# amiga_cycle_ctl

**amiga_cycle_ctl: floorplan with the power grid**

Scale bar: 20 microns. Pins as bars on the die edge. Tap cells in gray.
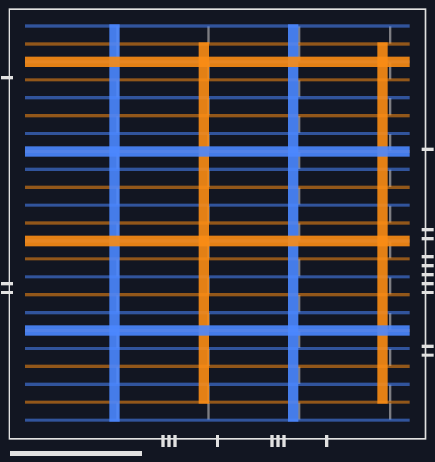
**amiga_cycle_ctl: cells colored by class**

Scale bar: 20 microns.
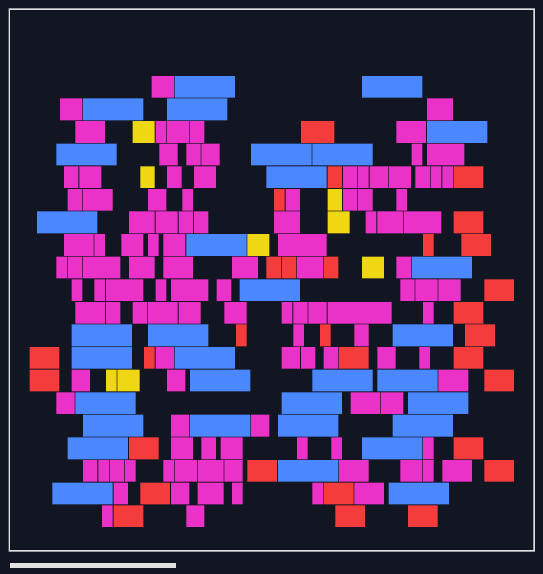
## src/rtl/amiga_cycle_ctl_pkg.sv

```systemverilog
// ---------------------------------------------------------------------------
// amiga_cycle_ctl_pkg
// Shared definitions for the AmigaPCI cycle controller and the bus-sizing
// stage that feeds it.
//   LANES       : number of byte-lane strobes (nDS width)
//   cyc_state_t : cycle controller state enumeration
//   siz_t       : transfer size encodings as driven on SIZ
//   dsack_t     : termination encodings returned to the bus sizer
// ---------------------------------------------------------------------------
package amiga_cycle_ctl_pkg;

   localparam int LANES = 4;

   typedef enum logic [2:0] {
      ST_IDLE    = 3'd0,
      ST_SETUP   = 3'd1,
      ST_STROBE  = 3'd2,
      ST_TERM    = 3'd3,
      ST_RECOVER = 3'd4
   } cyc_state_t;

   typedef enum logic [1:0] {
      LWORD = 2'b00,
      BYTE  = 2'b01,
      WORD  = 2'b10,
      BURST = 2'b11
   } siz_t;

   typedef enum logic [1:0] {
      L_TERM    = 2'b00,
      W_TERM    = 2'b01,
      WAIT_TERM = 2'b11
   } dsack_t;

endpackage

```

## src/rtl/amiga_cycle_ctl_lane_decode.sv

```systemverilog
// ---------------------------------------------------------------------------
// lane_decode
// Combinational byte-lane decode. Produces the active-low lane mask for the
// latched transfer size and low address bits; the parent registers it.
//   SIZ   in  2      transfer size (LWORD/BYTE/WORD/BURST)
//   A     in  2      A[1:0]
//   nLANE out LANES  active-low lane mask, bit0 = D31:24 ... bit3 = D7:0
// ---------------------------------------------------------------------------
module lane_decode
   import amiga_cycle_ctl_pkg::*;
(
   input  logic [1:0]       SIZ,
   input  logic [1:0]       A,
   output logic [LANES-1:0] nLANE
);

   genvar gi;
   generate
      for (gi = 0; gi < LANES; gi++) begin : g_lane
         // Byte address that this lane carries (lane 0 is the most
         // significant byte of the long word).
         localparam logic [1:0] LANE_IDX = gi[1:0];

         // Byte: only the addressed lane. Word: the half selected by A[1].
         // Long and burst: all lanes.
         assign nLANE[gi] = (SIZ == BYTE) ? (A != LANE_IDX)
                          : (SIZ == WORD) ? (A[1] != LANE_IDX[1])
                          : 1'b0;
      end
   endgenerate

endmodule

```

## src/rtl/amiga_cycle_ctl.sv

```systemverilog
// ---------------------------------------------------------------------------
// amiga_cycle_ctl
// Runs one AmigaPCI bus cycle per accepted transfer start: SETUP drops nAS,
// STROBE drives the byte lanes and waits for nDTACK / nBERR / timeout, TERM
// returns a one-cycle DSACK (and nTEA on error), RECOVER enforces an idle gap.
// All outputs come straight from flops. Outputs reflect the action of the
// state that was current at the edge, so nAS falls on the SETUP edge.
//   CLK40   in   1  clock
//   nRESET  in   1  synchronous active-low reset
//   nTS     in   1  transfer start, one cycle, only honoured in IDLE
//   RnW     in   1  1 = read, 0 = write (sampled with nTS)
//   SIZ     in   2  transfer size (sampled with nTS)
//   A       in   2  A[1:0] (sampled with nTS)
//   PORT32  in   1  1 = 32-bit target, 0 = 16-bit (sampled with nTS)
//   nDTACK  in   1  async target acknowledge
//   nBERR   in   1  async target bus error
//   nAS     out  1  address strobe
//   nDS     out  4  byte-lane strobes
//   WRITE   out  1  ~RnW of the current cycle
//   DSACK   out  2  termination to the bus sizer (11 = wait)
//   nTEA    out  1  transfer error, only alongside a DSACK termination
//   BUSY    out  1  cycle in progress (accept through end of RECOVER)
// ---------------------------------------------------------------------------
module amiga_cycle_ctl
   import amiga_cycle_ctl_pkg::*;
#(
   parameter logic [7:0] TIMEOUT_CYCLES = 8'd200,
   parameter logic [1:0] RECOVER_CYCLES = 2'd1
)
(
   input  logic             CLK40,
   input  logic             nRESET,
   input  logic             nTS,
   input  logic             RnW,
   input  logic [1:0]       SIZ,
   input  logic [1:0]       A,
   input  logic             PORT32,
   input  logic             nDTACK,
   input  logic             nBERR,
   output logic             nAS,
   output logic [LANES-1:0] nDS,
   output logic             WRITE,
   output logic [1:0]       DSACK,
   output logic             nTEA,
   output logic             BUSY
);

   cyc_state_t       state_reg;
   logic [1:0]       siz_reg;
   logic [1:0]       a_reg;
   logic             port32_reg;
   logic             err_reg;
   logic [7:0]       cnt_reg;
   logic [1:0]       rec_cnt_reg;
   logic             nas_reg;
   logic [LANES-1:0] nds_reg;
   logic             write_reg;
   dsack_t           dsack_reg;
   logic             ntea_reg;
   logic             busy_reg;

   // Bit 1 is the synchronized value used by the FSM.
   logic [1:0]       dtack_sync_reg;
   logic [1:0]       berr_sync_reg;

   logic [LANES-1:0] lane_mask;

   lane_decode u_lane_decode (
      .SIZ   (siz_reg),
      .A     (a_reg),
      .nLANE (lane_mask)
   );

   always_ff @(posedge CLK40) begin
      if (!nRESET) begin
         dtack_sync_reg <= 2'b11;
         berr_sync_reg  <= 2'b11;
      end else begin
         dtack_sync_reg <= {dtack_sync_reg[0], nDTACK};
         berr_sync_reg  <= {berr_sync_reg[0], nBERR};
      end
   end

   always_ff @(posedge CLK40) begin
      if (!nRESET) begin
         state_reg   <= ST_IDLE;
         siz_reg     <= 2'b00;
         a_reg       <= 2'b00;
         port32_reg  <= 1'b0;
         err_reg     <= 1'b0;
         cnt_reg     <= 8'd0;
         rec_cnt_reg <= 2'd0;
         nas_reg     <= 1'b1;
         nds_reg     <= '1;
         write_reg   <= 1'b0;
         dsack_reg   <= WAIT_TERM;
         ntea_reg    <= 1'b1;
         busy_reg    <= 1'b0;
      end else begin
         // Termination is a single-cycle pulse; every state but TERM
         // returns the bus sizer to wait.
         dsack_reg <= WAIT_TERM;
         ntea_reg  <= 1'b1;

         case (state_reg)
            ST_IDLE: begin
               if (!nTS) begin
                  siz_reg    <= SIZ;
                  a_reg      <= A;
                  port32_reg <= PORT32;
                  write_reg  <= ~RnW;
                  busy_reg   <= 1'b1;
                  state_reg  <= ST_SETUP;
               end
            end

            ST_SETUP: begin
               nas_reg   <= 1'b0;
               cnt_reg   <= 8'd0;
               err_reg   <= 1'b0;
               state_reg <= ST_STROBE;
            end

            ST_STROBE: begin
               nas_reg <= 1'b0;
               nds_reg <= lane_mask;
               if (cnt_reg != TIMEOUT_CYCLES) begin
                  cnt_reg <= cnt_reg + 8'd1;
               end
               // Error is tested first so a simultaneous acknowledge loses.
               if (!berr_sync_reg[1] || (cnt_reg == TIMEOUT_CYCLES)) begin
                  err_reg   <= 1'b1;
                  state_reg <= ST_TERM;
               end else if (!dtack_sync_reg[1]) begin
                  state_reg <= ST_TERM;
               end
            end

            ST_TERM: begin
               nas_reg     <= 1'b1;
               nds_reg     <= '1;
               dsack_reg   <= (port32_reg || err_reg) ? L_TERM : W_TERM;
               ntea_reg    <= ~err_reg;
               rec_cnt_reg <= 2'd1;
               state_reg   <= ST_RECOVER;
            end

            ST_RECOVER: begin
               // A zero gap still spends one cycle here.
               if (rec_cnt_reg >= RECOVER_CYCLES) begin
                  busy_reg  <= 1'b0;
                  state_reg <= ST_IDLE;
               end else begin
                  rec_cnt_reg <= rec_cnt_reg + 2'd1;
               end
            end

            default: begin
               state_reg <= ST_IDLE;
            end
         endcase
      end
   end

   assign nAS   = nas_reg;
   assign nDS   = nds_reg;
   assign WRITE = write_reg;
   assign DSACK = dsack_reg;
   assign nTEA  = ntea_reg;
   assign BUSY  = busy_reg;

endmodule

```

## config.mk

```make
export PLATFORM = sky130hd
export DESIGN_NAME = amiga_cycle_ctl
export DESIGN_NICKNAME = d
export VERILOG_FILES = /design/src/rtl/amiga_cycle_ctl_pkg.sv /design/src/rtl/amiga_cycle_ctl_lane_decode.sv /design/src/rtl/amiga_cycle_ctl.sv
export SDC_FILE = /design/constraint.sdc
export NUM_CORES = 1
export LEC_CHECK = 0
export ABC_AREA = 0
export CAP_MARGIN = 20
export CORE_AREA = 2 2 61 63
export DETAILED_ROUTE_END_ITERATION = 6
export DIE_AREA = 0 0 63 65
export GPL_TIMING_DRIVEN = 0
export PLACE_DENSITY = 0.66
export SYNTH_ARGS = -nofsm -noshare
export SYNTH_HDL_FRONTEND = slang
export SYNTH_SLANG_ARGS = --single-unit
```

## constraint.sdc

```tcl
create_clock -name CLK40 -period 3.2 [get_ports CLK40]
set_input_delay 0.32 -clock CLK40 [delete_from_list [all_inputs] [get_ports CLK40]]
set_output_delay 0.32 -clock CLK40 [all_outputs]
set_load 0.005 [all_outputs]
```

==> impl_metrics.ini <==
; yosys + openroad results
[status]
status = finished, final reports clean

[critical_path]
r2r-end = nDS[1]
crit_type = reg -> reg
startpoint = state_reg[2]
slowest_delay_ps = 390
critical_path_required_ps = 3390
worst_path_dominant_cell_family = simple AND/OR/NAND/NOR gates
cp_num_cells = 5

[logic_synthesis]
netlist_top_cells_count = 33 x dfxtp_1, 12 x nor2_1, 11 x mux2i_1, 9 x nand2_1, 9 x nand3_1
avgSynthCellArea_sq_um = 9.31
topCellsByArea = dfxtp_1 45%, mux2i_1 7.4%, nand3_1 3.0%

[timing]
timing.hold.ws_ps = 405
timing.fmax_mhz = 641
worst_slack_ps = 1640

[power_and_ir_drop]
p_clk_frac = 0.248
peakVddDrop_uv = 269
power_frac_seq = 0.517
pg_seq_mw = 0.465
power_density_mw_per_mm2 = 502
p_comb_frac = 0.235

[global_route]
grtUsageMet2 = 0.266
grt_pass1_vias = 1172
grt_pass1_wl_microns = 5360
busiest_layer = met2

[final_layout]
seq_cell_count = 33
syn_to_final_growth_pct = 21.0
comb_share = 0.415
fin_nets = 200

[min_path]
hp-start = berr_sync_reg[0]
min_path_cells = 1

[placed_design]
io_buffers = 20
pre_cts_ws_ps = 1470

[clocking]
clkLatencyLatePin_ps = 330
cts_resized = 0

[routing]
wl_met1_microns = 1400
num_vias = 1216

[floorplanning]
chipWidth_microns = 63
About 'floorplan with the power grid' of amiga_cycle_ctl:
[blue] VSS
[orange] VDD
tap cells: 48
met1 rails: 23
rows: 22
met5 straps: 4
met4 straps: 4

About 'cells colored by class' of amiga_cycle_ctl:
[yellow] clock drivers and dummy loads | cells: 8 | share of their area: 3.0%
[magenta] remaining logic cells | cells: 116 | share of their area: 44%
[red] remaining buffers and delay cells | cells: 30 | share of their area: 14%
[blue] registers | cells: 33 | share of their area: 38%

[logic make-up after synthesis]
family	after synthesis	share of synthesized area
XOR/XNOR	2	0.0169
multiplexers	11	0.0744
buffers and inverters	17	0.0516
AND/OR/NAND/NOR	62	0.247
flip-flops	33	0.446
adder cells (fa/ha/maj)	3	0.0254
AND-OR/OR-AND	31	0.139
[worst reg2reg max path: stages (launching register included)]
cell and delay (ps):
dfxtp_1 310, buf_2 170, or3b_1 390, clkbuf_2 170, a221oi_1 270, o21ai_0 120

# fwd_scoreboard

--- config.mk ---
export PLATFORM = sky130hd
export DESIGN_NAME = fwd_scoreboard
export DESIGN_NICKNAME = d
export VERILOG_FILES = /design/src/rtl/fwd_pkg.sv /design/src/rtl/fwd_match.sv /design/src/rtl/fwd_scoreboard.sv
export SDC_FILE = /design/constraint.sdc
export NUM_CORES = 1
export LEC_CHECK = 0
export ABC_CLOCK_PERIOD_IN_PS = 5500
export CAP_MARGIN = 20
export CELL_PAD_IN_SITES_DETAIL_PLACEMENT = 0
export CELL_PAD_IN_SITES_GLOBAL_PLACEMENT = 1
export CORE_MARGIN = 2
export CORE_UTILIZATION = 38
export DETAILED_ROUTE_END_ITERATION = 10
export PLACE_DENSITY_LB_ADDON = 0.1
export SLEW_MARGIN = 20
export SYNTH_ARGS = -nofsm -noshare
export SYNTH_HDL_FRONTEND = slang
export SYNTH_HIERARCHICAL = 1
export SYNTH_SLANG_ARGS = --single-unit
--- constraint.sdc ---
create_clock -name clk_i -period 5.5 [get_ports clk_i]
set_input_delay 1.1 -clock clk_i [delete_from_list [all_inputs] [get_ports clk_i]]
set_output_delay 1.1 -clock clk_i [all_outputs]
set_load 0.1 [all_outputs]
--- src/rtl/fwd_pkg.sv ---
// ============================================================================
// Module   : fwd_pkg
// Brief    : Shared constants, entry type and sizing helper for the forwarding scoreboard.
// Revision : 1.0 - initial release
// ============================================================================
`default_nettype none

package fwd_pkg;

    localparam int FWD_SEL_REGFILE = 0;
    localparam int FWD_REG_ADDR_W  = 5;
    localparam int FWD_LAT_W       = 2;

    typedef struct packed {
        logic                      valid;
        logic [FWD_REG_ADDR_W-1:0] rd;
        logic [FWD_LAT_W-1:0]      cnt;
    } fwd_entry_t;

    function automatic int fwd_clog2(input int n);
        int r;
        int v;
        r = 0;
        v = 1;
        while (v < n) begin
            v = v << 1;
            r++;
        end
        return r;
    endfunction

endpackage

`default_nettype wire

--- src/rtl/fwd_match.sv ---
// ============================================================================
// Module   : fwd_match
// Brief    : Per-source lookup: youngest matching in-flight writer selects or stalls.
// Revision : 1.0 - initial release
// ============================================================================
`default_nettype none

module fwd_match
    import fwd_pkg::*;
#(
    parameter int REG_ADDR_W = 5,
    parameter int DEPTH      = 2,
    parameter int LAT_W      = 2,
    parameter int SEL_W      = 2
) (
    input  logic [REG_ADDR_W-1:0]       src_i,
    input  logic [DEPTH-1:0]            valid_i,
    input  logic [DEPTH*REG_ADDR_W-1:0] rd_i,
    input  logic [DEPTH*LAT_W-1:0]      cnt_i,
    output logic [SEL_W-1:0]            sel_o,
    output logic                        stall_req_o
);

    // Scan oldest to youngest so the youngest match overwrites older ones.
    always_comb begin
        sel_o       = SEL_W'(FWD_SEL_REGFILE);
        stall_req_o = 1'b0;
        if (src_i != '0) begin
            for (int k = DEPTH - 1; k >= 0; k--) begin
                if (valid_i[k] && (rd_i[k*REG_ADDR_W +: REG_ADDR_W] == src_i)) begin
                    if (cnt_i[k*LAT_W +: LAT_W] == '0) begin
                        sel_o       = SEL_W'(k + 1);
                        stall_req_o = 1'b0;
                    end else begin
                        sel_o       = SEL_W'(FWD_SEL_REGFILE);
                        stall_req_o = 1'b1;
                    end
                end
            end
        end
    end

endmodule

`default_nettype wire

--- src/rtl/fwd_scoreboard.sv ---
// ============================================================================
// Module   : fwd_scoreboard
// Brief    : Shift-register scoreboard of in-flight writes driving EX operand
//            forwarding selects and a load-use / multi-cycle stall.
//            Optional stall/forward counters under FWD_STALL_STATS_EN.
// Revision : 1.0 - initial release
// ============================================================================
`default_nettype none

module fwd_scoreboard
    import fwd_pkg::*;
#(
    parameter  int REG_ADDR_W = FWD_REG_ADDR_W,
    parameter  int NUM_SRC    = 2,
    parameter  int DEPTH      = 2,
    parameter  int LAT_W      = FWD_LAT_W,
    localparam int SEL_W      = fwd_clog2(DEPTH + 1)
) (
    input  logic                          clk_i,
    input  logic                          rst_i,
    input  logic                          ex_valid_i,
    input  logic                          ex_reg_write_i,
    input  logic [REG_ADDR_W-1:0]         ex_rd_i,
    input  logic [LAT_W-1:0]              ex_lat_i,
    input  logic [NUM_SRC*REG_ADDR_W-1:0] ex_src_i,
    input  logic                          flush_i,
    output logic [NUM_SRC*SEL_W-1:0]      fwd_sel_o,
    output logic                          stall_o
`ifdef FWD_STALL_STATS_EN
    ,
    output logic [31:0]                   stall_cnt_o,
    output logic [31:0]                   fwd_cnt_o
`endif
);

    localparam logic [31:0] MAX_LAT = 32'(DEPTH - 1);

    // Stage k+1 of the scoreboard lives at index k.
    logic [DEPTH-1:0]            valid_q, valid_d;
    logic [DEPTH*REG_ADDR_W-1:0] rd_q, rd_d;
    logic [DEPTH*LAT_W-1:0]      cnt_q, cnt_d;
    logic [NUM_SRC-1:0]          stall_req;
    logic [LAT_W-1:0]            lat_clamped;
    logic                        commit;

    assign stall_o = ex_valid_i & ~flush_i & (|stall_req);
    assign commit  = ex_valid_i & ex_reg_write_i & (ex_rd_i != '0) & ~stall_o & ~flush_i;

    // Clamping bounds every stall to DEPTH-1 cycles: the producer is ready by the last stage.
    always_comb begin
        lat_clamped = ex_lat_i;
        if (32'(ex_lat_i) > MAX_LAT) begin
            lat_clamped = LAT_W'(MAX_LAT);
        end
    end

    always_comb begin
        valid_d    = '0;
        rd_d       = '0;
        cnt_d      = '0;
        valid_d[0] = commit;
        if (commit) begin
            rd_d[REG_ADDR_W-1:0] = ex_rd_i;
            cnt_d[LAT_W-1:0]     = lat_clamped;
        end
        for (int k = 1; k < DEPTH; k++) begin
            valid_d[k]                          = valid_q[k-1];
            rd_d[k*REG_ADDR_W +: REG_ADDR_W]    = rd_q[(k-1)*REG_ADDR_W +: REG_ADDR_W];
            cnt_d[k*LAT_W +: LAT_W]             = (cnt_q[(k-1)*LAT_W +: LAT_W] == '0) ?
                                                  '0 : cnt_q[(k-1)*LAT_W +: LAT_W] - 1'b1;
        end
    end

    always_ff @(posedge clk_i or posedge rst_i) begin
        if (rst_i) begin
            valid_q <= '0;
            rd_q    <= '0;
            cnt_q   <= '0;
        end else begin
            valid_q <= valid_d;
            rd_q    <= rd_d;
            cnt_q   <= cnt_d;
        end
    end

    generate
        for (genvar j = 0; j < NUM_SRC; j++) begin : g_src
            fwd_match #(
                .REG_ADDR_W (REG_ADDR_W),
                .DEPTH      (DEPTH),
                .LAT_W      (LAT_W),
                .SEL_W      (SEL_W)
            ) u_match (
                .src_i       (ex_src_i[j*REG_ADDR_W +: REG_ADDR_W]),
                .valid_i     (valid_q),
                .rd_i        (rd_q),
                .cnt_i       (cnt_q),
                .sel_o       (fwd_sel_o[j*SEL_W +: SEL_W]),
                .stall_req_o (stall_req[j])
            );
        end
    endgenerate

`ifdef FWD_STALL_STATS_EN
    logic [31:0] stall_cnt_q, stall_cnt_d;
    logic [31:0] fwd_cnt_q, fwd_cnt_d;

    always_comb begin
        stall_cnt_d = stall_cnt_q + {31'd0, stall_o};
        fwd_cnt_d   = fwd_cnt_q + {31'd0, (|fwd_sel_o) & ~stall_o};
    end

    always_ff @(posedge clk_i or posedge rst_i) begin
        if (rst_i) begin
            stall_cnt_q <= '0;
            fwd_cnt_q   <= '0;
        end else begin
            stall_cnt_q <= stall_cnt_d;
            fwd_cnt_q   <= fwd_cnt_d;
        end
    end

    assign stall_cnt_o = stall_cnt_q;
    assign fwd_cnt_o   = fwd_cnt_q;
`else
    // Statistics counters are not built in this configuration.
`endif

endmodule

`default_nettype wire
**fwd_scoreboard: cells colored by class**

Scale bar: 20 microns.
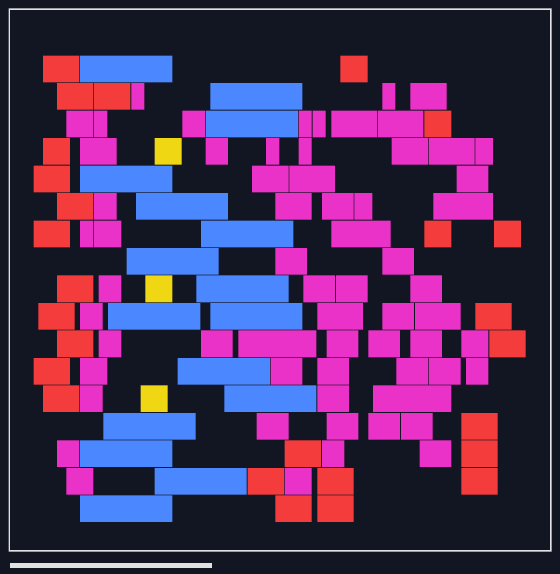
[yellow] clock-net drivers | cells: 3 | share of their area: 1.9%
[blue] registers | cells: 16 | share of their area: 33%
[red] remaining buffers and delay cells | cells: 26 | share of their area: 20%
[magenta] remaining logic cells | cells: 63 | share of their area: 45%
final instance area: 0.00125 sq mm
row count: 17

==> impl_metrics.ini <==
; yosys + openroad results
[routing]
num_vias = 685
wl_met1_microns = 758
drt-pass1-iter-count = 4
viasPerCell = 5.04
drc = 0
highest_layer = met4
dr_wl_met2_microns = 869

[logic_synthesis]
synthFlopType = dfrtp_1
yosysUniqueCellTypes = 21
synth_warnings = 6
async_flop_share = 1.00
ys_ff = 16
netlist_top_cells_count = 16 x dfrtp_1, 16 x xor2_1, 6 x nor2_1, 5 x and2_1
ys_seq_frac = 0.431
largest_area_cell = dfrtp_1

[global_route]
grt_max_degree = 17
met3_usage = 0.0282
grtUsageTotal = 0.151
antenna_found_initial = 0
grt_util_met1 = 0.180
grtUsageMet2 = 0.253

[min_path]
min_to = rd_q[8]

[final_layout]
comb_cells = 62
comb_share = 0.431
n_all_inverters = 1
n_all_buffers = 26
top_register = rd_q
final_cell_mix = 21 x clkdlybuf4s50_1, 16 x dfrtp_1, 16 x xor2_1, 6 x nor2_1
largest_cell_class = multi-input combinational cells
lay_top_count = clkdlybuf4s50_1
largest_register_ffs = 10
n_antenna_cell = 0
clock_area_frac = 0.0181
fillers = 211
ff_latch_area_sq_um = 400
n_clock_buffer = 3
buf_share = 0.199
logic_area_sq_um = 537

[floorplanning]
dieArea_sq_mm = 0.00285
chipWidth_microns = 53.4
fp.coreArea_sq_mm = 0.00225
fp_util = 0.412
fp.dieH_microns = 53.4

[placed_design]
gp_congestion = 0.884
pre_cts_ws_ps = 1300

[critical_path]
worst_path_dominant_cell_family = buffers and inverters
startpoint = ex_src_i[6]
r2r_start = rd_q[2]
critPathCaptureType = output pin
cp_num_cells = 8
crit_chain = clkdlybuf4s50_1 > xor2_1 > nor4_2 > nand4b_1 > a211oi_2 > nor2_1 > nor3b_1 > buf_4
cp.arrival_ps = 3110
cp_max_fo = 3
cp_num_buf_inv = 2
r2r-end = cnt_q[0]

[clocking]
cts_setup_buffers = 0
cts.hold.buffers_added = 0
clkTransAtPathRegs_ps = 80
cts_max_level = 1
cts_inserted_buffers = 3

[status]
status = finished, final reports clean

[power_and_ir_drop]
leakage_nw = 0.525
power_density_mw_per_mm2 = 180
peakVddDrop_uv = 130

[timing]
worst_slack_ps = 1290
finalSetupTns_ps = 0
finalCritPeriodShare = 0.766
hold_viol_final = 0
period_minus_slack_ps = 4210
**fwd_scoreboard: placed standard cells**

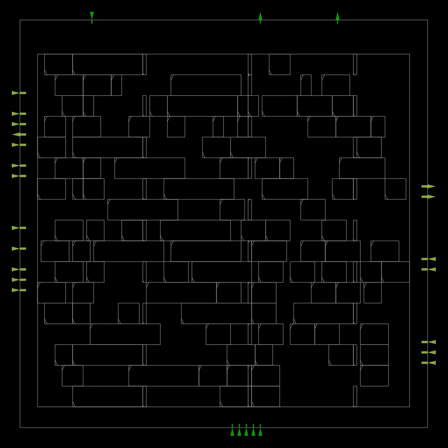
registers: 16
sequential share of cell area: 0.321
post-layout util: 0.553

logic make-up after synthesis:
group,after synthesis,share of synthesized area
buffers and inverters,1,0.00404
flip-flops,16,0.431
AND-OR/OR-AND,2,0.0269
XOR/XNOR,20,0.189
AND/OR/NAND/NOR,39,0.345
other,1,0.00404
power breakdown:
group	switching (mW)	internal, mW
clock	0.0318	0.0254
combinational	0.0187	0.0230
sequential	0.00433	0.121
total	0.0548	0.170

# scan_display_decoder_flat

## src/rtl/scan_display_decoder_if.sv

```systemverilog
// Display scan lines observed by the decoder and the time/status it reconstructs.
interface scan_display_decoder_if;
  logic [7:0] led_bits;
  logic [6:0] sm_a_to_g;
  logic [7:0] second;
  logic [7:0] minute;
  logic [7:0] hour;
  logic       time_valid;
  logic       locked;
  logic       seg_err;
  logic       sel_err;
  logic       range_err;

  modport master (
    output led_bits, sm_a_to_g,
    input  second, minute, hour, time_valid, locked, seg_err, sel_err, range_err
  );

  modport slave (
    input  led_bits, sm_a_to_g,
    output second, minute, hour, time_valid, locked, seg_err, sel_err, range_err
  );
endinterface

```

## src/rtl/scan_display_decoder.sv

```systemverilog
// Rebuilds the displayed time from a multiplexed 7-segment scan and publishes it
// as packed BCD once enough consecutive complete frames agree.
module scan_display_decoder #(
  parameter int STABLE_CYCLES  = 4,
  parameter int MATCH_FRAMES   = 2,
  parameter int TIMEOUT_CYCLES = 65536
) (
  input  logic clk,
  input  logic rst,
  scan_display_decoder_if.slave bus
);

  localparam int            TW        = $clog2(TIMEOUT_CYCLES);
  localparam logic [7:0]    STAB_LAST = 8'(STABLE_CYCLES - 1);
  localparam logic [3:0]    MATCH_LIM = 4'(MATCH_FRAMES);
  localparam logic [TW-1:0] TMO_LAST  = TW'(TIMEOUT_CYCLES - 1);

  typedef enum logic [1:0] {IDLE, WAIT_START, COLLECT, CHECK} state_t;

  function automatic logic [4:0] seg_decode(input logic [6:0] seg);
    case (seg)
      7'b1111110: return {1'b1, 4'd0};
      7'b0110000: return {1'b1, 4'd1};
      7'b1101101: return {1'b1, 4'd2};
      7'b1111001: return {1'b1, 4'd3};
      7'b0110011: return {1'b1, 4'd4};
      7'b1011011: return {1'b1, 4'd5};
      7'b1011111: return {1'b1, 4'd6};
      7'b1110000: return {1'b1, 4'd7};
      7'b1111111: return {1'b1, 4'd8};
      7'b1111011: return {1'b1, 4'd9};
      default:    return 5'b0_0000;
    endcase
  endfunction

  function automatic logic range_ok(input logic [23:0] f);
    return (f[7:4] <= 4'd5) && (f[15:12] <= 4'd5) &&
           (f[23:20] <= 4'd2) && (f[23:16] <= 8'h23);
  endfunction

  function automatic logic [3:0] sat_inc(input logic [3:0] v);
    return (v == 4'hF) ? 4'hF : v + 4'd1;
  endfunction

  state_t        r_state, w_state_nxt;
  logic [14:0]   r_prev;
  logic [7:0]    r_stab;
  logic [23:0]   r_buf, r_frame, r_last;
  logic          r_last_vld;
  logic [5:0]    r_mask, w_mask_nxt;
  logic [3:0]    r_match, w_match_nxt;
  logic [TW-1:0] r_tmo;

  logic [14:0] w_cur;
  logic        w_same, w_sel_bad, w_prev_sel_ok, w_cap, w_dec_ok;
  logic [3:0]  w_digit;
  logic [2:0]  w_pos;
  logic        w_store, w_snap, w_seg_bad, w_tmo_hit;
  logic        w_rng_ok, w_same_last, w_pub, w_new;

  assign w_cur         = {bus.led_bits, bus.sm_a_to_g};
  assign w_same        = (w_cur == r_prev);
  assign w_sel_bad     = (bus.led_bits[7:6] != 2'b00) ||
                         ((bus.led_bits[5:0] & (bus.led_bits[5:0] - 6'd1)) != 6'd0);
  assign w_prev_sel_ok = (r_prev[14:13] == 2'b00) && $onehot(r_prev[12:7]);
  // The counter passes STAB_LAST exactly once per held value (it saturates at 255).
  assign w_cap         = (r_stab == STAB_LAST) && w_prev_sel_ok;
  assign {w_dec_ok, w_digit} = seg_decode(r_prev[6:0]);

  always_comb begin
    w_pos = 3'd0;
    for (int i = 0; i < 6; i++) begin
      if (r_prev[7+i]) w_pos = 3'(i);
    end
  end

  assign w_rng_ok    = range_ok(r_frame);
  assign w_same_last = r_last_vld && (r_frame == r_last);
  assign w_match_nxt = !w_rng_ok ? 4'd0 : (w_same_last ? sat_inc(r_match) : 4'd1);
  assign w_pub       = w_rng_ok && (w_match_nxt >= MATCH_LIM);
  assign w_new       = (r_frame != {bus.hour, bus.minute, bus.second});
  assign w_tmo_hit   = (r_state != CHECK) && (r_tmo == TMO_LAST);

  always_ff @(posedge clk) begin
    if (rst) r_state <= IDLE;
    else     r_state <= w_state_nxt;
  end

  always_comb begin
    w_state_nxt = r_state;
    w_mask_nxt  = r_mask;
    w_store     = 1'b0;
    w_snap      = 1'b0;
    w_seg_bad   = 1'b0;
    case (r_state)
      IDLE: w_state_nxt = WAIT_START;
      WAIT_START: begin
        if (w_cap && !w_dec_ok) begin
          w_seg_bad = 1'b1;
        end else if (w_cap && w_pos == 3'd0) begin
          w_store     = 1'b1;
          w_mask_nxt  = 6'b000001;
          w_state_nxt = COLLECT;
        end
      end
      default: begin
        if (r_state == CHECK) w_state_nxt = COLLECT;
        if (w_cap && !w_dec_ok) begin
          w_seg_bad   = 1'b1;
          w_mask_nxt  = 6'b000000;
          w_state_nxt = WAIT_START;
        end else if (w_cap && w_pos == 3'd0) begin
          // Position 0 both closes a full frame and opens the next one.
          w_store    = 1'b1;
          w_mask_nxt = 6'b000001;
          if (r_state == COLLECT && r_mask == 6'h3F) begin
            w_snap      = 1'b1;
            w_state_nxt = CHECK;
          end
        end else if (w_cap) begin
          w_store    = 1'b1;
          w_mask_nxt = r_mask | (6'b000001 << w_pos);
        end
      end
    endcase
    if (w_tmo_hit) begin
      w_state_nxt = WAIT_START;
      w_mask_nxt  = 6'b000000;
      w_store     = 1'b0;
      w_snap      = 1'b0;
    end
  end

  // Digit buffer and frame snapshots carry no reset; r_mask/r_last_vld qualify them.
  always_ff @(posedge clk) begin
    if (w_store) r_buf[{w_pos, 2'b00} +: 4] <= w_digit;
    if (w_snap) r_frame <= r_buf;
    if (r_state == CHECK && w_rng_ok) r_last <= r_frame;
  end

  always_ff @(posedge clk) begin
    if (rst) begin
      r_prev         <= '0;
      r_stab         <= '0;
      r_mask         <= '0;
      r_match        <= '0;
      r_tmo          <= '0;
      r_last_vld     <= 1'b0;
      bus.second     <= '0;
      bus.minute     <= '0;
      bus.hour       <= '0;
      bus.time_valid <= 1'b0;
      bus.locked     <= 1'b0;
      bus.seg_err    <= 1'b0;
      bus.sel_err    <= 1'b0;
      bus.range_err  <= 1'b0;
    end else begin
      r_prev         <= w_cur;
      r_stab         <= !w_same ? 8'd0 : ((r_stab == 8'hFF) ? r_stab : r_stab + 8'd1);
      r_mask         <= w_mask_nxt;
      bus.time_valid <= 1'b0;
      if (w_sel_bad) bus.sel_err <= 1'b1;
      if (w_seg_bad) bus.seg_err <= 1'b1;
      if (r_state == CHECK) begin
        r_tmo   <= '0;
        r_match <= w_match_nxt;
        if (!w_rng_ok) begin
          bus.range_err <= 1'b1;
        end else begin
          r_last_vld <= 1'b1;
          if (w_pub) begin
            bus.locked <= 1'b1;
            if (w_new) begin
              {bus.hour, bus.minute, bus.second} <= r_frame;
              bus.time_valid <= 1'b1;
            end
          end
        end
      end else if (w_tmo_hit) begin
        r_tmo      <= '0;
        r_match    <= '0;
        bus.locked <= 1'b0;
      end else begin
        r_tmo <= r_tmo + TW'(1);
      end
    end
  end

endmodule
```

## src/flat_wrapper.sv

```systemverilog
// flat-port wrapper written by rule: the top's interface ports become plain ports
module scan_display_decoder_flat 
#(
  parameter int STABLE_CYCLES  = 4,
  parameter int MATCH_FRAMES   = 2,
  parameter int TIMEOUT_CYCLES = 65536
)
  (clk, rst, bus_led_bits, bus_sm_a_to_g, bus_second, bus_minute, bus_hour, bus_time_valid, bus_locked, bus_seg_err, bus_sel_err, bus_range_err);
  scan_display_decoder_if bus_i ();
  input  logic clk;
  input  logic rst;
  input wire logic [$bits(bus_i.led_bits)-1:0] bus_led_bits;
  input wire logic [$bits(bus_i.sm_a_to_g)-1:0] bus_sm_a_to_g;
  output wire logic [$bits(bus_i.second)-1:0] bus_second;
  output wire logic [$bits(bus_i.minute)-1:0] bus_minute;
  output wire logic [$bits(bus_i.hour)-1:0] bus_hour;
  output wire logic [$bits(bus_i.time_valid)-1:0] bus_time_valid;
  output wire logic [$bits(bus_i.locked)-1:0] bus_locked;
  output wire logic [$bits(bus_i.seg_err)-1:0] bus_seg_err;
  output wire logic [$bits(bus_i.sel_err)-1:0] bus_sel_err;
  output wire logic [$bits(bus_i.range_err)-1:0] bus_range_err;
  assign bus_i.led_bits = bus_led_bits;
  assign bus_i.sm_a_to_g = bus_sm_a_to_g;
  assign bus_second = bus_i.second;
  assign bus_minute = bus_i.minute;
  assign bus_hour = bus_i.hour;
  assign bus_time_valid = bus_i.time_valid;
  assign bus_locked = bus_i.locked;
  assign bus_seg_err = bus_i.seg_err;
  assign bus_sel_err = bus_i.sel_err;
  assign bus_range_err = bus_i.range_err;
  scan_display_decoder #(.STABLE_CYCLES(STABLE_CYCLES), .MATCH_FRAMES(MATCH_FRAMES), .TIMEOUT_CYCLES(TIMEOUT_CYCLES)) u_core (.clk(clk), .rst(rst), .bus(bus_i));
endmodule
```

## config.mk

```make
export PLATFORM = sky130hd
export DESIGN_NAME = scan_display_decoder_flat
export DESIGN_NICKNAME = d
export VERILOG_FILES = /design/src/rtl/scan_display_decoder_if.sv /design/src/rtl/scan_display_decoder.sv /design/src/flat_wrapper.sv
export SDC_FILE = /design/constraint.sdc
export NUM_CORES = 1
export LEC_CHECK = 0
export ABC_CLOCK_PERIOD_IN_PS = 6950
export CELL_PAD_IN_SITES_DETAIL_PLACEMENT = 0
export CELL_PAD_IN_SITES_GLOBAL_PLACEMENT = 2
export CORE_ASPECT_RATIO = 2
export CORE_MARGIN = 3
export CORE_UTILIZATION = 35
export DETAILED_ROUTE_END_ITERATION = 10
export PLACE_DENSITY_LB_ADDON = 0.1
export REMOVE_ABC_BUFFERS = 1
export SKIP_CTS_REPAIR_TIMING = 1
export SLEW_MARGIN = 30
export SYNTH_ARGS = -nofsm -noshare
export SYNTH_HDL_FRONTEND = slang
export SYNTH_SLANG_ARGS = --single-unit
export TNS_END_PERCENT = 5
```

## constraint.sdc

```tcl
create_clock -name clk -period 6.95 [get_ports clk]
set_input_delay 0.695 -clock clk [delete_from_list [all_inputs] [get_ports clk]]
set_output_delay 0.695 -clock clk [all_outputs]
set_load 0.03 [all_outputs]
```

**scan_display_decoder_flat: floorplan with the power grid**

Scale bar: 20 microns. Pins as bars on the die edge. Tap cells in gray.
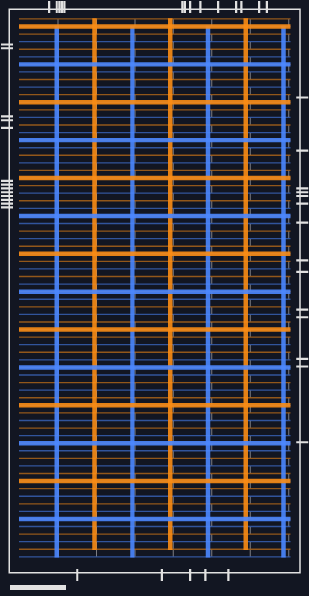
[blue] VSS
[orange] VDD
met4 straps: 7
met5 straps: 14

**scan_display_decoder_flat: cells colored by class**

Scale bar: 20 microns.
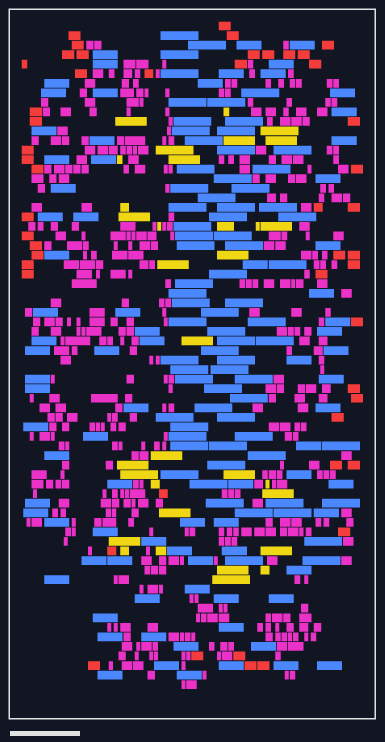
[red] remaining buffers and delay cells | cells: 49 | share of their area: 6.2%
[magenta] remaining logic cells | cells: 443 | share of their area: 37%
[blue] registers | cells: 153 | share of their area: 49%
[yellow] clock drivers and dummy loads | cells: 32 | share of their area: 8.0%

**scan_display_decoder_flat: clock distribution**

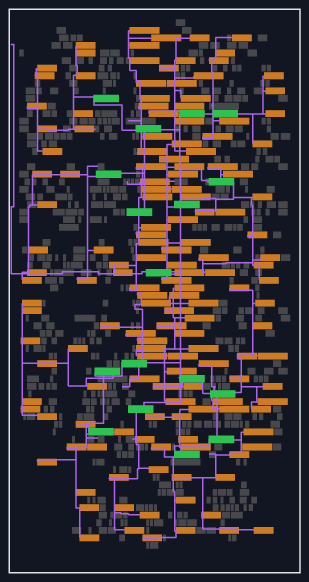
[purple] clock wires | length: 2,000 microns
[green] clock-net drivers | count: 17
[orange] flip-flops | count: 153
flops lie: all over the die

==> impl_metrics.ini <==
; yosys + openroad results
[status]
status = finished, final reports clean

[logic_synthesis]
topCellsByArea = edfxtp_1 32%, dfxtp_1 24%, xor2_1 7.2%
netlist_top_cells_count = 81 x dfxtp_1, 72 x edfxtp_1, 61 x nor2_1, 55 x xor2_1
ys_cells = 617
mappedNetlistArea_sq_mm = 0.00671
synthMostInstantiatedCell = dfxtp_1
synthFlopType = dfxtp_1
synth_warnings = 0
yosysUniqueCellTypes = 51
ys_area_sq_mm = 0.00671
synth.cellmix.adderShare = 0.0373
ys_ff = 153

[min_path]
hp-class = reg -> reg

[power_and_ir_drop]
power_frac_seq = 0.476
total_power_mw = 2.00
pg_comb_mw = 0.0751
power.net_switching_mw = 0.416
leakage_nw = 2.73
clock_power_mw = 0.972

[routing]
dr_wl_met2_microns = 9580
routed-wl-met3_microns = 356
highest_layer = met4
antenna_left = 0
drt-pass1-iter-count = 4
viasPerCell = 4.94

[global_route]
gr-total-overflow = 0
grtUsageTotal = 0.157
grt_pass1_vias = 4745
antenna_found_initial = 0

[final_layout]
comb_share = 0.343
largest_cell_class = sequential cells
stdcell_count = 932
top_regs = u_core.r_buf x24, u_core.r_frame x24, u_core.r_last x24
drive_gt1_frac = 0.0650
fillers = 1841
fin_nets = 699

[floorplanning]
fp.dieH_microns = 202

[clocking]
cts_root_buf = clkbuf_16
clkLatencyLatePin_ps = 420

[timing]
period_minus_slack_ps = 3280
worst_slack_ps = 3670
timing.fmax_mhz = 305

[run]
max-cap-violations = 0

[placed_design]
dpl_cell_area_sq_mm = 0.00741

[critical_path]
worstSetupStartpointType = flip-flop
reg2reg_depth = 6
worst_path_dominant_cell_family = simple AND/OR/NAND/NOR gates
-- final timing paths --
path | startpoint | to | slack, ps
setup / recovery | u_core.r_frame[6] | u_core.bus.hour[6] | 3670
hold / removal | u_core.r_buf[8] | u_core.r_frame[8] | 420
setup reg to reg | u_core.r_frame[6] | u_core.bus.hour[6] | 3670
hold reg to reg | u_core.r_buf[8] | u_core.r_frame[8] | 420
-- worst register-to-register path: stages (launching register included) --
cell	delay, ps
edfxtp_1	550
a22oi_1	430
nand4_1	310
a31oi_1	500
nand3_1	780
nor2_1	500
nor3b_1	90

# fir_bank_sum_flat

**fir_bank_sum_flat: floorplan with the power grid**

Scale bar: 50 microns. Pins as bars on the die edge. Tap cells in gray.
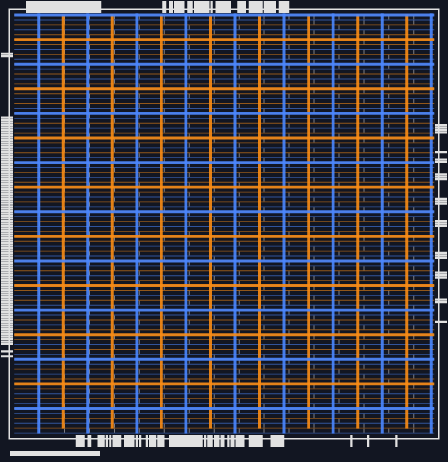
==> src/rtl/fir_pkg.sv <==
// Shared constants, FSM state type and arithmetic helpers for the decimation stages.
package fir_pkg;

  localparam int M            = 20;
  localparam int IN_WIDTH     = 35;
  localparam int CAPTURE_ADDR = 9;

  typedef enum logic [1:0] {
    S_IDLE,
    S_ACCUM,
    S_ROUND,
    S_PUSH
  } sum_state_e;

  // Width needed to add n signed values of width in_w without wrapping.
  function automatic int acc_width(input int in_w, input int n);
    return in_w + $clog2(n);
  endfunction

  // Round half up by 2^shift, then saturate to a signed out_w result.
  // Operates at 64 bits so any stage with acc width below ~60 can share it.
  function automatic logic signed [63:0] round_sat(input logic signed [63:0] acc,
                                                   input int                 shift,
                                                   input int                 out_w);
    logic signed [63:0] r;
    logic signed [63:0] max_v;
    logic signed [63:0] min_v;
    r     = (acc + (64'sd1 <<< (shift - 1))) >>> shift;
    max_v = (64'sd1 <<< (out_w - 1)) - 64'sd1;
    min_v = -(64'sd1 <<< (out_w - 1));
    if (r > max_v)      return max_v;
    else if (r < min_v) return min_v;
    else                return r;
  endfunction

endpackage

==> src/rtl/fir_bank_sum_if.sv <==
// Sample stream from the bank summer toward the FFT/packetiser stage.
interface fir_bank_sum_if #(
  parameter int OUTPUT_WIDTH = 25
);
  logic signed [OUTPUT_WIDTH-1:0] dout;
  logic                           dout_valid;
  logic                           dout_ready;

  modport master (output dout, output dout_valid, input dout_ready);
  modport slave  (input dout, input dout_valid, output dout_ready);
endinterface

==> src/rtl/fir_out_fifo.sv <==
// Synchronous show-ahead FIFO; a push into a full FIFO is accepted when a pop
// happens on the same edge.
module fir_out_fifo #(
  parameter int WIDTH = 25,
  parameter int DEPTH = 4
) (
  input  logic             clk,
  input  logic             rst_n,
  input  logic             push_i,
  input  logic [WIDTH-1:0] din_i,
  input  logic             pop_i,
  output logic [WIDTH-1:0] dout_o,
  output logic             empty_o,
  output logic             full_o
);

  localparam int PTR_W = (DEPTH > 1) ? $clog2(DEPTH) : 1;
  localparam int CNT_W = $clog2(DEPTH + 1);

  logic [WIDTH-1:0] mem_q [DEPTH];
  logic [PTR_W-1:0] rd_q, rd_d, wr_q, wr_d;
  logic [CNT_W-1:0] cnt_q, cnt_d;
  logic             do_push, do_pop;

  assign empty_o = (cnt_q == '0);
  assign full_o  = (cnt_q == CNT_W'(DEPTH));
  assign do_pop  = pop_i && !empty_o;
  assign do_push = push_i && (!full_o || do_pop);
  assign dout_o  = empty_o ? '0 : mem_q[rd_q];

  always_comb begin
    rd_d  = rd_q;
    wr_d  = wr_q;
    cnt_d = cnt_q;
    if (do_pop)  rd_d = rd_q + PTR_W'(1);
    if (do_push) wr_d = wr_q + PTR_W'(1);
    case ({do_push, do_pop})
      2'b10:   cnt_d = cnt_q + CNT_W'(1);
      2'b01:   cnt_d = cnt_q - CNT_W'(1);
      default: cnt_d = cnt_q;
    endcase
  end

  always_ff @(posedge clk or negedge rst_n) begin
    if (!rst_n) begin
      rd_q  <= '0;
      wr_q  <= '0;
      cnt_q <= '0;
    end else begin
      rd_q  <= rd_d;
      wr_q  <= wr_d;
      cnt_q <= cnt_d;
    end
  end

  // NOTE: storage is deliberately not reset; dout_o is forced to 0 while empty,
  // so stale entries are never visible.
  always_ff @(posedge clk) begin
    if (do_push) mem_q[wr_q] <= din_i;
  end

endmodule

==> src/rtl/fir_bank_sum.sv <==
// Snapshots all bank outputs once per frame, sums them sequentially, rounds and
// saturates, and queues the decimated sample in a show-ahead output FIFO.
module fir_bank_sum #(
  parameter int M            = fir_pkg::M,
  parameter int NUM_BANKS    = 8,
  parameter int IN_WIDTH     = fir_pkg::IN_WIDTH,
  parameter int OUTPUT_WIDTH = 25,
  parameter int SHIFT        = 13,
  parameter int CAPTURE_ADDR = fir_pkg::CAPTURE_ADDR,
  parameter int FIFO_DEPTH   = 4
) (
  input  logic                          clk,
  input  logic                          rst_n,
  input  logic [$clog2(M)-1:0]          tap_addr_i,
  input  logic [NUM_BANKS*IN_WIDTH-1:0] bank_dout_i,
  fir_bank_sum_if.master                out_if,
  output logic                          overflow_o,
  output logic                          capture_miss_o
);
  import fir_pkg::*;

  localparam int TAP_W = $clog2(M);
  localparam int ACC_W = acc_width(IN_WIDTH, NUM_BANKS);
  localparam int IDX_W = (NUM_BANKS > 1) ? $clog2(NUM_BANKS) : 1;

  sum_state_e                     state_q, state_d;
  logic signed [ACC_W-1:0]        acc_q, acc_d;
  logic [IDX_W-1:0]               idx_q, idx_d;
  logic signed [IN_WIDTH-1:0]     snap_q [NUM_BANKS];
  logic signed [OUTPUT_WIDTH-1:0] result_q, result_d;
  logic                           overflow_q, overflow_d;
  logic                           miss_q, miss_d;
  logic                           snap_en, capture_hit, fifo_push, fifo_full, fifo_empty;

  assign capture_hit = (tap_addr_i == TAP_W'(CAPTURE_ADDR));

  // NOTE: every output of this block gets a default first, so no path can
  // leave a signal unassigned and infer a latch.
  always_comb begin
    state_d    = state_q;
    acc_d      = acc_q;
    idx_d      = idx_q;
    result_d   = result_q;
    overflow_d = overflow_q;
    miss_d     = miss_q;
    snap_en    = 1'b0;
    fifo_push  = 1'b0;
    case (state_q)
      S_IDLE: begin
        if (capture_hit) begin
          snap_en = 1'b1;
          acc_d   = '0;
          idx_d   = '0;
          state_d = S_ACCUM;
        end
      end
      S_ACCUM: begin
        acc_d = acc_q + ACC_W'(snap_q[idx_q]);
        idx_d = idx_q + IDX_W'(1);
        if (idx_q == IDX_W'(NUM_BANKS - 1)) state_d = S_ROUND;
      end
      S_ROUND: begin
        result_d = OUTPUT_WIDTH'(round_sat(64'(acc_q), SHIFT, OUTPUT_WIDTH));
        state_d  = S_PUSH;
      end
      S_PUSH: begin
        fifo_push = 1'b1;
        // A full FIFO only takes the sample if the head leaves on this edge.
        if (fifo_full && !out_if.dout_ready) overflow_d = 1'b1;
        state_d = S_IDLE;
      end
      default: state_d = S_IDLE;
    endcase
    if (capture_hit && state_q != S_IDLE) miss_d = 1'b1;
  end

  // NOTE: sequential state uses non-blocking assignments only, so every
  // register samples the pre-edge values regardless of block ordering.
  always_ff @(posedge clk or negedge rst_n) begin
    if (!rst_n) begin
      state_q    <= S_IDLE;
      acc_q      <= '0;
      idx_q      <= '0;
      result_q   <= '0;
      overflow_q <= 1'b0;
      miss_q     <= 1'b0;
    end else begin
      state_q    <= state_d;
      acc_q      <= acc_d;
      idx_q      <= idx_d;
      result_q   <= result_d;
      overflow_q <= overflow_d;
      miss_q     <= miss_d;
    end
  end

  // NOTE: the snapshot array is small and reset explicitly so a partial frame
  // can never leak old bank values after reset.
  always_ff @(posedge clk or negedge rst_n) begin
    if (!rst_n) begin
      for (int i = 0; i < NUM_BANKS; i++) snap_q[i] <= '0;
    end else if (snap_en) begin
      for (int i = 0; i < NUM_BANKS; i++) snap_q[i] <= bank_dout_i[i*IN_WIDTH +: IN_WIDTH];
    end
  end

  fir_out_fifo #(
    .WIDTH (OUTPUT_WIDTH),
    .DEPTH (FIFO_DEPTH)
  ) u_fifo (
    .clk     (clk),
    .rst_n   (rst_n),
    .push_i  (fifo_push),
    .din_i   (result_q),
    .pop_i   (out_if.dout_ready),
    .dout_o  (out_if.dout),
    .empty_o (fifo_empty),
    .full_o  (fifo_full)
  );

  assign out_if.dout_valid = !fifo_empty;
  assign overflow_o        = overflow_q;
  assign capture_miss_o    = miss_q;

endmodule
==> src/flat_wrapper.sv <==
// flat-port wrapper written by rule: the top's interface ports become plain ports
module fir_bank_sum_flat import fir_pkg::*;
#(
  parameter int M            = fir_pkg::M,
  parameter int NUM_BANKS    = 8,
  parameter int IN_WIDTH     = fir_pkg::IN_WIDTH,
  parameter int OUTPUT_WIDTH = 25,
  parameter int SHIFT        = 13,
  parameter int CAPTURE_ADDR = fir_pkg::CAPTURE_ADDR,
  parameter int FIFO_DEPTH   = 4
)
  (clk, rst_n, tap_addr_i, bank_dout_i, overflow_o, capture_miss_o, out_if_dout, out_if_dout_valid, out_if_dout_ready);
  fir_bank_sum_if #(.OUTPUT_WIDTH(OUTPUT_WIDTH)) out_if_i ();
  input  logic clk;
  input  logic rst_n;
  input  logic [$clog2(M)-1:0] tap_addr_i;
  input  logic [NUM_BANKS*IN_WIDTH-1:0] bank_dout_i;
  output logic overflow_o;
  output logic capture_miss_o;
  output wire logic [$bits(out_if_i.dout)-1:0] out_if_dout;
  output wire logic [$bits(out_if_i.dout_valid)-1:0] out_if_dout_valid;
  input wire logic [$bits(out_if_i.dout_ready)-1:0] out_if_dout_ready;
  assign out_if_dout = out_if_i.dout;
  assign out_if_dout_valid = out_if_i.dout_valid;
  assign out_if_i.dout_ready = out_if_dout_ready;
  fir_bank_sum #(.M(M), .NUM_BANKS(NUM_BANKS), .IN_WIDTH(IN_WIDTH), .OUTPUT_WIDTH(OUTPUT_WIDTH), .SHIFT(SHIFT), .CAPTURE_ADDR(CAPTURE_ADDR), .FIFO_DEPTH(FIFO_DEPTH)) u_core (.clk(clk), .rst_n(rst_n), .tap_addr_i(tap_addr_i), .bank_dout_i(bank_dout_i), .out_if(out_if_i), .overflow_o(overflow_o), .capture_miss_o(capture_miss_o));
endmodule
==> config.mk <==
export PLATFORM = sky130hd
export DESIGN_NAME = fir_bank_sum_flat
export DESIGN_NICKNAME = d
export VERILOG_FILES = /design/src/rtl/fir_pkg.sv /design/src/rtl/fir_bank_sum_if.sv /design/src/rtl/fir_out_fifo.sv /design/src/rtl/fir_bank_sum.sv /design/src/flat_wrapper.sv
export SDC_FILE = /design/constraint.sdc
export NUM_CORES = 1
export LEC_CHECK = 0
export CAP_MARGIN = 20
export CORE_MARGIN = 2
export CORE_UTILIZATION = 40
export CTS_CLUSTER_SIZE = 16
export DETAILED_ROUTE_END_ITERATION = 12
export PLACE_DENSITY = 0.63
export SYNTH_ARGS = -nofsm -noshare
export SYNTH_HDL_FRONTEND = slang
export SYNTH_SLANG_ARGS = --single-unit
export TNS_END_PERCENT = 50
==> constraint.sdc <==
create_clock -name clk -period 4.75 [get_ports clk]
set_input_delay 0.475 -clock clk [delete_from_list [all_inputs] [get_ports clk]]
set_output_delay 0.475 -clock clk [all_outputs]
set_load 0.02 [all_outputs]
==> impl_metrics.ini <==
; yosys + openroad results
[status]
status = finished, final reports clean

[routing]
routed-wl-met3_microns = 2130
antenna_left = 0
wl_met1_microns = 22200
drc = 0
num_vias = 13540

[final_layout]
fin_nets = 2170
final_cell_mix = 354 x dfrtp_1, 315 x mux2_2, 314 x clkdlybuf4s50_1, 100 x edfxtp_1, 95 x mux4_2
seq_area_frac = 0.433
logic_area_sq_mm = 0.00931
buf_share = 0.124
clock_area_frac = 0.0694
n_all_inverters = 29
seq_cell_count = 457
drive_gt1_frac = 0.284
comb_share = 0.338

[logic_synthesis]
avgSynthCellArea_sq_um = 14.2
largest_area_cell = dfrtp_1
yosysUniqueCellTypes = 67
synth.area.mux_share = 0.263
synthFlopType = dfrtp_1
synth.cellmix.adderShare = 0.0302
netlist_logic_family_top = multiplexers
xor_area_frac = 0.0239

[power_and_ir_drop]
total_power_mw = 17.5
p_comb_frac = 0.373
clock_power_mw = 4.44
pg_comb_mw = 6.53
p_int_mw = 11.7
peakVddDrop_uv = 255

[timing]
drv_slew = 0
finalSetupTns_ps = 0
setup_viol = 0
period_minus_slack_ps = 4150
finClkSkew_ps = 11.6
worst_slack_ps = 599

[global_route]
busiest_layer = met2
gr-total-overflow = 0

[run]
warning_count = 37

[floorplanning]
tap_cells = 696

[clocking]
clkLatencyLatePin_ps = 590
clkTransAtPathRegs_ps = 60
cts_tree = yes

[placed_design]
io_buffers = 315

[critical_path]
slowest_delay_ps = 700
worst_path_dominant_cell_family = AND-OR/OR-AND gates
cp_num_cells = 12
reg2reg_depth = 12
crit_type = reg -> reg
critPathCaptureType = flip-flop
## Picture notes: 'floorplan with the power grid' of fir_bank_sum_flat
[blue] VSS
[orange] VDD
tap cells: 696
rows: 85
met1 rails: 86

[worst paths after layout]
kind / start / endpoint / slack [ps]
min in group asynchronous: rst_n / u_core.snap_q[156] / 530
max: u_core.idx_q[0] / u_core.acc_q[36] / 600
min: u_core.capture_miss_o / u_core.capture_miss_o / 460
max in group asynchronous: rst_n / u_core.snap_q[20] / 3020
max reg2reg: u_core.idx_q[0] / u_core.acc_q[36] / 600
min reg2reg: u_core.capture_miss_o / u_core.capture_miss_o / 460
[timing repair]
action                     4_1_cts  5_1_grt
hold endpoints to repair         1        0
resized                          0        0
hold buffers                     1        0
setup endpoints to repair        0        0

# vga_bus_master

===== src/rtl/vga_bus_pkg.sv =====
// rtl/vga_bus_pkg.sv - register map, status bit positions, command kinds and FSM states of the VGA bus master
package vga_bus_pkg;

    localparam logic [3:0] REG_MODE    = 4'd0;
    localparam logic [3:0] REG_INSTR   = 4'd1;
    localparam logic [3:0] REG_ARG0    = 4'd2;
    localparam logic [3:0] REG_STATUS  = 4'd13;
    localparam logic [3:0] REG_RESULT0 = 4'd14;
    localparam logic [3:0] REG_RESULT1 = 4'd15;

    localparam int STAT_BUSY     = 0;
    localparam int STAT_FINISHED = 1;
    localparam int STAT_ERROR    = 2;
    localparam int STAT_FAULT    = 3;

    localparam logic CMD_INSTR = 1'b0;
    localparam logic CMD_MODE  = 1'b1;

    localparam logic [3:0] MAX_NARGS = 4'd11;

    typedef enum logic [2:0] {
        S_IDLE,
        S_MODE,
        S_ARG,
        S_INSTR,
        S_POLL,
        S_RD0,
        S_RD1,
        S_RESP
    } state_t;

    function automatic logic is_bus_state(input state_t s);
        return !(s inside {S_IDLE, S_RESP});
    endfunction

    function automatic logic is_read_state(input state_t s);
        return s inside {S_POLL, S_RD0, S_RD1};
    endfunction

endpackage


===== src/rtl/vga_bus_master_phi2_gen.sv =====
// rtl/vga_bus_master_phi2_gen.sv - PHI2 divider: low half then high half, with one-clk rise/fall/sample strobes
module phi2_gen #(
    parameter int PHI2_HALF = 12
) (
    input  logic clk,
    input  logic reset,
    output logic phi2,
    output logic rise_strobe,
    output logic fall_strobe,
    output logic sample_strobe
);
    localparam int CW = $clog2(2 * PHI2_HALF);
    localparam logic [CW-1:0] CNT_RISE = CW'(PHI2_HALF - 1);
    localparam logic [CW-1:0] CNT_LAST = CW'(2 * PHI2_HALF - 1);

    logic [CW-1:0] cnt_q, cnt_d;
    logic          phi2_q, phi2_d;

    // Strobes are high during the clk whose closing edge moves phi2.
    always_comb begin
        cnt_d  = (cnt_q == CNT_LAST) ? '0 : cnt_q + 1'b1;
        phi2_d = phi2_q;
        if (cnt_q == CNT_RISE) begin
            phi2_d = 1'b1;
        end else if (cnt_q == CNT_LAST) begin
            phi2_d = 1'b0;
        end
    end

    always_ff @(posedge clk or posedge reset) begin
        if (reset) begin
            cnt_q  <= '0;
            phi2_q <= 1'b0;
        end else begin
            cnt_q  <= cnt_d;
            phi2_q <= phi2_d;
        end
    end

    assign phi2          = phi2_q;
    assign rise_strobe   = (cnt_q == CNT_RISE);
    assign fall_strobe   = (cnt_q == CNT_LAST);
    // The last high clk is also the one that ends the cycle, so read data lands with the fall.
    assign sample_strobe = (cnt_q == CNT_LAST);

endmodule


===== src/rtl/vga_bus_master.sv =====
// rtl/vga_bus_master.sv - command-driven 6502-style register bus initiator for the VGA card
// Define POLL_TIMEOUT_EN to abandon status polling after POLL_LIMIT busy reads.
module vga_bus_master
    import vga_bus_pkg::*;
#(
    parameter int PHI2_HALF  = 12,
    parameter int POLL_LIMIT = 1024
) (
    input  logic        clk,
    input  logic        reset,
    input  logic        cmd_valid,
    output logic        cmd_ready,
    input  logic        cmd_kind,
    input  logic [7:0]  cmd_instr,
    input  logic [87:0] cmd_args,
    input  logic [3:0]  cmd_nargs,
    output logic        rsp_valid,
    input  logic        rsp_ready,
    output logic [7:0]  rsp_result0,
    output logic [7:0]  rsp_result1,
    output logic [3:0]  rsp_status,
    output logic        phi2,
    output logic [3:0]  addr,
    output logic [7:0]  data_out,
    output logic        data_oe,
    input  logic [7:0]  data_in,
    output logic        rw,
    output logic        ce0,
    output logic        ce1b
);
    if (PHI2_HALF < 2 || POLL_LIMIT < 1) begin : g_param_check
        $error("vga_bus_master: PHI2_HALF must be >= 2 and POLL_LIMIT >= 1");
    end

    logic rise_strobe, fall_strobe, sample_strobe;

    phi2_gen #(.PHI2_HALF(PHI2_HALF)) u_phi2_gen (
        .clk          (clk),
        .reset        (reset),
        .phi2         (phi2),
        .rise_strobe  (rise_strobe),
        .fall_strobe  (fall_strobe),
        .sample_strobe(sample_strobe)
    );

    state_t        state_q, state_d;
    logic          active_q, active_d;
    logic          cmd_ready_q, cmd_ready_d;
    logic [7:0]    instr_q, instr_d;
    logic [87:0]   args_q, args_d;
    logic [3:0]    nargs_q, nargs_d;
    logic [3:0]    idx_q, idx_d;
    logic [3:0]    addr_q, addr_d;
    logic          rw_q, rw_d;
    logic          ce0_q, ce0_d;
    logic [7:0]    data_out_q, data_out_d;
    logic          data_oe_q, data_oe_d;
    logic [3:0]    rsp_status_q, rsp_status_d;
    logic [7:0]    result0_q, result0_d;
    logic [7:0]    result1_q, result1_d;
`ifdef POLL_TIMEOUT_EN
    localparam int PCW = $clog2(POLL_LIMIT + 1);
    logic [PCW-1:0] poll_cnt_q, poll_cnt_d;
`endif

    logic [7:0] arg_byte;
    assign arg_byte = args_q[{idx_q, 3'b000} +: 8];

    always_comb begin
        state_d      = state_q;
        active_d     = active_q;
        instr_d      = instr_q;
        args_d       = args_q;
        nargs_d      = nargs_q;
        idx_d        = idx_q;
        addr_d       = addr_q;
        rw_d         = rw_q;
        ce0_d        = ce0_q;
        data_out_d   = data_out_q;
        data_oe_d    = data_oe_q;
        rsp_status_d = rsp_status_q;
        result0_d    = result0_q;
        result1_d    = result1_q;
`ifdef POLL_TIMEOUT_EN
        poll_cnt_d   = poll_cnt_q;
`endif

        case (state_q)
            S_IDLE: begin
                if (cmd_valid && cmd_ready_q) begin
                    instr_d      = cmd_instr;
                    args_d       = cmd_args;
                    nargs_d      = cmd_nargs;
                    idx_d        = '0;
                    rsp_status_d = '0;
                    result0_d    = '0;
                    result1_d    = '0;
                    case (cmd_kind)
                        CMD_MODE:  state_d = S_MODE;
                        CMD_INSTR: begin
                            if (cmd_nargs > MAX_NARGS) begin
                                state_d                  = S_RESP;
                                rsp_status_d[STAT_FAULT] = 1'b1;
                            end else if (cmd_nargs == 4'd0) begin
                                state_d = S_INSTR;
                            end else begin
                                state_d = S_ARG;
                            end
                        end
                    endcase
                end
            end
            S_RESP: begin
                if (rsp_ready) begin
                    state_d = S_IDLE;
                end
            end
            default: ;
        endcase

        // Close the running bus cycle; read data is valid on this same clk.
        if (sample_strobe && active_q) begin
            case (state_q)
                S_MODE:  state_d = S_RESP;
                S_ARG: begin
                    idx_d = idx_q + 1'b1;
                    if (idx_q + 1'b1 == nargs_q) begin
                        state_d = S_INSTR;
                    end
                end
                S_INSTR: begin
                    state_d = S_POLL;
`ifdef POLL_TIMEOUT_EN
                    poll_cnt_d = '0;
`endif
                end
                S_POLL: begin
                    rsp_status_d = {1'b0, data_in[STAT_ERROR], data_in[STAT_FINISHED], data_in[STAT_BUSY]};
                    if (!data_in[STAT_BUSY]) begin
                        state_d = S_RD0;
                    end
`ifdef POLL_TIMEOUT_EN
                    else if (poll_cnt_q == PCW'(POLL_LIMIT - 1)) begin
                        state_d                  = S_RESP;
                        rsp_status_d[STAT_FAULT] = 1'b1;
                    end else begin
                        poll_cnt_d = poll_cnt_q + 1'b1;
                    end
`endif
                end
                S_RD0: begin
                    result0_d = data_in;
                    state_d   = S_RD1;
                end
                S_RD1: begin
                    result1_d = data_in;
                    state_d   = S_RESP;
                end
                default: ;
            endcase
        end

        // A command accepted on a falling-edge clk waits for the following fall.
        if (fall_strobe && state_q != S_IDLE) begin
            data_oe_d  = 1'b0;
            data_out_d = '0;
            if (is_bus_state(state_d)) begin
                active_d = 1'b1;
                ce0_d    = 1'b1;
                rw_d     = is_read_state(state_d);
                case (state_d)
                    S_MODE:  addr_d = REG_MODE;
                    S_ARG:   addr_d = REG_ARG0 + idx_d;
                    S_INSTR: addr_d = REG_INSTR;
                    S_POLL:  addr_d = REG_STATUS;
                    S_RD0:   addr_d = REG_RESULT0;
                    S_RD1:   addr_d = REG_RESULT1;
                    default: addr_d = addr_q;
                endcase
            end else begin
                active_d = 1'b0;
                ce0_d    = 1'b0;
                rw_d     = 1'b1;
            end
        end

        if (rise_strobe && active_q && !rw_q) begin
            data_oe_d  = 1'b1;
            data_out_d = (state_q == S_ARG) ? arg_byte : instr_q;
        end

        cmd_ready_d = (state_d == S_IDLE);
    end

    always_ff @(posedge clk or posedge reset) begin
        if (reset) begin
            state_q      <= S_IDLE;
            active_q     <= 1'b0;
            cmd_ready_q  <= 1'b0;
            instr_q      <= '0;
            args_q       <= '0;
            nargs_q      <= '0;
            idx_q        <= '0;
            addr_q       <= '0;
            rw_q         <= 1'b1;
            ce0_q        <= 1'b0;
            data_out_q   <= '0;
            data_oe_q    <= 1'b0;
            rsp_status_q <= '0;
            result0_q    <= '0;
            result1_q    <= '0;
`ifdef POLL_TIMEOUT_EN
            poll_cnt_q   <= '0;
`endif
        end else begin
            state_q      <= state_d;
            active_q     <= active_d;
            cmd_ready_q  <= cmd_ready_d;
            instr_q      <= instr_d;
            args_q       <= args_d;
            nargs_q      <= nargs_d;
            idx_q        <= idx_d;
            addr_q       <= addr_d;
            rw_q         <= rw_d;
            ce0_q        <= ce0_d;
            data_out_q   <= data_out_d;
            data_oe_q    <= data_oe_d;
            rsp_status_q <= rsp_status_d;
            result0_q    <= result0_d;
            result1_q    <= result1_d;
`ifdef POLL_TIMEOUT_EN
            poll_cnt_q   <= poll_cnt_d;
`endif
        end
    end

    assign cmd_ready   = cmd_ready_q;
    assign rsp_valid   = (state_q == S_RESP);
    assign rsp_status  = rsp_status_q;
    assign rsp_result0 = result0_q;
    assign rsp_result1 = result1_q;
    assign addr        = addr_q;
    assign rw          = rw_q;
    assign ce0         = ce0_q;
    assign ce1b        = ~ce0_q;
    assign data_out    = data_out_q;
    assign data_oe     = data_oe_q;

endmodule


===== config.mk =====
export PLATFORM = sky130hd
export DESIGN_NAME = vga_bus_master
export DESIGN_NICKNAME = d
export VERILOG_FILES = /design/src/rtl/vga_bus_pkg.sv /design/src/rtl/vga_bus_master_phi2_gen.sv /design/src/rtl/vga_bus_master.sv
export SDC_FILE = /design/constraint.sdc
export NUM_CORES = 1
export LEC_CHECK = 0
export CAP_MARGIN = 20
export CORE_MARGIN = 2
export CORE_UTILIZATION = 40
export CTS_CLUSTER_DIAMETER = 150
export DETAILED_ROUTE_END_ITERATION = 6
export DONT_BUFFER_PORTS = 1
export MAX_ROUTING_LAYER = met4
export SYNTH_ARGS = -nofsm -noshare
export SYNTH_HDL_FRONTEND = slang
export SYNTH_SLANG_ARGS = --single-unit
export TNS_END_PERCENT = 100

===== constraint.sdc =====
create_clock -name clk -period 12.3 [get_ports clk]
set_input_delay 2.46 -clock clk [delete_from_list [all_inputs] [get_ports clk]]
set_output_delay 2.46 -clock clk [all_outputs]
set_load 0.005 [all_outputs]

**vga_bus_master: floorplan with the power grid**

Scale bar: 50 microns. Pins as bars on the die edge. Tap cells in gray.
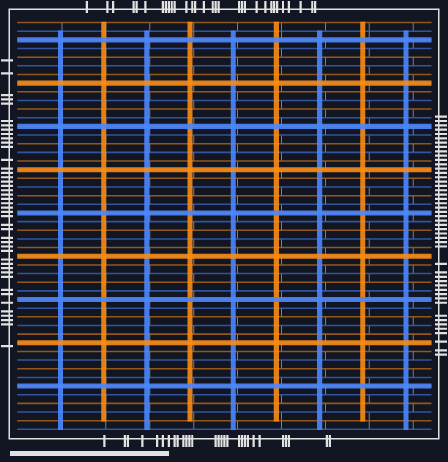
[blue] VSS
[orange] VDD
signal pins: 152
met4 straps: 9
met1 rails: 48
Die H: 135 microns
worst vdd ir: 92.4 uV

**vga_bus_master: cells colored by class**

Scale bar: 50 microns.
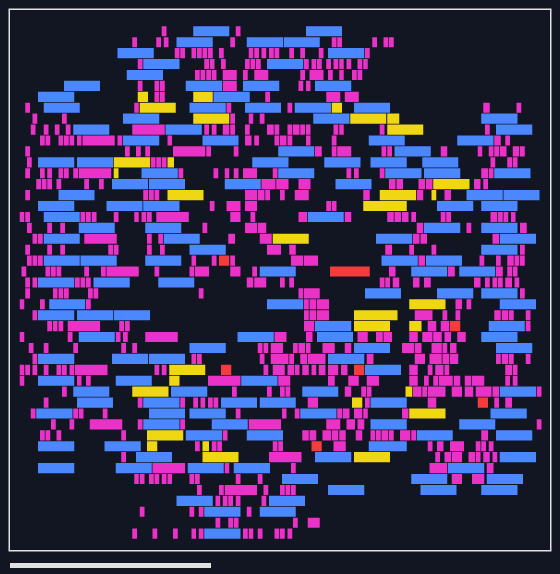
[magenta] remaining logic cells | cells: 568 | share of their area: 40%
[yellow] clock drivers and dummy loads | cells: 32 | share of their area: 7.9%
[blue] registers | cells: 149 | share of their area: 51%
[red] remaining buffers and delay cells | cells: 7 | share of their area: 1.0%

**vga_bus_master: clock distribution**

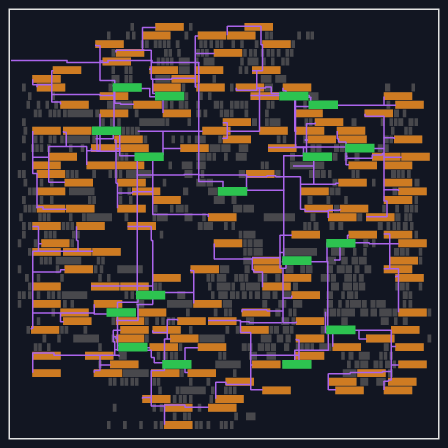
[purple] clock wires | length: 1,910 microns
[orange] flip-flops | count: 149
[green] clock-net drivers | count: 17
flops lie: all over the die
clk pwr: 0.508 mW
Setup Skew: 6.25 ps
clock latency on the worst-skew pair: 420 ps
Clk network pwr share: 0.503

==> impl_metrics.ini <==
; yosys + openroad results
[routing]
route.detailed.wl_per_inst_microns = 17.2
drtIter0Drc = 332
highest_layer = met4
drt-pass1-iter-count = 4

[global_route]
grtUsageMet2 = 0.309
antenna_found_initial = 0
grt_max_degree = 101
grt_pass1_vias = 5207
gr-total-overflow = 0
grt_pass1_wl_microns = 27300
met3_usage = 0.0432

[critical_path]
reg2reg_depth = 11
critical_path_required_ps = 12630
startpoint = cmd_valid
cp_max_fo = 68
crit_end = addr[3]
cp.arrival_ps = 4930
r2r_slack_ps = 9030

[timing]
drv_slew = 0
timing.hold.ws_ps = 464
period_minus_slack_ps = 4600
setup_viol = 0
rsz0062_at_grt = false

[clocking]
cts_root_buf = clkbuf_16
cts_inserted_buffers = 17
cts_buffer_depth = 2
cts_tree = yes

[placed_design]
pre_cts_ws_ps = 7260
hpwlAfterDp_microns = 11600
gp_congestion = 0.831
io_buffers = 0
dpl_cell_area_sq_mm = 0.00696

[final_layout]
fin_nets = 859
design_area_sq_mm = 0.00757
seq_area_frac = 0.493
buf_share = 0.00959
seq_cell_count = 149
ff_latch_area_sq_mm = 0.00373

[logic_synthesis]
top_area_frac = 0.544
ys_sh_simple = 0.246
mappedNetlistArea_sq_mm = 0.00681
edf_count = 0
ys_ff = 149
async_flop_share = 1.00

[power_and_ir_drop]
power.net_switching_mw = 0.214
power_leader = clock
pg_seq_mw = 0.490
leakage_nw = 3.76

[min_path]
hp-start = u_phi2_gen.cnt_q[0]

[floorplanning]
dieArea_sq_mm = 0.0181
row_count = 47

[run]
warning_count = 28

[status]
status = finished, final reports clean
-- worst max-delay path, delay by kind of cell --
family	cells	cell delay, ps
AOI/OAI and AO/OA	4	540
buffers and inverters	1	650
xor gates and xnor gates	1	140
adders and majority gates	1	210
and+or+nand+nor	4	880
-- flip-flops by register name, indices dropped and copies added (netlist names) --
signal            count
addr                  4
args_q               88
ce0                   1
cmd_ready             1
data_oe               1
data_out              8
idx_q                 4
instr_q               8
nargs_q               4
rsp_result0           8
rsp_result1           8
rsp_status            4
rw                    1
state_q               3
u_phi2_gen.cnt_q      5
u_phi2_gen.phi2       1

# mem_load_unit

===== src/rtl/mem_load_unit.sv =====
// mem_load_unit: MEM-stage load reader.
// Detects a load in EX/MEM, runs a req/ready + rvalid read to data memory,
// stalls the pipeline while waiting, then aligns and extends the returned word
// for MEM/WB. Misaligned or illegal loads and slow memory are reported as pulses.
module mem_load_unit #(
    parameter int unsigned TIMEOUT_CYCLES = 255
) (
    input  logic        clk,
    input  logic        rst,
    input  logic        ex_mem_valid,
    input  logic [31:0] instr_ex_mem,
    input  logic [31:0] ex_mem_output,
    output logic        mem_rd_req,
    output logic [31:0] mem_rd_addr,
    input  logic        mem_rd_ready,
    input  logic        mem_rd_valid,
    input  logic [31:0] mem_rd_data,
    output logic        stall_mem,
    output logic        load_valid,
    output logic [4:0]  load_rd,
    output logic [31:0] load_data_final,
    output logic        misalign_err,
    output logic        timeout_err
);

    localparam int unsigned CW = $clog2(TIMEOUT_CYCLES + 1);

    typedef enum logic [2:0] {
        S_IDLE,
        S_REQ,
        S_WAIT,
        S_DONE,
        S_ERR_MIS,
        S_ERR_TO
    } state_t;

    state_t        r_state;
    logic [CW-1:0] r_cnt;
    logic          r_req;
    logic [31:0]   r_addr;
    logic [1:0]    r_lane;
    logic [2:0]    r_f3;
    logic [4:0]    r_rd_lat;
    logic [4:0]    r_rd;
    logic [31:0]   r_data;
    logic          r_load_valid;
    logic          r_mis;
    logic          r_to;

    logic [6:0]    w_opcode;
    logic [2:0]    w_f3;
    logic          w_is_load;
    logic          w_f3_legal;
    logic          w_misalign;
    logic [CW-1:0] w_cnt_next;
    logic          w_timeout;
    logic          w_req_done;
    logic          w_wait_done;
    logic [7:0]    w_byte;
    logic [15:0]   w_half;
    logic [31:0]   w_ext;

    assign w_opcode   = instr_ex_mem[6:0];
    assign w_f3       = instr_ex_mem[14:12];
    // Gated by rst so every output reads 0 while reset is held.
    assign w_is_load  = !rst && ex_mem_valid && (w_opcode == 7'b0000011);
    assign w_cnt_next = r_cnt + CW'(1);
    assign w_timeout  = (w_cnt_next == CW'(TIMEOUT_CYCLES));
    assign w_req_done = (r_state == S_REQ) && mem_rd_ready && mem_rd_valid;
    assign w_wait_done = (r_state == S_WAIT) && mem_rd_valid;

    // Classify funct3 and alignment of the incoming load
    always_comb begin
        w_f3_legal = 1'b0;
        w_misalign = 1'b0;
        case (w_f3)
            3'b000, 3'b100: w_f3_legal = 1'b1;
            3'b001, 3'b101: begin
                w_f3_legal = 1'b1;
                w_misalign = ex_mem_output[0];
            end
            3'b010: begin
                w_f3_legal = 1'b1;
                w_misalign = (ex_mem_output[1:0] != 2'b00);
            end
            default: w_f3_legal = 1'b0;
        endcase
    end

    // Select the addressed lane of the returned word and extend it
    always_comb begin
        w_byte = mem_rd_data[{r_lane, 3'b000} +: 8];
        w_half = mem_rd_data[{r_lane[1], 4'b0000} +: 16];
        w_ext  = '0;
        case (r_f3)
            3'b000:  w_ext = {{24{w_byte[7]}}, w_byte};
            3'b001:  w_ext = {{16{w_half[15]}}, w_half};
            3'b010:  w_ext = mem_rd_data;
            3'b100:  w_ext = {24'd0, w_byte};
            3'b101:  w_ext = {16'd0, w_half};
            default: w_ext = '0;
        endcase
    end

    // Load FSM with registered request, result and status pulses
    always_ff @(posedge clk or posedge rst) begin
        if (rst) begin
            r_state      <= S_IDLE;
            r_cnt        <= '0;
            r_req        <= 1'b0;
            r_addr       <= '0;
            r_lane       <= '0;
            r_f3         <= '0;
            r_rd_lat     <= '0;
            r_rd         <= '0;
            r_data       <= '0;
            r_load_valid <= 1'b0;
            r_mis        <= 1'b0;
            r_to         <= 1'b0;
        end else begin
            r_load_valid <= 1'b0;
            r_mis        <= 1'b0;
            r_to         <= 1'b0;
            case (r_state)
                S_IDLE: begin
                    if (w_is_load) begin
                        if (!w_f3_legal || w_misalign) begin
                            r_mis   <= 1'b1;
                            r_state <= S_ERR_MIS;
                        end else begin
                            r_lane   <= ex_mem_output[1:0];
                            r_f3     <= w_f3;
                            r_rd_lat <= instr_ex_mem[11:7];
                            r_addr   <= {ex_mem_output[31:2], 2'b00};
                            r_cnt    <= '0;
                            r_req    <= 1'b1;
                            r_state  <= S_REQ;
                        end
                    end
                end
                S_REQ: begin
                    r_cnt <= w_cnt_next;
                    // Completion is tested before timeout so it wins on the last cycle.
                    if (w_req_done) begin
                        r_data       <= w_ext;
                        r_rd         <= r_rd_lat;
                        r_load_valid <= 1'b1;
                        r_req        <= 1'b0;
                        r_state      <= S_DONE;
                    end else if (w_timeout) begin
                        r_data  <= '0;
                        r_to    <= 1'b1;
                        r_req   <= 1'b0;
                        r_state <= S_ERR_TO;
                    end else if (mem_rd_ready) begin
                        r_req   <= 1'b0;
                        r_state <= S_WAIT;
                    end
                end
                S_WAIT: begin
                    r_cnt <= w_cnt_next;
                    if (w_wait_done) begin
                        r_data       <= w_ext;
                        r_rd         <= r_rd_lat;
                        r_load_valid <= 1'b1;
                        r_state      <= S_DONE;
                    end else if (w_timeout) begin
                        r_data  <= '0;
                        r_to    <= 1'b1;
                        r_state <= S_ERR_TO;
                    end
                end
                S_DONE, S_ERR_MIS, S_ERR_TO: r_state <= S_IDLE;
                default: r_state <= S_IDLE;
            endcase
        end
    end

    assign mem_rd_req      = r_req;
    assign mem_rd_addr     = r_addr;
    assign stall_mem       = (r_state == S_REQ) || (r_state == S_WAIT) ||
                             ((r_state == S_IDLE) && w_is_load);
    assign load_valid      = r_load_valid;
    assign load_rd         = r_rd;
    assign load_data_final = r_data;
    assign misalign_err    = r_mis;
    assign timeout_err     = r_to;

endmodule


===== config.mk =====
export PLATFORM = sky130hd
export DESIGN_NAME = mem_load_unit
export DESIGN_NICKNAME = d
export VERILOG_FILES = /design/src/rtl/mem_load_unit.sv
export SDC_FILE = /design/constraint.sdc
export NUM_CORES = 1
export LEC_CHECK = 0
export CORE_UTILIZATION = 44
export CTS_CLUSTER_DIAMETER = 100
export CTS_CLUSTER_SIZE = 16
export DETAILED_ROUTE_END_ITERATION = 10
export PLACE_DENSITY_LB_ADDON = 0.1
export SETUP_SLACK_MARGIN = 0.15
export SLEW_MARGIN = 0
export SYNTH_ARGS = -nofsm -noshare
export SYNTH_HDL_FRONTEND = slang
export SYNTH_SLANG_ARGS = --single-unit

===== constraint.sdc =====
create_clock -name clk -period 3.5 [get_ports clk]
set_input_delay 0.525 -clock clk [delete_from_list [all_inputs] [get_ports clk]]
set_output_delay 0.525 -clock clk [all_outputs]
set_load 0.02 [all_outputs]

==> impl_metrics.ini <==
; yosys + openroad results
[global_route]
grtUsageTotal = 0.216
antenna_found_initial = 0
grt_pass1_vias = 3588

[final_layout]
final_cell_mix = 154 x clkdlybuf4s50_1, 92 x dfrtp_1, 44 x nand2_1, 38 x o21ai_0, 30 x mux2_4
n_antenna_cell = 0
syn_to_final_growth_pct = 40.2
design_area_sq_mm = 0.00636

[timing]
finalCritPeriodShare = 0.876
timing.fmax_mhz = 326
worst_slack_ps = 435
worst_pin_slew_ps = 946

[min_path]
min_path_cells = 2
hp-start = load_data_final[14]

[logic_synthesis]
ys_ff = 92
ys_seq_frac = 0.508
largest_area_cell = dfrtp_1
mappedNetlistArea_sq_mm = 0.00454
ys_cells = 394
yosysUniqueCellTypes = 59
synthFlopType = dfrtp_1

[critical_path]
cp_max_fo = 3
worst_path_dominant_cell_family = simple AND/OR/NAND/NOR gates
cp_num_buf_inv = 2
r2r_start = r_lane[1]
worstSetupStartpointType = input pin
crit_chain = clkdlybuf4s50_1 > or4_4 > or4_1 > nand2_1 > dlygate4sd2_1

[clocking]
cts_sinks = 92
cts_setup_buffers = 0

[floorplanning]
fp.coreArea_sq_mm = 0.00986
chipWidth_microns = 104

[placed_design]
hpwlAfterDp_microns = 8250

[power_and_ir_drop]
p_comb_frac = 0.404
power_density_mw_per_mm2 = 604

[status]
status = finished, final reports clean
-- layer usage --
layer	vias up	part of all wire	global-route usage
met5	-	0	0
met4	0	0.0081	0.0600
met3	8	0.069	0.0585
met2	143	0.51	0.365
met1	1812	0.42	0.273
li1	1726	-	-
-- final cells by class --
type                       count  area (sq um)  area share
tap                          133           166      0.0262
multi-input combinational    267          2020       0.318
timing repair buffer         162          1630       0.256
sequential                    92          2300       0.362
inverter                       6          23.8     0.00374
clock inverter                 5          65.1      0.0102
clock buffer                  11           151      0.0238
**mem_load_unit: placed standard cells**

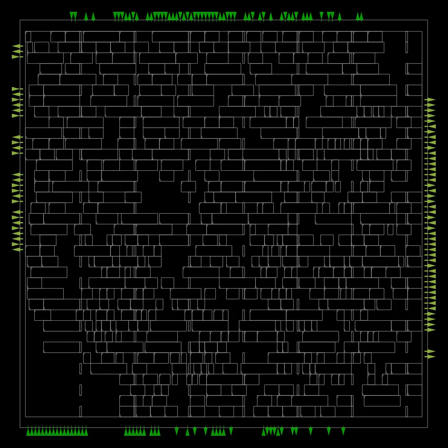
post-layout util: 0.645
sequential share of cell area: 0.362
registers: 92
# Taps: 133
row count: 36

**mem_load_unit: clock distribution**

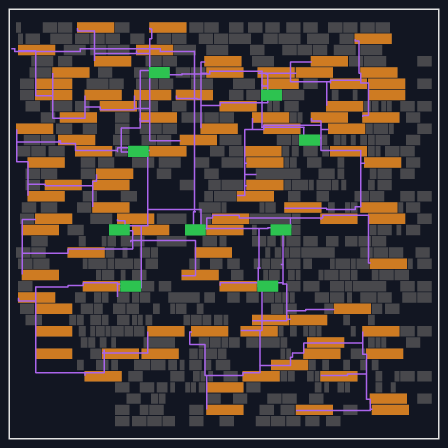
[purple] clock wires | length: 1,150 microns
[green] clock-net drivers | count: 9
[orange] flip-flops | count: 92
routed clock nets: 10
flops lie: all over the die


# counter_ud_m

--- config.mk ---
export PLATFORM = sky130hd
export DESIGN_NAME = counter_ud_m
export DESIGN_NICKNAME = d
export VERILOG_FILES = /design/src/rtl/counter_ud_m.sv
export SDC_FILE = /design/constraint.sdc
export NUM_CORES = 1
export LEC_CHECK = 0
export CAP_MARGIN = 20
export CORE_AREA = 2 2 39 41
export CTS_CLUSTER_DIAMETER = 50
export DETAILED_ROUTE_END_ITERATION = 10
export DIE_AREA = 0 0 41 43
export PLACE_DENSITY = 0.8
export SETUP_SLACK_MARGIN = 0.2
export SYNTH_ARGS = -nofsm -noshare
export SYNTH_HDL_FRONTEND = slang
export SYNTH_SLANG_ARGS = --single-unit
--- constraint.sdc ---
create_clock -name clk -period 2.3 [get_ports clk]
set_clock_uncertainty 0.15 [all_clocks]
set_input_delay 0.23 -clock clk [delete_from_list [all_inputs] [get_ports clk]]
set_output_delay 0.23 -clock clk [all_outputs]
set_load 0.03 [all_outputs]
--- src/rtl/counter_ud_m.sv ---
// Up/down modulo counter with clamped synchronous load, enable, terminal-count flag and wrap pulse.
// Define COUNTER_SAT_EN to pin the count at its bounds instead of wrapping.
module counter_ud_m #(
    parameter int unsigned WIDTH   = 5,
    parameter int unsigned MAX_VAL = 2**WIDTH - 1
) (
    input  logic             clk,
    input  logic             rst,
    input  logic             en,
    input  logic             load,
    input  logic             up,
    input  logic [WIDTH-1:0] data,
    output logic [WIDTH-1:0] count,
    output logic             tc,
    output logic             wrap
);

    localparam logic [WIDTH-1:0] MAX_C = WIDTH'(MAX_VAL);

    logic [WIDTH-1:0] count_q, count_d;
    logic             wrap_q, wrap_d;
    logic             at_max, at_zero;

    assign at_max  = (count_q == MAX_C);
    assign at_zero = (count_q == '0);

    // Next-state: load beats enable; load clamps out-of-range data to MAX_VAL
    always_comb begin
        count_d = count_q;
        wrap_d  = 1'b0;
        if (load) begin
            count_d = (data > MAX_C) ? MAX_C : data;
        end else if (en) begin
            if (up) begin
                if (at_max) begin
`ifdef COUNTER_SAT_EN
                    count_d = count_q;
`else
                    count_d = '0;
                    wrap_d  = 1'b1;
`endif
                end else begin
                    count_d = count_q + WIDTH'(1);
                end
            end else begin
                if (at_zero) begin
`ifdef COUNTER_SAT_EN
                    count_d = count_q;
`else
                    count_d = MAX_C;
                    wrap_d  = 1'b1;
`endif
                end else begin
                    count_d = count_q - WIDTH'(1);
                end
            end
        end
    end

    always_ff @(posedge clk or posedge rst) begin
        if (rst) begin
            count_q <= '0;
            wrap_q  <= 1'b0;
        end else begin
            count_q <= count_d;
            wrap_q  <= wrap_d;
        end
    end

    assign count = count_q;
    assign wrap  = wrap_q;
    assign tc    = en & ((up & at_max) | (~up & at_zero));

endmodule
**counter_ud_m: floorplan with the power grid**

Scale bar: 10 microns. Pins as bars on the die edge. Tap cells in gray.
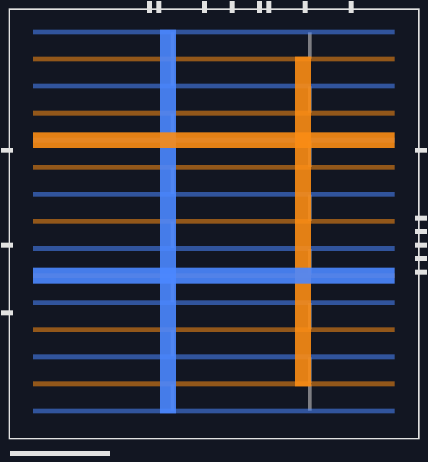
[orange] VDD
[blue] VSS
signal pins: 17
met1 rails: 15
met4 straps: 2
rows: 14
met5 straps: 2
worst vdd ir: 233 uV
Die H: 43 microns
Core Region: 0.00138 sq mm
die x size: 41 microns

**counter_ud_m: cells colored by class**

Scale bar: 10 microns.
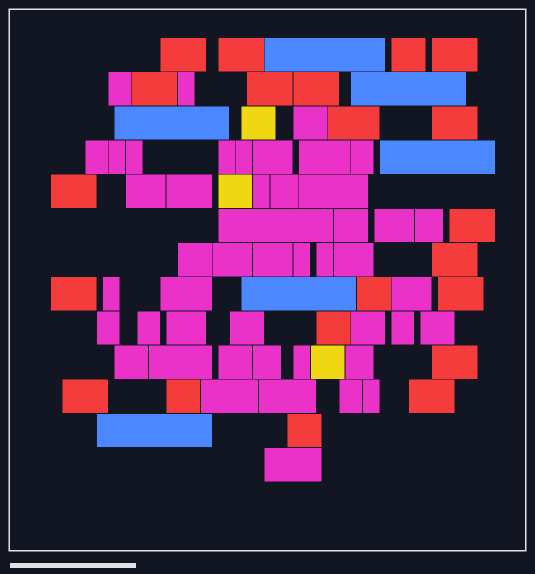
[yellow] clock-net drivers | cells: 3 | share of their area: 3.1%
[red] remaining buffers and delay cells | cells: 21 | share of their area: 27%
[magenta] remaining logic cells | cells: 47 | share of their area: 49%
[blue] registers | cells: 6 | share of their area: 21%
final instance area: 748 sq um
row count: 14

**counter_ud_m: clock distribution**

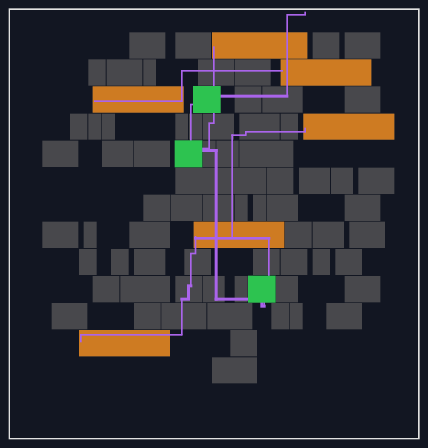
[purple] clock wires | length: 138 microns
[orange] flip-flops | count: 6
[green] clock-net drivers | count: 3
routed clock nets: 4
Clk network pwr share: 0.278
clock latency on the worst-skew pair: 260 ps

==> impl_metrics.ini <==
; yosys + openroad results
[run]
max-cap-violations = 0
warning_count = 30

[status]
status = finished, final reports clean

[timing]
drv_slew = 0
finalSetupTns_ps = 0
hold_viol_final = 0
worst_pin_slew_ps = 396
slew_headroom = 0.735
timing.hold.ws_ps = 37.8

[final_layout]
lay_top_count = clkdlybuf4s50_1
largest_cell_class = multi-input combinational cells
logic_area_sq_um = 344
postLayoutCoreUtil = 0.541
comb_cells = 44
largest_register_ffs = 5
n_all_inverters = 3
final_cell_mix = 15 x clkdlybuf4s50_1, 5 x nor2_1, 5 x dfrtp_1, 5 x buf_4, 4 x o21ai_0
seq_cell_count = 6
syn_to_final_growth_pct = 47.3
stdcell_count = 93

[logic_synthesis]
fp_nets = 70
synthMostInstantiatedCell = dfrtp_1
ys_seq_frac = 0.296
async_flop_share = 1.00
topCellsByArea = dfrtp_1 30%, ha_1 9.9%, a21boi_0 4.4%
top_area_frac = 0.296
largest_area_cell = dfrtp_1
ys_cells = 56
avgSynthCellArea_sq_um = 9.07

[floorplanning]
ios = 17

[power_and_ir_drop]
clock_power_mw = 0.111
leakage_nw = 0.327
pg_comb_mw = 0.155
total_power_mw = 0.401
power_leader = combinational logic

[critical_path]
worstSetupStartpointType = flip-flop
r2r_start = count[0]
critPathCaptureType = output pin
r2r-end = count[2]
cp_max_fo = 5
reg2reg_depth = 7
crit_end = tc
critical_path_required_ps = 1920

[routing]
drt_wl_total_microns = 1290
routed-wl-met3_microns = 63
num_vias = 504
drt-pass1-iter-count = 4
route.detailed.wl_per_inst_microns = 13.9
highest_layer = met4

[global_route]
met3_usage = 0.0471
grt_util_met1 = 0.220
grt_pass1_wl_microns = 2100
grt_max_degree = 12
grtUsageMet2 = 0.263
busiest_layer = met2

[clocking]
cts_max_level = 1
clkTransAtPathRegs_ps = 60
cts_buffer_depth = 2
cts_inserted_buffers = 3
cts_setup_buffers = 3

[placed_design]
io_buffers = 16
pre_cts_ws_ps = 304
gp_congestion = 0.803
hpwlAfterDp_microns = 918
dp.cells = 86
==> critical path, stage by stage (launching register included) <==
cell and delay [ps]:
dfrtp_1 410, inv_2 90, ha_4 160, nand2b_4 50
or4_4 460, a21boi_2 150, buf_6 140
==> cells by family after synthesis <==
kind of cell,count (synthesis),share of synthesized area
compound gates,16,0.234
xor+xnor,2,0.0345
fa+ha+maj,4,0.0985
buf+inv,6,0.0591
flops,6,0.296
mux,1,0.0197
simple gates,21,0.259

# fetch_unit

===== src/rtl/fetch_unit.sv =====
// Instruction-fetch front end: owns the PC, drives the ICache read port, and
// freezes the pipeline on ICache misses. Optional perf counters: FETCH_PERF_CNT_EN.
module fetch_unit #(
  parameter logic [31:0] RESET_PC = 32'h0000_2000,
  parameter logic [31:0] NOP_INST = 32'h0000_0013
) (
  input  logic        clk,
  input  logic        reset,
  input  logic [1:0]  PC_Sel,
  input  logic [31:0] alu_target,
  input  logic        Inst_Kill,
  output logic [31:0] icache_addr,
  output logic        icache_re,
  input  logic [31:0] icache_dout,
  input  logic        icache_stall,
  output logic [31:0] inst,
  output logic        inst_valid,
  output logic [31:0] pc_I,
  output logic [31:0] pc_X,
  output logic        fetch_stall,
  output logic [31:0] perf_fetch_cnt,
  output logic [31:0] perf_stall_cnt,
  output logic [1:0]  dbg_state_o
);

  localparam logic [1:0] PCSEL_PLUS4 = 2'd0;
  localparam logic [1:0] PCSEL_ALU   = 2'd1;

  localparam logic [1:0] S_BOOT       = 2'd0;
  localparam logic [1:0] S_RUN        = 2'd1;
  localparam logic [1:0] S_MISS       = 2'd2;
  localparam logic [1:0] S_MISS_REDIR = 2'd3;

  logic [1:0]  state_q, state_d;
  logic [31:0] pc_i_q, pc_i_d;
  logic [31:0] pc_x_q, pc_x_d;
  logic [31:0] pend_tgt_q, pend_tgt_d;

  logic        redirect;
  logic [31:0] tgt;
  logic [31:0] npc;
  logic [31:0] redir_tgt;

  assign redirect  = (PC_Sel == PCSEL_ALU);
  assign tgt       = alu_target & 32'hFFFF_FFFC;
  assign npc       = redirect ? tgt : (pc_i_q + 32'd4);
  // A redirect arriving in the same cycle the miss resolves beats the older pending one.
  assign redir_tgt = redirect ? tgt : pend_tgt_q;

  // Handshake: inst_valid=1 means inst/pc_I carry a real fetched word this cycle
  // and the pipeline advances; fetch_stall=1 means nothing downstream may advance.
  always_comb begin
    state_d     = state_q;
    pc_i_d      = pc_i_q;
    pc_x_d      = pc_x_q;
    pend_tgt_d  = pend_tgt_q;
    icache_addr = pc_i_q;
    inst_valid  = 1'b0;
    fetch_stall = 1'b0;
    case (state_q)
      S_BOOT: begin
        icache_addr = RESET_PC;
        pc_i_d      = RESET_PC;
        state_d     = S_RUN;
      end
      S_RUN: begin
        icache_addr = npc;
        if (icache_stall) begin
          fetch_stall = 1'b1;
          if (redirect) begin
            pend_tgt_d = tgt;
            state_d    = S_MISS_REDIR;
          end else begin
            state_d = S_MISS;
          end
        end else begin
          inst_valid = 1'b1;
          pc_x_d     = pc_i_q;
          pc_i_d     = npc;
        end
      end
      S_MISS: begin
        fetch_stall = 1'b1;
        if (redirect) begin
          pend_tgt_d = tgt;
          state_d    = S_MISS_REDIR;
        end else if (!icache_stall) begin
          state_d = S_RUN;
        end
      end
      S_MISS_REDIR: begin
        fetch_stall = 1'b1;
        if (redirect) pend_tgt_d = tgt;
        if (!icache_stall) begin
          icache_addr = redir_tgt;
          pc_i_d      = redir_tgt;
          state_d     = S_RUN;
        end
      end
      default: state_d = S_BOOT;
    endcase
  end

  always_ff @(posedge clk or negedge reset) begin
    if (!reset) begin
      state_q    <= S_BOOT;
      pc_i_q     <= RESET_PC;
      pc_x_q     <= 32'd0;
      pend_tgt_q <= 32'd0;
    end else begin
      state_q    <= state_d;
      pc_i_q     <= pc_i_d;
      pc_x_q     <= pc_x_d;
      pend_tgt_q <= pend_tgt_d;
    end
  end

  assign icache_re   = 1'b1;
  assign inst        = (inst_valid && !Inst_Kill) ? icache_dout : NOP_INST;
  assign pc_I        = pc_i_q;
  assign pc_X        = pc_x_q;
  assign dbg_state_o = state_q;

`ifdef FETCH_PERF_CNT_EN
  logic [31:0] fetch_cnt_q;
  logic [31:0] stall_cnt_q;

  always_ff @(posedge clk or negedge reset) begin
    if (!reset) begin
      fetch_cnt_q <= 32'd0;
      stall_cnt_q <= 32'd0;
    end else begin
      if (inst_valid && !Inst_Kill && !fetch_stall) fetch_cnt_q <= fetch_cnt_q + 32'd1;
      if (fetch_stall) stall_cnt_q <= stall_cnt_q + 32'd1;
    end
  end

  assign perf_fetch_cnt = fetch_cnt_q;
  assign perf_stall_cnt = stall_cnt_q;
`else
  assign perf_fetch_cnt = 32'd0;
  assign perf_stall_cnt = 32'd0;
`endif

endmodule


===== config.mk =====
export PLATFORM = sky130hd
export DESIGN_NAME = fetch_unit
export DESIGN_NICKNAME = d
export VERILOG_FILES = /design/src/rtl/fetch_unit.sv
export SDC_FILE = /design/constraint.sdc
export NUM_CORES = 1
export LEC_CHECK = 0
export ABC_AREA = 1
export CORE_MARGIN = 4
export CORE_UTILIZATION = 48
export DETAILED_ROUTE_END_ITERATION = 6
export PLACE_DENSITY = 0.87
export SLEW_MARGIN = 20
export SYNTH_ARGS = -nofsm -noshare
export SYNTH_HDL_FRONTEND = slang
export SYNTH_SLANG_ARGS = --single-unit
export TNS_END_PERCENT = 50

===== constraint.sdc =====
create_clock -name clk -period 4.3 [get_ports clk]
set_input_delay 0.86 -clock clk [delete_from_list [all_inputs] [get_ports clk]]
set_output_delay 0.86 -clock clk [all_outputs]
set_load 0.02 [all_outputs]

**fetch_unit: cells colored by class**

Scale bar: 50 microns.
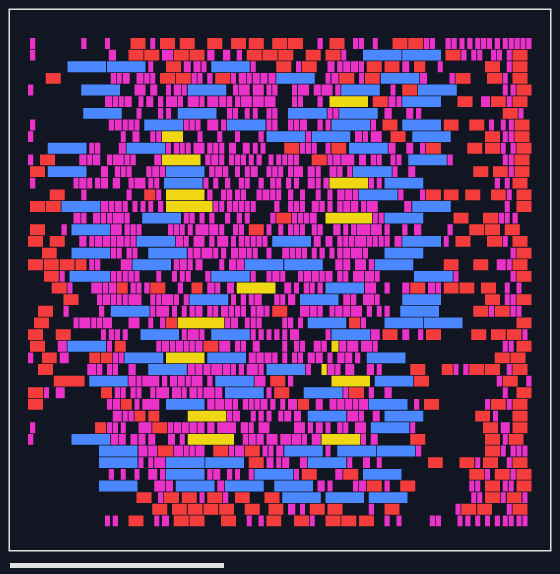
[red] remaining buffers and delay cells | cells: 216 | share of their area: 24%
[blue] registers | cells: 98 | share of their area: 28%
[yellow] clock drivers and dummy loads | cells: 16 | share of their area: 4.2%
[magenta] remaining logic cells | cells: 861 | share of their area: 43%

**fetch_unit: placed standard cells**

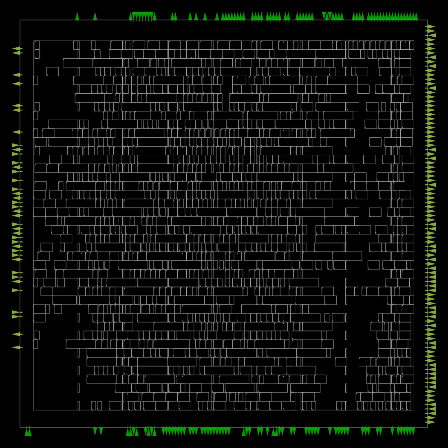
post-layout util: 0.665
registers: 98
# Taps: 176
Core Region: 0.0135 sq mm

==> impl_metrics.ini <==
; yosys + openroad results
[logic_synthesis]
synth.cellmix.adderShare = 0.00187
netlist_top_cells_count = 272 x nand2_1, 148 x nor2_1, 104 x inv_1, 104 x o21ai_0, 97 x dfrtp_1
syn_inst = 1008
ys_seq_frac = 0.366
ys_cells = 1008
largest_area_cell = dfrtp_1
synth_warnings = 0
synthMostInstantiatedCell = nand2_1
netlist_logic_family_top = simple AND/OR/NAND/NOR gates
yosysUniqueCellTypes = 34
ys_area_sq_mm = 0.00670
edf_count = 0
avgSynthCellArea_sq_um = 6.65
mappedNetlistArea_sq_mm = 0.00670

[timing]
finalSetupTns_ps = 0
timing.hold.ws_ps = 482
timing.fmax_mhz = 245
finClkSkew_ps = 8.59
rsz0062_at_grt = false
drv_slew = 0
hold_viol_final = 0
period_minus_slack_ps = 4090

[routing]
routed-wl-met3_microns = 2450
highest_layer = met4
antenna_left = 0
drt_wl_total_microns = 22800
drtIter0Drc = 852

[critical_path]
worst_path_dominant_cell_family = buffers and inverters
cp_num_cells = 7
cp_num_buf_inv = 4
crit_end = inst[1]
cp.arrival_ps = 3230
r2r_start = dbg_state_o[0]
cp_max_fo = 32
r2r_slack_ps = 1680

[global_route]
grt_util_met1 = 0.347
grtUsageMet2 = 0.464
busiest_layer = met2
grt_max_degree = 65

[min_path]
hp-start = pc_X[14]

[power_and_ir_drop]
pg_comb_mw = 2.00
clock_power_mw = 0.994

[floorplanning]
dieArea_sq_mm = 0.0159
fp_util = 0.498

[final_layout]
lay_top_count = nand2_1
syn_to_final_growth_pct = 33.6
fin_nets = 1257

[clocking]
cts_tree = yes
cts_root_buf = clkbuf_16

[placed_design]
hpwlAfterDp_microns = 17200

[status]
status = finished, final reports clean
**fetch_unit: clock distribution**

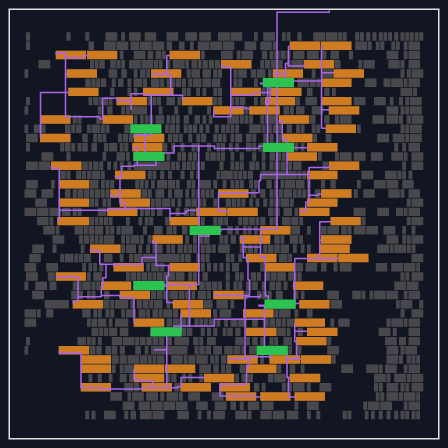
[orange] flip-flops | count: 98
[green] clock-net drivers | count: 9
[purple] clock wires | length: 1,190 microns
routed clock nets: 10

-- layout make-up --
cell class | count | area, sq um | area share
diodes | 1 | 2.50 | 0.000280
clock inverters | 5 | 125 | 0.0140
clock buffers | 11 | 243 | 0.0271
repair buffers | 216 | 2130 | 0.238
flip-flops and latches | 98 | 2450 | 0.274
multi-input cells | 749 | 3360 | 0.375
well taps | 176 | 220 | 0.0246
inverters | 112 | 422 | 0.0471
-- worst reg2reg max path, cell delays in order, from the launching register on --
cell and delay, ps:
dfrtp_1 450, nand2_1 180, clkinv_1 400, buf_4 360, nor2_2 160, clkinv_2 500
nand2_1 300, o21ai_0 130

# up_down_counter

===== config.mk =====
export PLATFORM = sky130hd
export DESIGN_NAME = up_down_counter
export DESIGN_NICKNAME = d
export VERILOG_FILES = /design/src/rtl/up_down_counter.sv
export SDC_FILE = /design/constraint.sdc
export NUM_CORES = 1
export LEC_CHECK = 0
export CAP_MARGIN = 20
export CORE_AREA = 2 2 39 41
export DETAILED_ROUTE_END_ITERATION = 16
export DIE_AREA = 0 0 41 43
export GPL_TIMING_DRIVEN = 0
export PLACE_DENSITY = 0.41
export REMOVE_ABC_BUFFERS = 1
export SYNTH_ARGS = -nofsm -noshare
export SYNTH_HDL_FRONTEND = slang
export SYNTH_SLANG_ARGS = --single-unit

===== constraint.sdc =====
create_clock -name clk -period 3.72 [get_ports clk]
set_clock_uncertainty 0.05 [all_clocks]
set_input_delay 0.744 -clock clk [delete_from_list [all_inputs] [get_ports clk]]
set_output_delay 0.744 -clock clk [all_outputs]
set_load 0.01 [all_outputs]

===== src/rtl/up_down_counter.sv =====
// -----------------------------------------------------------------------------
// up_down_counter
//
// Synchronous binary up/down counter with a direction select and a
// terminal-count flag. It advances by one on every rising clock edge in the
// direction chosen by `mode`.
//
// Build option:
//   UP_DOWN_COUNTER_SAT_EN  undefined (default): wraps modulo 2^WIDTH
//                           defined: saturates at 0 / 2^WIDTH-1
//
// Parameters:
//   WIDTH  counter width in bits (2..32), default 4
//
// Ports:
//   clk    in   1      rising-edge clock, sole clock domain
//   rst    in   1      synchronous active-high reset (clears count)
//   mode   in   1      0 = count up, 1 = count down
//   count  out  WIDTH  current counter value (registered)
//   tc     out  1      terminal count: next step would wrap/hold,
//                      combinational from count and mode, 0 while rst=1
// -----------------------------------------------------------------------------
module up_down_counter #(
    parameter int WIDTH = 4
) (
    input  logic             clk,
    input  logic             rst,
    input  logic             mode,
    output logic [WIDTH-1:0] count,
    output logic             tc
);

    localparam logic [WIDTH-1:0] CNT_ZERO = {WIDTH{1'b0}};
    localparam logic [WIDTH-1:0] CNT_ONE  = {{(WIDTH-1){1'b0}}, 1'b1};
    localparam logic [WIDTH-1:0] CNT_MAX  = {WIDTH{1'b1}};

    logic [WIDTH-1:0] count_r;
    logic [WIDTH-1:0] count_next_s;
    logic             at_limit_s;

    // True when the current value is the last one before a wrap in the
    // selected direction.
    function automatic logic is_limit(input logic [WIDTH-1:0] cur,
                                      input logic             down);
        logic lim;
        if (down) begin
            lim = (cur == CNT_ZERO);
        end else begin
            lim = (cur == CNT_MAX);
        end
        return lim;
    endfunction

    // One unsigned modulo-2^WIDTH step in the selected direction.
    function automatic logic [WIDTH-1:0] step_count(input logic [WIDTH-1:0] cur,
                                                    input logic             down);
        logic [WIDTH-1:0] nxt;
        if (down) begin
            nxt = cur - CNT_ONE;
        end else begin
            nxt = cur + CNT_ONE;
        end
        return nxt;
    endfunction

    // Limit detection, next-state selection and terminal-count flag.
    always_comb begin
        at_limit_s   = is_limit(count_r, mode);
        count_next_s = step_count(count_r, mode);
`ifdef UP_DOWN_COUNTER_SAT_EN
        // Saturating build: hold at the end of the range instead of wrapping.
        if (at_limit_s) begin
            count_next_s = count_r;
        end else begin
            count_next_s = step_count(count_r, mode);
        end
`endif
        // Reset masks the flag even though count already reads 0.
        if (rst) begin
            tc = 1'b0;
        end else begin
            tc = at_limit_s;
        end
    end

    // Counter state register; reset takes priority over counting.
    always_ff @(posedge clk) begin
        if (rst) begin
            count_r <= CNT_ZERO;
        end else begin
            count_r <= count_next_s;
        end
    end

    assign count = count_r;

endmodule


==> impl_metrics.ini <==
; yosys + openroad results
[status]
status = finished, final reports clean

[critical_path]
worst_path_dominant_cell_family = buffers and inverters
cpMostUsedCell = clkdlybuf4s50_1
cp.arrival_ps = 2600
crit_slowest_cell = clkdlybuf4s50_1
startpoint = mode
r2r-end = count[2]

[logic_synthesis]
topCellsByArea = dfxtp_1 35%, ha_1 11%, fa_1 8.8%
edf_count = 0
netlist_top_cells_count = 4 x dfxtp_1, 4 x nor2_1, 3 x a21oi_1
largest_area_cell = dfxtp_1
mappedNetlistArea_sq_um = 226

[final_layout]
fin_nets = 43
seq_area_frac = 0.236
n_all_inverters = 3
design_area_sq_um = 339
largest_cell_class = multi-input combinational cells
logic_area_sq_um = 135
syn_to_final_growth_pct = 49.7
stdcell_count = 51
largest_register_ffs = 4
drive_gt1_frac = 0.143

[global_route]
grtUsageTotal = 0.0724
met3_usage = 0.0314
grtUsageMet2 = 0.103
antenna_found_initial = 0
gr-total-overflow = 0

[min_path]
hp-class = reg -> reg
min_path_cells = 1

[routing]
num_vias = 209
drt_wl_total_microns = 459
viasPerCell = 4.10
wl_met1_microns = 190
drt-pass1-iter-count = 2
dr_wl_met2_microns = 218
antenna_left = 0

[clocking]
cts_tree = yes
cts_resized = 0
cts_setup_buffers = 0
clkLatencyLatePin_ps = 230
cts_root_buf = clkbuf_4

[timing]
worst_pin_slew_ps = 207
setup_viol = 0
drv_slew = 0
timing.hold.ws_ps = 444

[power_and_ir_drop]
power.net_switching_mw = 0.0498
pg_comb_mw = 0.0573
power_density_mw_per_mm2 = 501
clock_power_mw = 0.0518
==> logic make-up after synthesis <==
logic type,after synthesis,synth area share
flip-flops,4,0.354
buffers and inverters,3,0.0497
XOR/XNOR,2,0.0774
adder cells (fa/ha/maj),3,0.199
AND-OR/OR-AND,4,0.0994
AND/OR/NAND/NOR,9,0.221
==> metrics by stage <==
step	utilization	total power [mW]
after floorplan	-	0.0921
after global placement	0.229	0.118
after detailed placement	0.229	0.120
after CTS	0.245	0.175
after global routing	0.245	0.188
final	0.245	0.170
**up_down_counter: floorplan with the power grid**

Scale bar: 10 microns. Pins as bars on the die edge. Tap cells in gray.
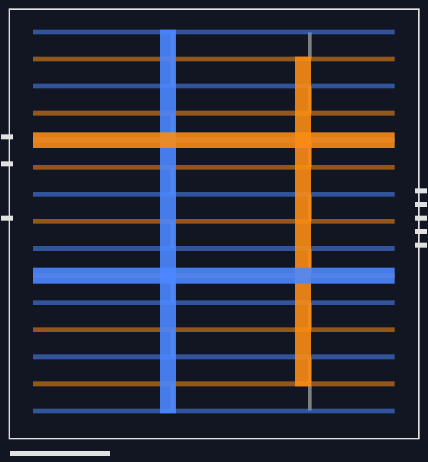
[blue] VSS
[orange] VDD
met1 rails: 15
signal pins: 8
rows: 14
tap cells: 16
met5 straps: 2
Die H: 43 microns
die x size: 41 microns
worst vdd ir: 131 uV


# wide_add_seq

**wide_add_seq: floorplan with the power grid**

Scale bar: 20 microns. Pins as bars on the die edge. Tap cells in gray.
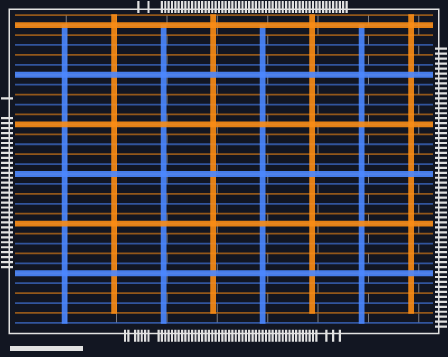
**wide_add_seq: cells colored by class**

Scale bar: 20 microns.
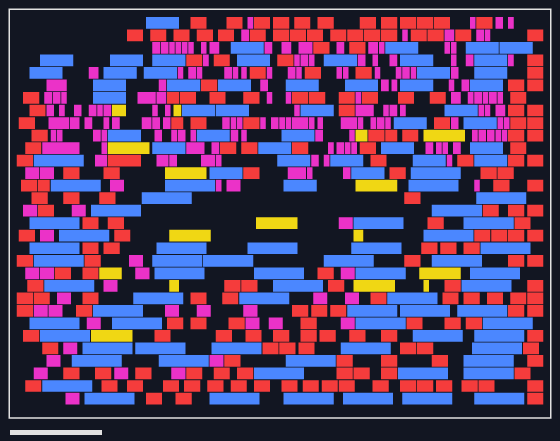
--- config.mk ---
export PLATFORM = sky130hd
export DESIGN_NAME = wide_add_seq
export DESIGN_NICKNAME = d
export VERILOG_FILES = /design/src/rtl/wide_add_seq.sv
export SDC_FILE = /design/constraint.sdc
export NUM_CORES = 1
export LEC_CHECK = 0
export CORE_ASPECT_RATIO = 0.75
export CORE_UTILIZATION = 40
export CTS_CLUSTER_SIZE = 12
export DETAILED_ROUTE_END_ITERATION = 16
export HOLD_SLACK_MARGIN = 0.03
export PLACE_DENSITY = 0.82
export SLEW_MARGIN = 30
export SYNTH_ARGS = -nofsm -noshare
export SYNTH_HDL_FRONTEND = slang
export SYNTH_SLANG_ARGS = --single-unit
--- constraint.sdc ---
create_clock -name clk -period 3.2 [get_ports clk]
set_input_delay 0.32 -clock clk [delete_from_list [all_inputs] [get_ports clk]]
set_output_delay 0.32 -clock clk [all_outputs]
set_load 0.01 [all_outputs]
--- src/rtl/wide_add_seq.sv ---
// Multi-word add/subtract sequencer around an external DW-bit adder.
// Words arrive least-significant first, and the carry chains across the words through carry_q.
module wide_add_seq #(
    parameter int WORDS = 4,
    parameter int DW    = 32
) (
    input  logic          clk,
    input  logic          rst_n,
    input  logic          in_valid,
    output logic          in_ready,
    input  logic [DW-1:0] in_a,
    input  logic [DW-1:0] in_b,
    input  logic          in_sub,
    output logic [DW-1:0] add_x,
    output logic [DW-1:0] add_y,
    output logic          add_cin,
    input  logic [DW-1:0] add_s,
    input  logic          add_cout,
    output logic          out_valid,
    input  logic          out_ready,
    output logic [DW-1:0] out_sum,
    output logic          out_last,
    output logic          out_carry,
    output logic          out_ovf,
    output logic          out_zero
);

    localparam int CW = $clog2(WORDS);
    localparam logic [CW-1:0] LAST_IDX = CW'(WORDS - 1);

    logic [CW-1:0] r_wcnt;
    logic          r_sub;
    logic          r_carry;
    logic          r_zacc;

    logic [DW-1:0] r_x_p1;
    logic [DW-1:0] r_y_p1;
    logic          r_first_p1;
    logic          r_last_p1;
    logic          r_vld_p1;

    logic [DW-1:0] r_sum_p2;
    logic          r_last_p2;
    logic          r_carry_p2;
    logic          r_ovf_p2;
    logic          r_zero_p2;
    logic          r_vld_p2;

    logic w_adv1;
    logic w_adv2;
    logic w_accept;
    logic w_xfer;
    logic w_first;
    logic w_last;
    logic w_sub_eff;
    logic w_zval;
    logic w_ovf;

    always_comb begin
        w_adv2    = !r_vld_p2 || out_ready;
        w_adv1    = !r_vld_p1 || w_adv2;
        w_accept  = in_valid && w_adv1;
        w_xfer    = r_vld_p1 && w_adv2;
        w_first   = (r_wcnt == '0);
        w_last    = (r_wcnt == LAST_IDX);
        w_sub_eff = w_first ? in_sub : r_sub;
        w_zval    = (r_first_p1 ? 1'b1 : r_zacc) && (add_s == '0);
        w_ovf     = (r_x_p1[DW-1] == r_y_p1[DW-1]) && (add_s[DW-1] != r_x_p1[DW-1]);
    end

    assign in_ready = w_adv1;
    assign add_x    = r_x_p1;
    assign add_y    = r_y_p1;
    assign add_cin  = r_first_p1 ? r_sub : r_carry;

    // ---- stage p1: operand capture (B pre-inverted for subtract) ----
    always_ff @(posedge clk) begin
        if (!rst_n) begin
            r_vld_p1   <= 1'b0;
            r_first_p1 <= 1'b0;
            r_last_p1  <= 1'b0;
            r_wcnt     <= '0;
            r_sub      <= 1'b0;
        end else if (w_accept) begin
            r_vld_p1   <= 1'b1;
            r_first_p1 <= w_first;
            r_last_p1  <= w_last;
            r_wcnt     <= w_last ? '0 : r_wcnt + 1'b1;
            if (w_first) begin
                r_sub <= in_sub;
            end
        end else if (w_adv2) begin
            r_vld_p1 <= 1'b0;
        end
    end

    always_ff @(posedge clk) begin
        if (w_accept) begin
            r_x_p1 <= in_a;
            r_y_p1 <= w_sub_eff ? ~in_b : in_b;
        end
    end

    // Carry and zero state move only on the p1->p2 transfer, so stalls leave the chain intact.
    always_ff @(posedge clk) begin
        if (!rst_n) begin
            r_carry <= 1'b0;
            r_zacc  <= 1'b0;
        end else if (w_xfer) begin
            r_carry <= r_last_p1 ? 1'b0 : add_cout;
            r_zacc  <= w_zval;
        end
    end

    // ---- stage p2: result capture ----
    always_ff @(posedge clk) begin
        if (!rst_n) begin
            r_vld_p2   <= 1'b0;
            r_sum_p2   <= '0;
            r_last_p2  <= 1'b0;
            r_carry_p2 <= 1'b0;
            r_ovf_p2   <= 1'b0;
            r_zero_p2  <= 1'b0;
        end else if (w_adv2) begin
            r_vld_p2 <= r_vld_p1;
            if (r_vld_p1) begin
                r_sum_p2   <= add_s;
                r_last_p2  <= r_last_p1;
                r_carry_p2 <= r_last_p1 && add_cout;
                r_ovf_p2   <= r_last_p1 && w_ovf;
                r_zero_p2  <= r_last_p1 && w_zval;
            end
        end
    end

    assign out_valid = r_vld_p2;
    assign out_sum   = r_sum_p2;
    assign out_last  = r_last_p2;
    assign out_carry = r_carry_p2;
    assign out_ovf   = r_ovf_p2;
    assign out_zero  = r_zero_p2;

endmodule

==> impl_metrics.ini <==
; yosys + openroad results
[status]
status = finished, final reports clean

[logic_synthesis]
ys_area_sq_mm = 0.00399
synthAoiAreaFrac = 0.0646
synth.area.mux_share = 0.00847
synth_warnings = 0
largest_area_cell = edfxtp_1
async_flop_share = 0
synthFlopType = edfxtp_1
avgSynthCellArea_sq_um = 12.7
yosysUniqueCellTypes = 34
fp_nets = 418

[placed_design]
io_buffers = 204
pre_cts_ws_ps = 1180

[critical_path]
crit_chain = mux2_2 > clkdlybuf4s50_1
cp.arrival_ps = 1590
worst_path_dominant_cell_family = buffers and inverters
critical_path_required_ps = 2880

[global_route]
grt_util_met1 = 0.224
grt_pass1_wl_microns = 14600
busiest_layer = met2
grtUsageMet2 = 0.320
grt_max_degree = 66

[min_path]
hp-class = reg -> reg

[final_layout]
seq_area_frac = 0.440
lay_top_count = clkdlybuf4s50_1
comb_cells = 184
syn_to_final_growth_pct = 61.0
n_all_inverters = 6
logic_area_sq_mm = 0.00104
ff_latch_area_sq_mm = 0.00282
n_antenna_cell = 0
n_clock_buffer = 11
drive_gt1_frac = 0.0534
seq_cell_count = 109
n_all_buffers = 209

[clocking]
clkTransAtPathRegs_ps = 70
cts_max_level = 3
cts_buffer_depth = 2
cts_inserted_buffers = 9
cts_root_buf = clkbuf_16
clkLatencyLatePin_ps = 340
cts.hold.buffers_added = 0

[floorplanning]
fp_util = 0.413
tap_cells = 132
ios = 205

[timing]
hold_viol_final = 0
rsz0062_at_grt = false
finalSetupTns_ps = 0
setup_viol = 0

[power_and_ir_drop]
total_power_mw = 3.22

[routing]
drc = 0
wl_met1_microns = 3890
About 'floorplan with the power grid' of wide_add_seq:
[blue] VSS
[orange] VDD
met5 straps: 6
rows: 31
Die H: 88.5 microns
die x size: 117 microns
worst vdd ir: 341 uV
Core Region: 0.00966 sq mm

About 'cells colored by class' of wide_add_seq:
[blue] registers | cells: 109 | share of their area: 45%
[magenta] remaining logic cells | cells: 190 | share of their area: 17%
[red] remaining buffers and delay cells | cells: 209 | share of their area: 33%
[yellow] clock drivers and dummy loads | cells: 16 | share of their area: 4.4%

-- where the power goes --
part / internal (mW) / switching (mW) / leakage [nW]
sequential: 1.60 / 0.0359 / 0.993
clock: 0.552 / 0.483 / 0.137
combinational: 0.329 / 0.219 / 1.11
-- path summary, 6_finish.rpt --
path	cells after the start	start	slack, ps	end
worst max-delay path	2	r_first_p1	1290	add_cin
worst min-delay path	2	r_carry	460	r_carry
worst max register to register	5	r_wcnt[0]	1480	add_y[12]
worst min register to register	2	r_carry	460	r_carry

# bsg_lru_pseudo_tree_encode_reg

**bsg_lru_pseudo_tree_encode_reg: floorplan with the power grid**

Scale bar: 10 microns. Pins as bars on the die edge. Tap cells in gray.
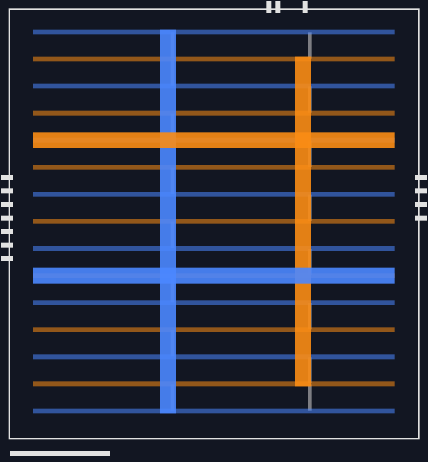
**bsg_lru_pseudo_tree_encode_reg: cells colored by class**

Scale bar: 10 microns.
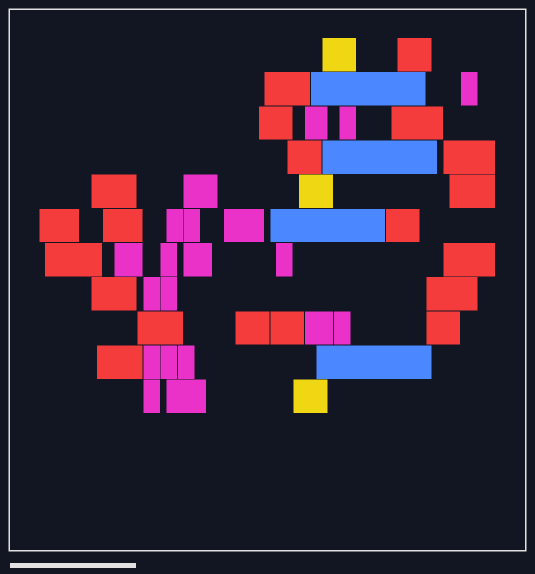
`config.mk`:
```
export PLATFORM = sky130hd
export DESIGN_NAME = bsg_lru_pseudo_tree_encode_reg
export DESIGN_NICKNAME = d
export VERILOG_FILES = /design/src/rtl/bsg_lru_pseudo_tree_encode_reg.sv
export SDC_FILE = /design/constraint.sdc
export NUM_CORES = 1
export LEC_CHECK = 0
export ABC_AREA = 1
export CAP_MARGIN = 10
export CORE_AREA = 2 2 39 41
export CTS_CLUSTER_SIZE = 40
export DETAILED_ROUTE_END_ITERATION = 16
export DIE_AREA = 0 0 41 43
export PLACE_DENSITY = 0.38
export SLEW_MARGIN = 20
export SYNTH_ARGS = -nofsm -noshare
export SYNTH_HDL_FRONTEND = slang
export SYNTH_SLANG_ARGS = --single-unit
```
`constraint.sdc`:
```
create_clock -name clk_i -period 1.01 [get_ports clk_i]
set_clock_uncertainty 0.1 [all_clocks]
set_input_delay 0.202 -clock clk_i [delete_from_list [all_inputs] [get_ports clk_i]]
set_output_delay 0.202 -clock clk_i [all_outputs]
set_load 0.03 [all_outputs]
```
`src/rtl/bsg_lru_pseudo_tree_encode_reg.sv`:
```
// Registered tree-PLRU encoder: walks the heap-ordered PLRU bits of one set
// from the root and registers the binary index of the victim way.
module bsg_lru_pseudo_tree_encode_reg #(
    parameter int ways_p     = 8,
    parameter int lg_ways_lp = (ways_p > 1) ? $clog2(ways_p) : 1
) (
    input  logic                  clk_i,
    input  logic                  reset_i,
    input  logic                  v_i,
    input  logic [ways_p-2:0]     lru_i,
    output logic                  v_o,
    output logic [lg_ways_lp-1:0] way_id_o
);

    // Node indices reach 2*ways_p-2 on the final step, so the tree is padded
    // to a power of two and the index width matches it exactly.
    localparam int NODE_W = lg_ways_lp + 1;

    logic [2*ways_p-1:0]  w_tree;
    logic [NODE_W-1:0]    w_node;
    logic [lg_ways_lp-1:0] w_way_id_p0;

    logic                  r_vld_p1;
    logic [lg_ways_lp-1:0] r_way_id_p1;

    assign w_tree = {{(ways_p + 1){1'b0}}, lru_i};

    always_comb begin
        w_node      = '0;
        w_way_id_p0 = '0;
        for (int d = 0; d < lg_ways_lp; d++) begin
            w_way_id_p0[lg_ways_lp-1-d] = w_tree[w_node];
            w_node = {w_node[NODE_W-2:0], 1'b0} + NODE_W'(1) + NODE_W'(w_tree[w_node]);
        end
    end

    // p0 -> p1: result register; the index holds while no valid input arrives
    always_ff @(posedge clk_i or posedge reset_i) begin
        if (reset_i) begin
            r_vld_p1    <= 1'b0;
            r_way_id_p1 <= '0;
        end else begin
            r_vld_p1 <= v_i;
            if (v_i) begin
                r_way_id_p1 <= w_way_id_p0;
            end
        end
    end

    assign v_o      = r_vld_p1;
    assign way_id_o = r_way_id_p1;

endmodule

```
==> impl_metrics.ini <==
; yosys + openroad results
[status]
status = finished with violations
violations = setup timing

[clocking]
cts_resized = 8

[critical_path]
r2r-end = way_id_o[0]
reg2reg_depth = 3
cp_num_buf_inv = 1
r2r_start = way_id_o[0]

[global_route]
antenna_found_initial = 0
grtUsageTotal = 0.0713
grt_max_degree = 7

[placed_design]
gp_congestion = 0.595

[final_layout]
fillers = 155
drive_gt1_frac = 0.404
n_all_inverters = 3

[logic_synthesis]
synth_warnings = 0
topCellsByArea = dfrtp_1 53%, nand2_1 12%, nor2_1 12%
ys_cells = 24

[power_and_ir_drop]
clock_power_mw = 0.195
power_density_mw_per_mm2 = 1290

[timing]
setup_viol = 4
timing.hold.ws_ps = 60.5
timing.fmax_mhz = 949
worst_slack_ps = -44.0
About 'floorplan with the power grid' of bsg_lru_pseudo_tree_encode_reg:
[blue] VSS
[orange] VDD
met5 straps: 2
rows: 14
Die H: 43 microns
die x size: 41 microns
Core Region: 0.00138 sq mm
worst vdd ir: 303 uV

About 'cells colored by class' of bsg_lru_pseudo_tree_encode_reg:
[blue] registers | cells: 4 | share of their area: 25%
[magenta] remaining logic cells | cells: 20 | share of their area: 24%
[red] remaining buffers and delay cells | cells: 20 | share of their area: 46%
[yellow] clock-net drivers | cells: 3 | share of their area: 5.5%

## metal layers
layer,track usage,vias up,routed length [microns]
met5,0,-,0
met3,0,2,35
met4,0.100,0,15
met1,0.0804,95,213
li1,-,123,-
met2,0.0969,13,232
## worst register-to-register path, delay by kind of cell (launching register included)
family,cells,cell delay (ps)
AOI/OAI and AO/OA,1,40
buffers and inverters,1,130
DFF,1,380
and+or+nand+nor,1,110
## cells by family (layout without fill, tap and decap cells)
logic type	after synthesis	in the layout	share of synthesized area
buffers and inverters	3	26	0.0596
flip-flops	4	4	0.530
AND-OR/OR-AND	5	5	0.172
AND/OR/NAND/NOR	12	12	0.238


## Gallery

Clock distribution.
shot_01.png
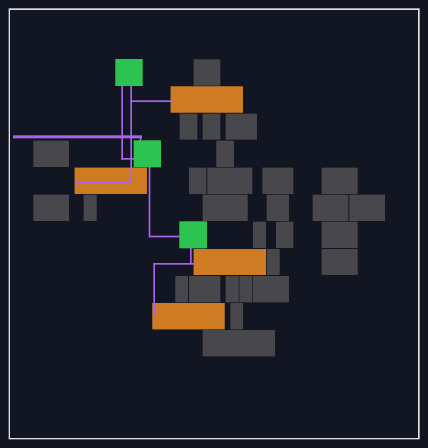
shot_02.png
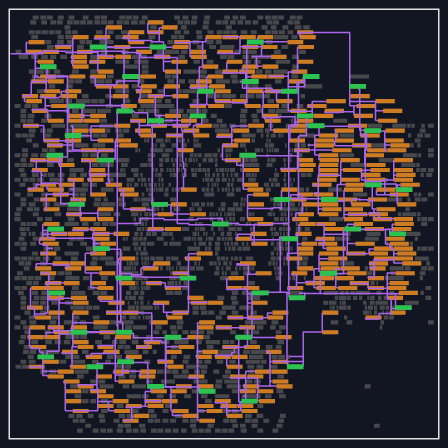
shot_03.png
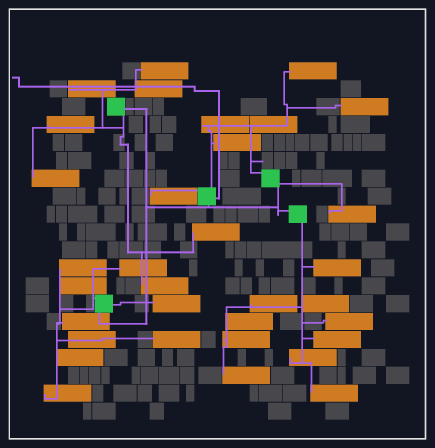
shot_04.png
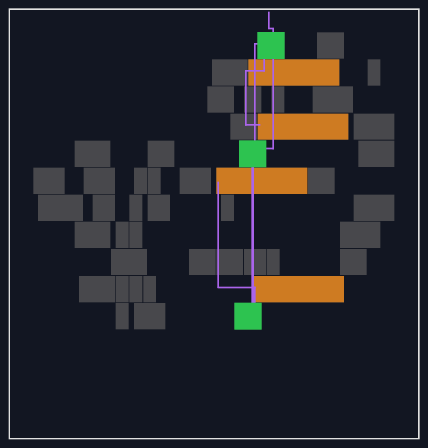
shot_05.png
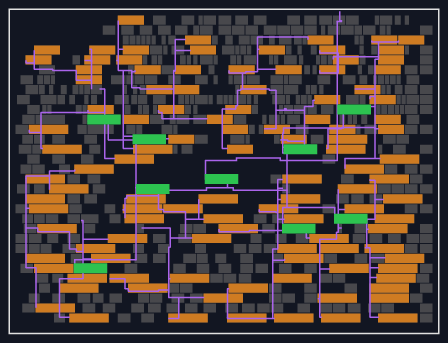
shot_06.png
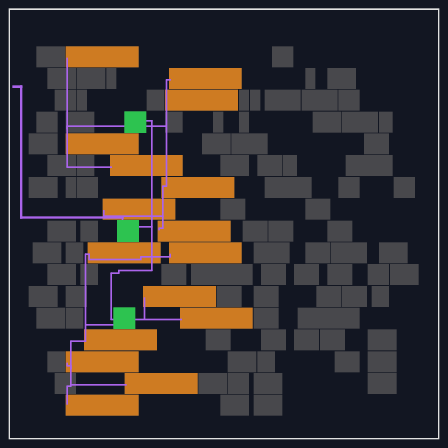
shot_01.png: up_down_counter
shot_03.png: amiga_cycle_ctl
shot_06.png: fwd_scoreboard
shot_05.png: wide_add_seq
shot_04.png: bsg_lru_pseudo_tree_encode_reg
shot_02.png: fir_bank_sum_flat


==> gallery <==
Cells colored by class.
picture 1
Scale bar: 10 microns.
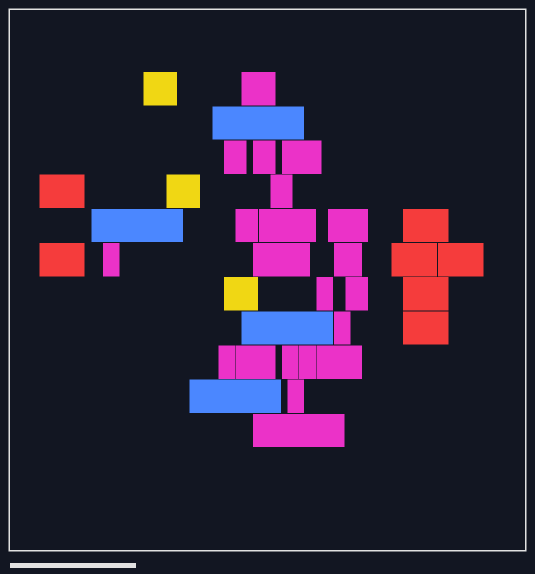
picture 2
Scale bar: 50 microns.
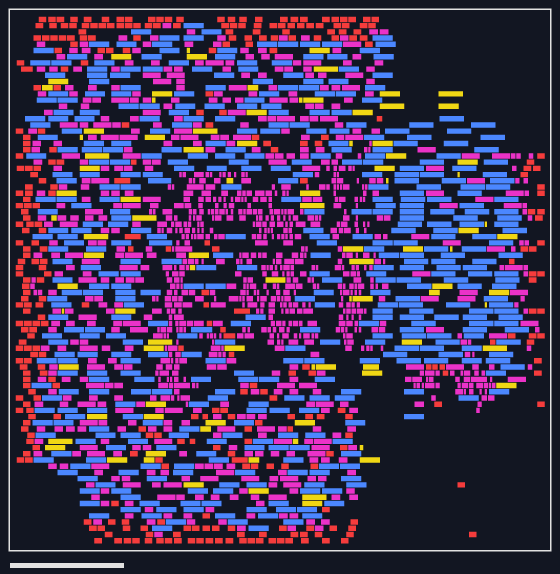
picture 3
Scale bar: 20 microns.
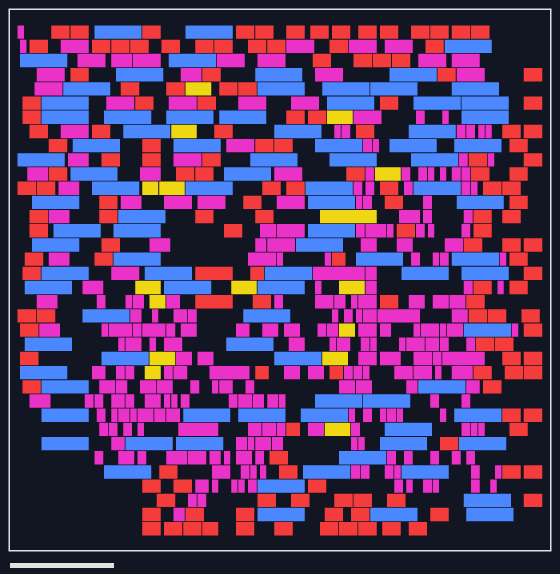
- highest utilization: picture 3
- largest die: picture 2
Picture 2 is fir_bank_sum_flat.
Picture 1 is up_down_counter.
Picture 3 is mem_load_unit.

No activity file was given, so power comes from the tool's default toggle rates.
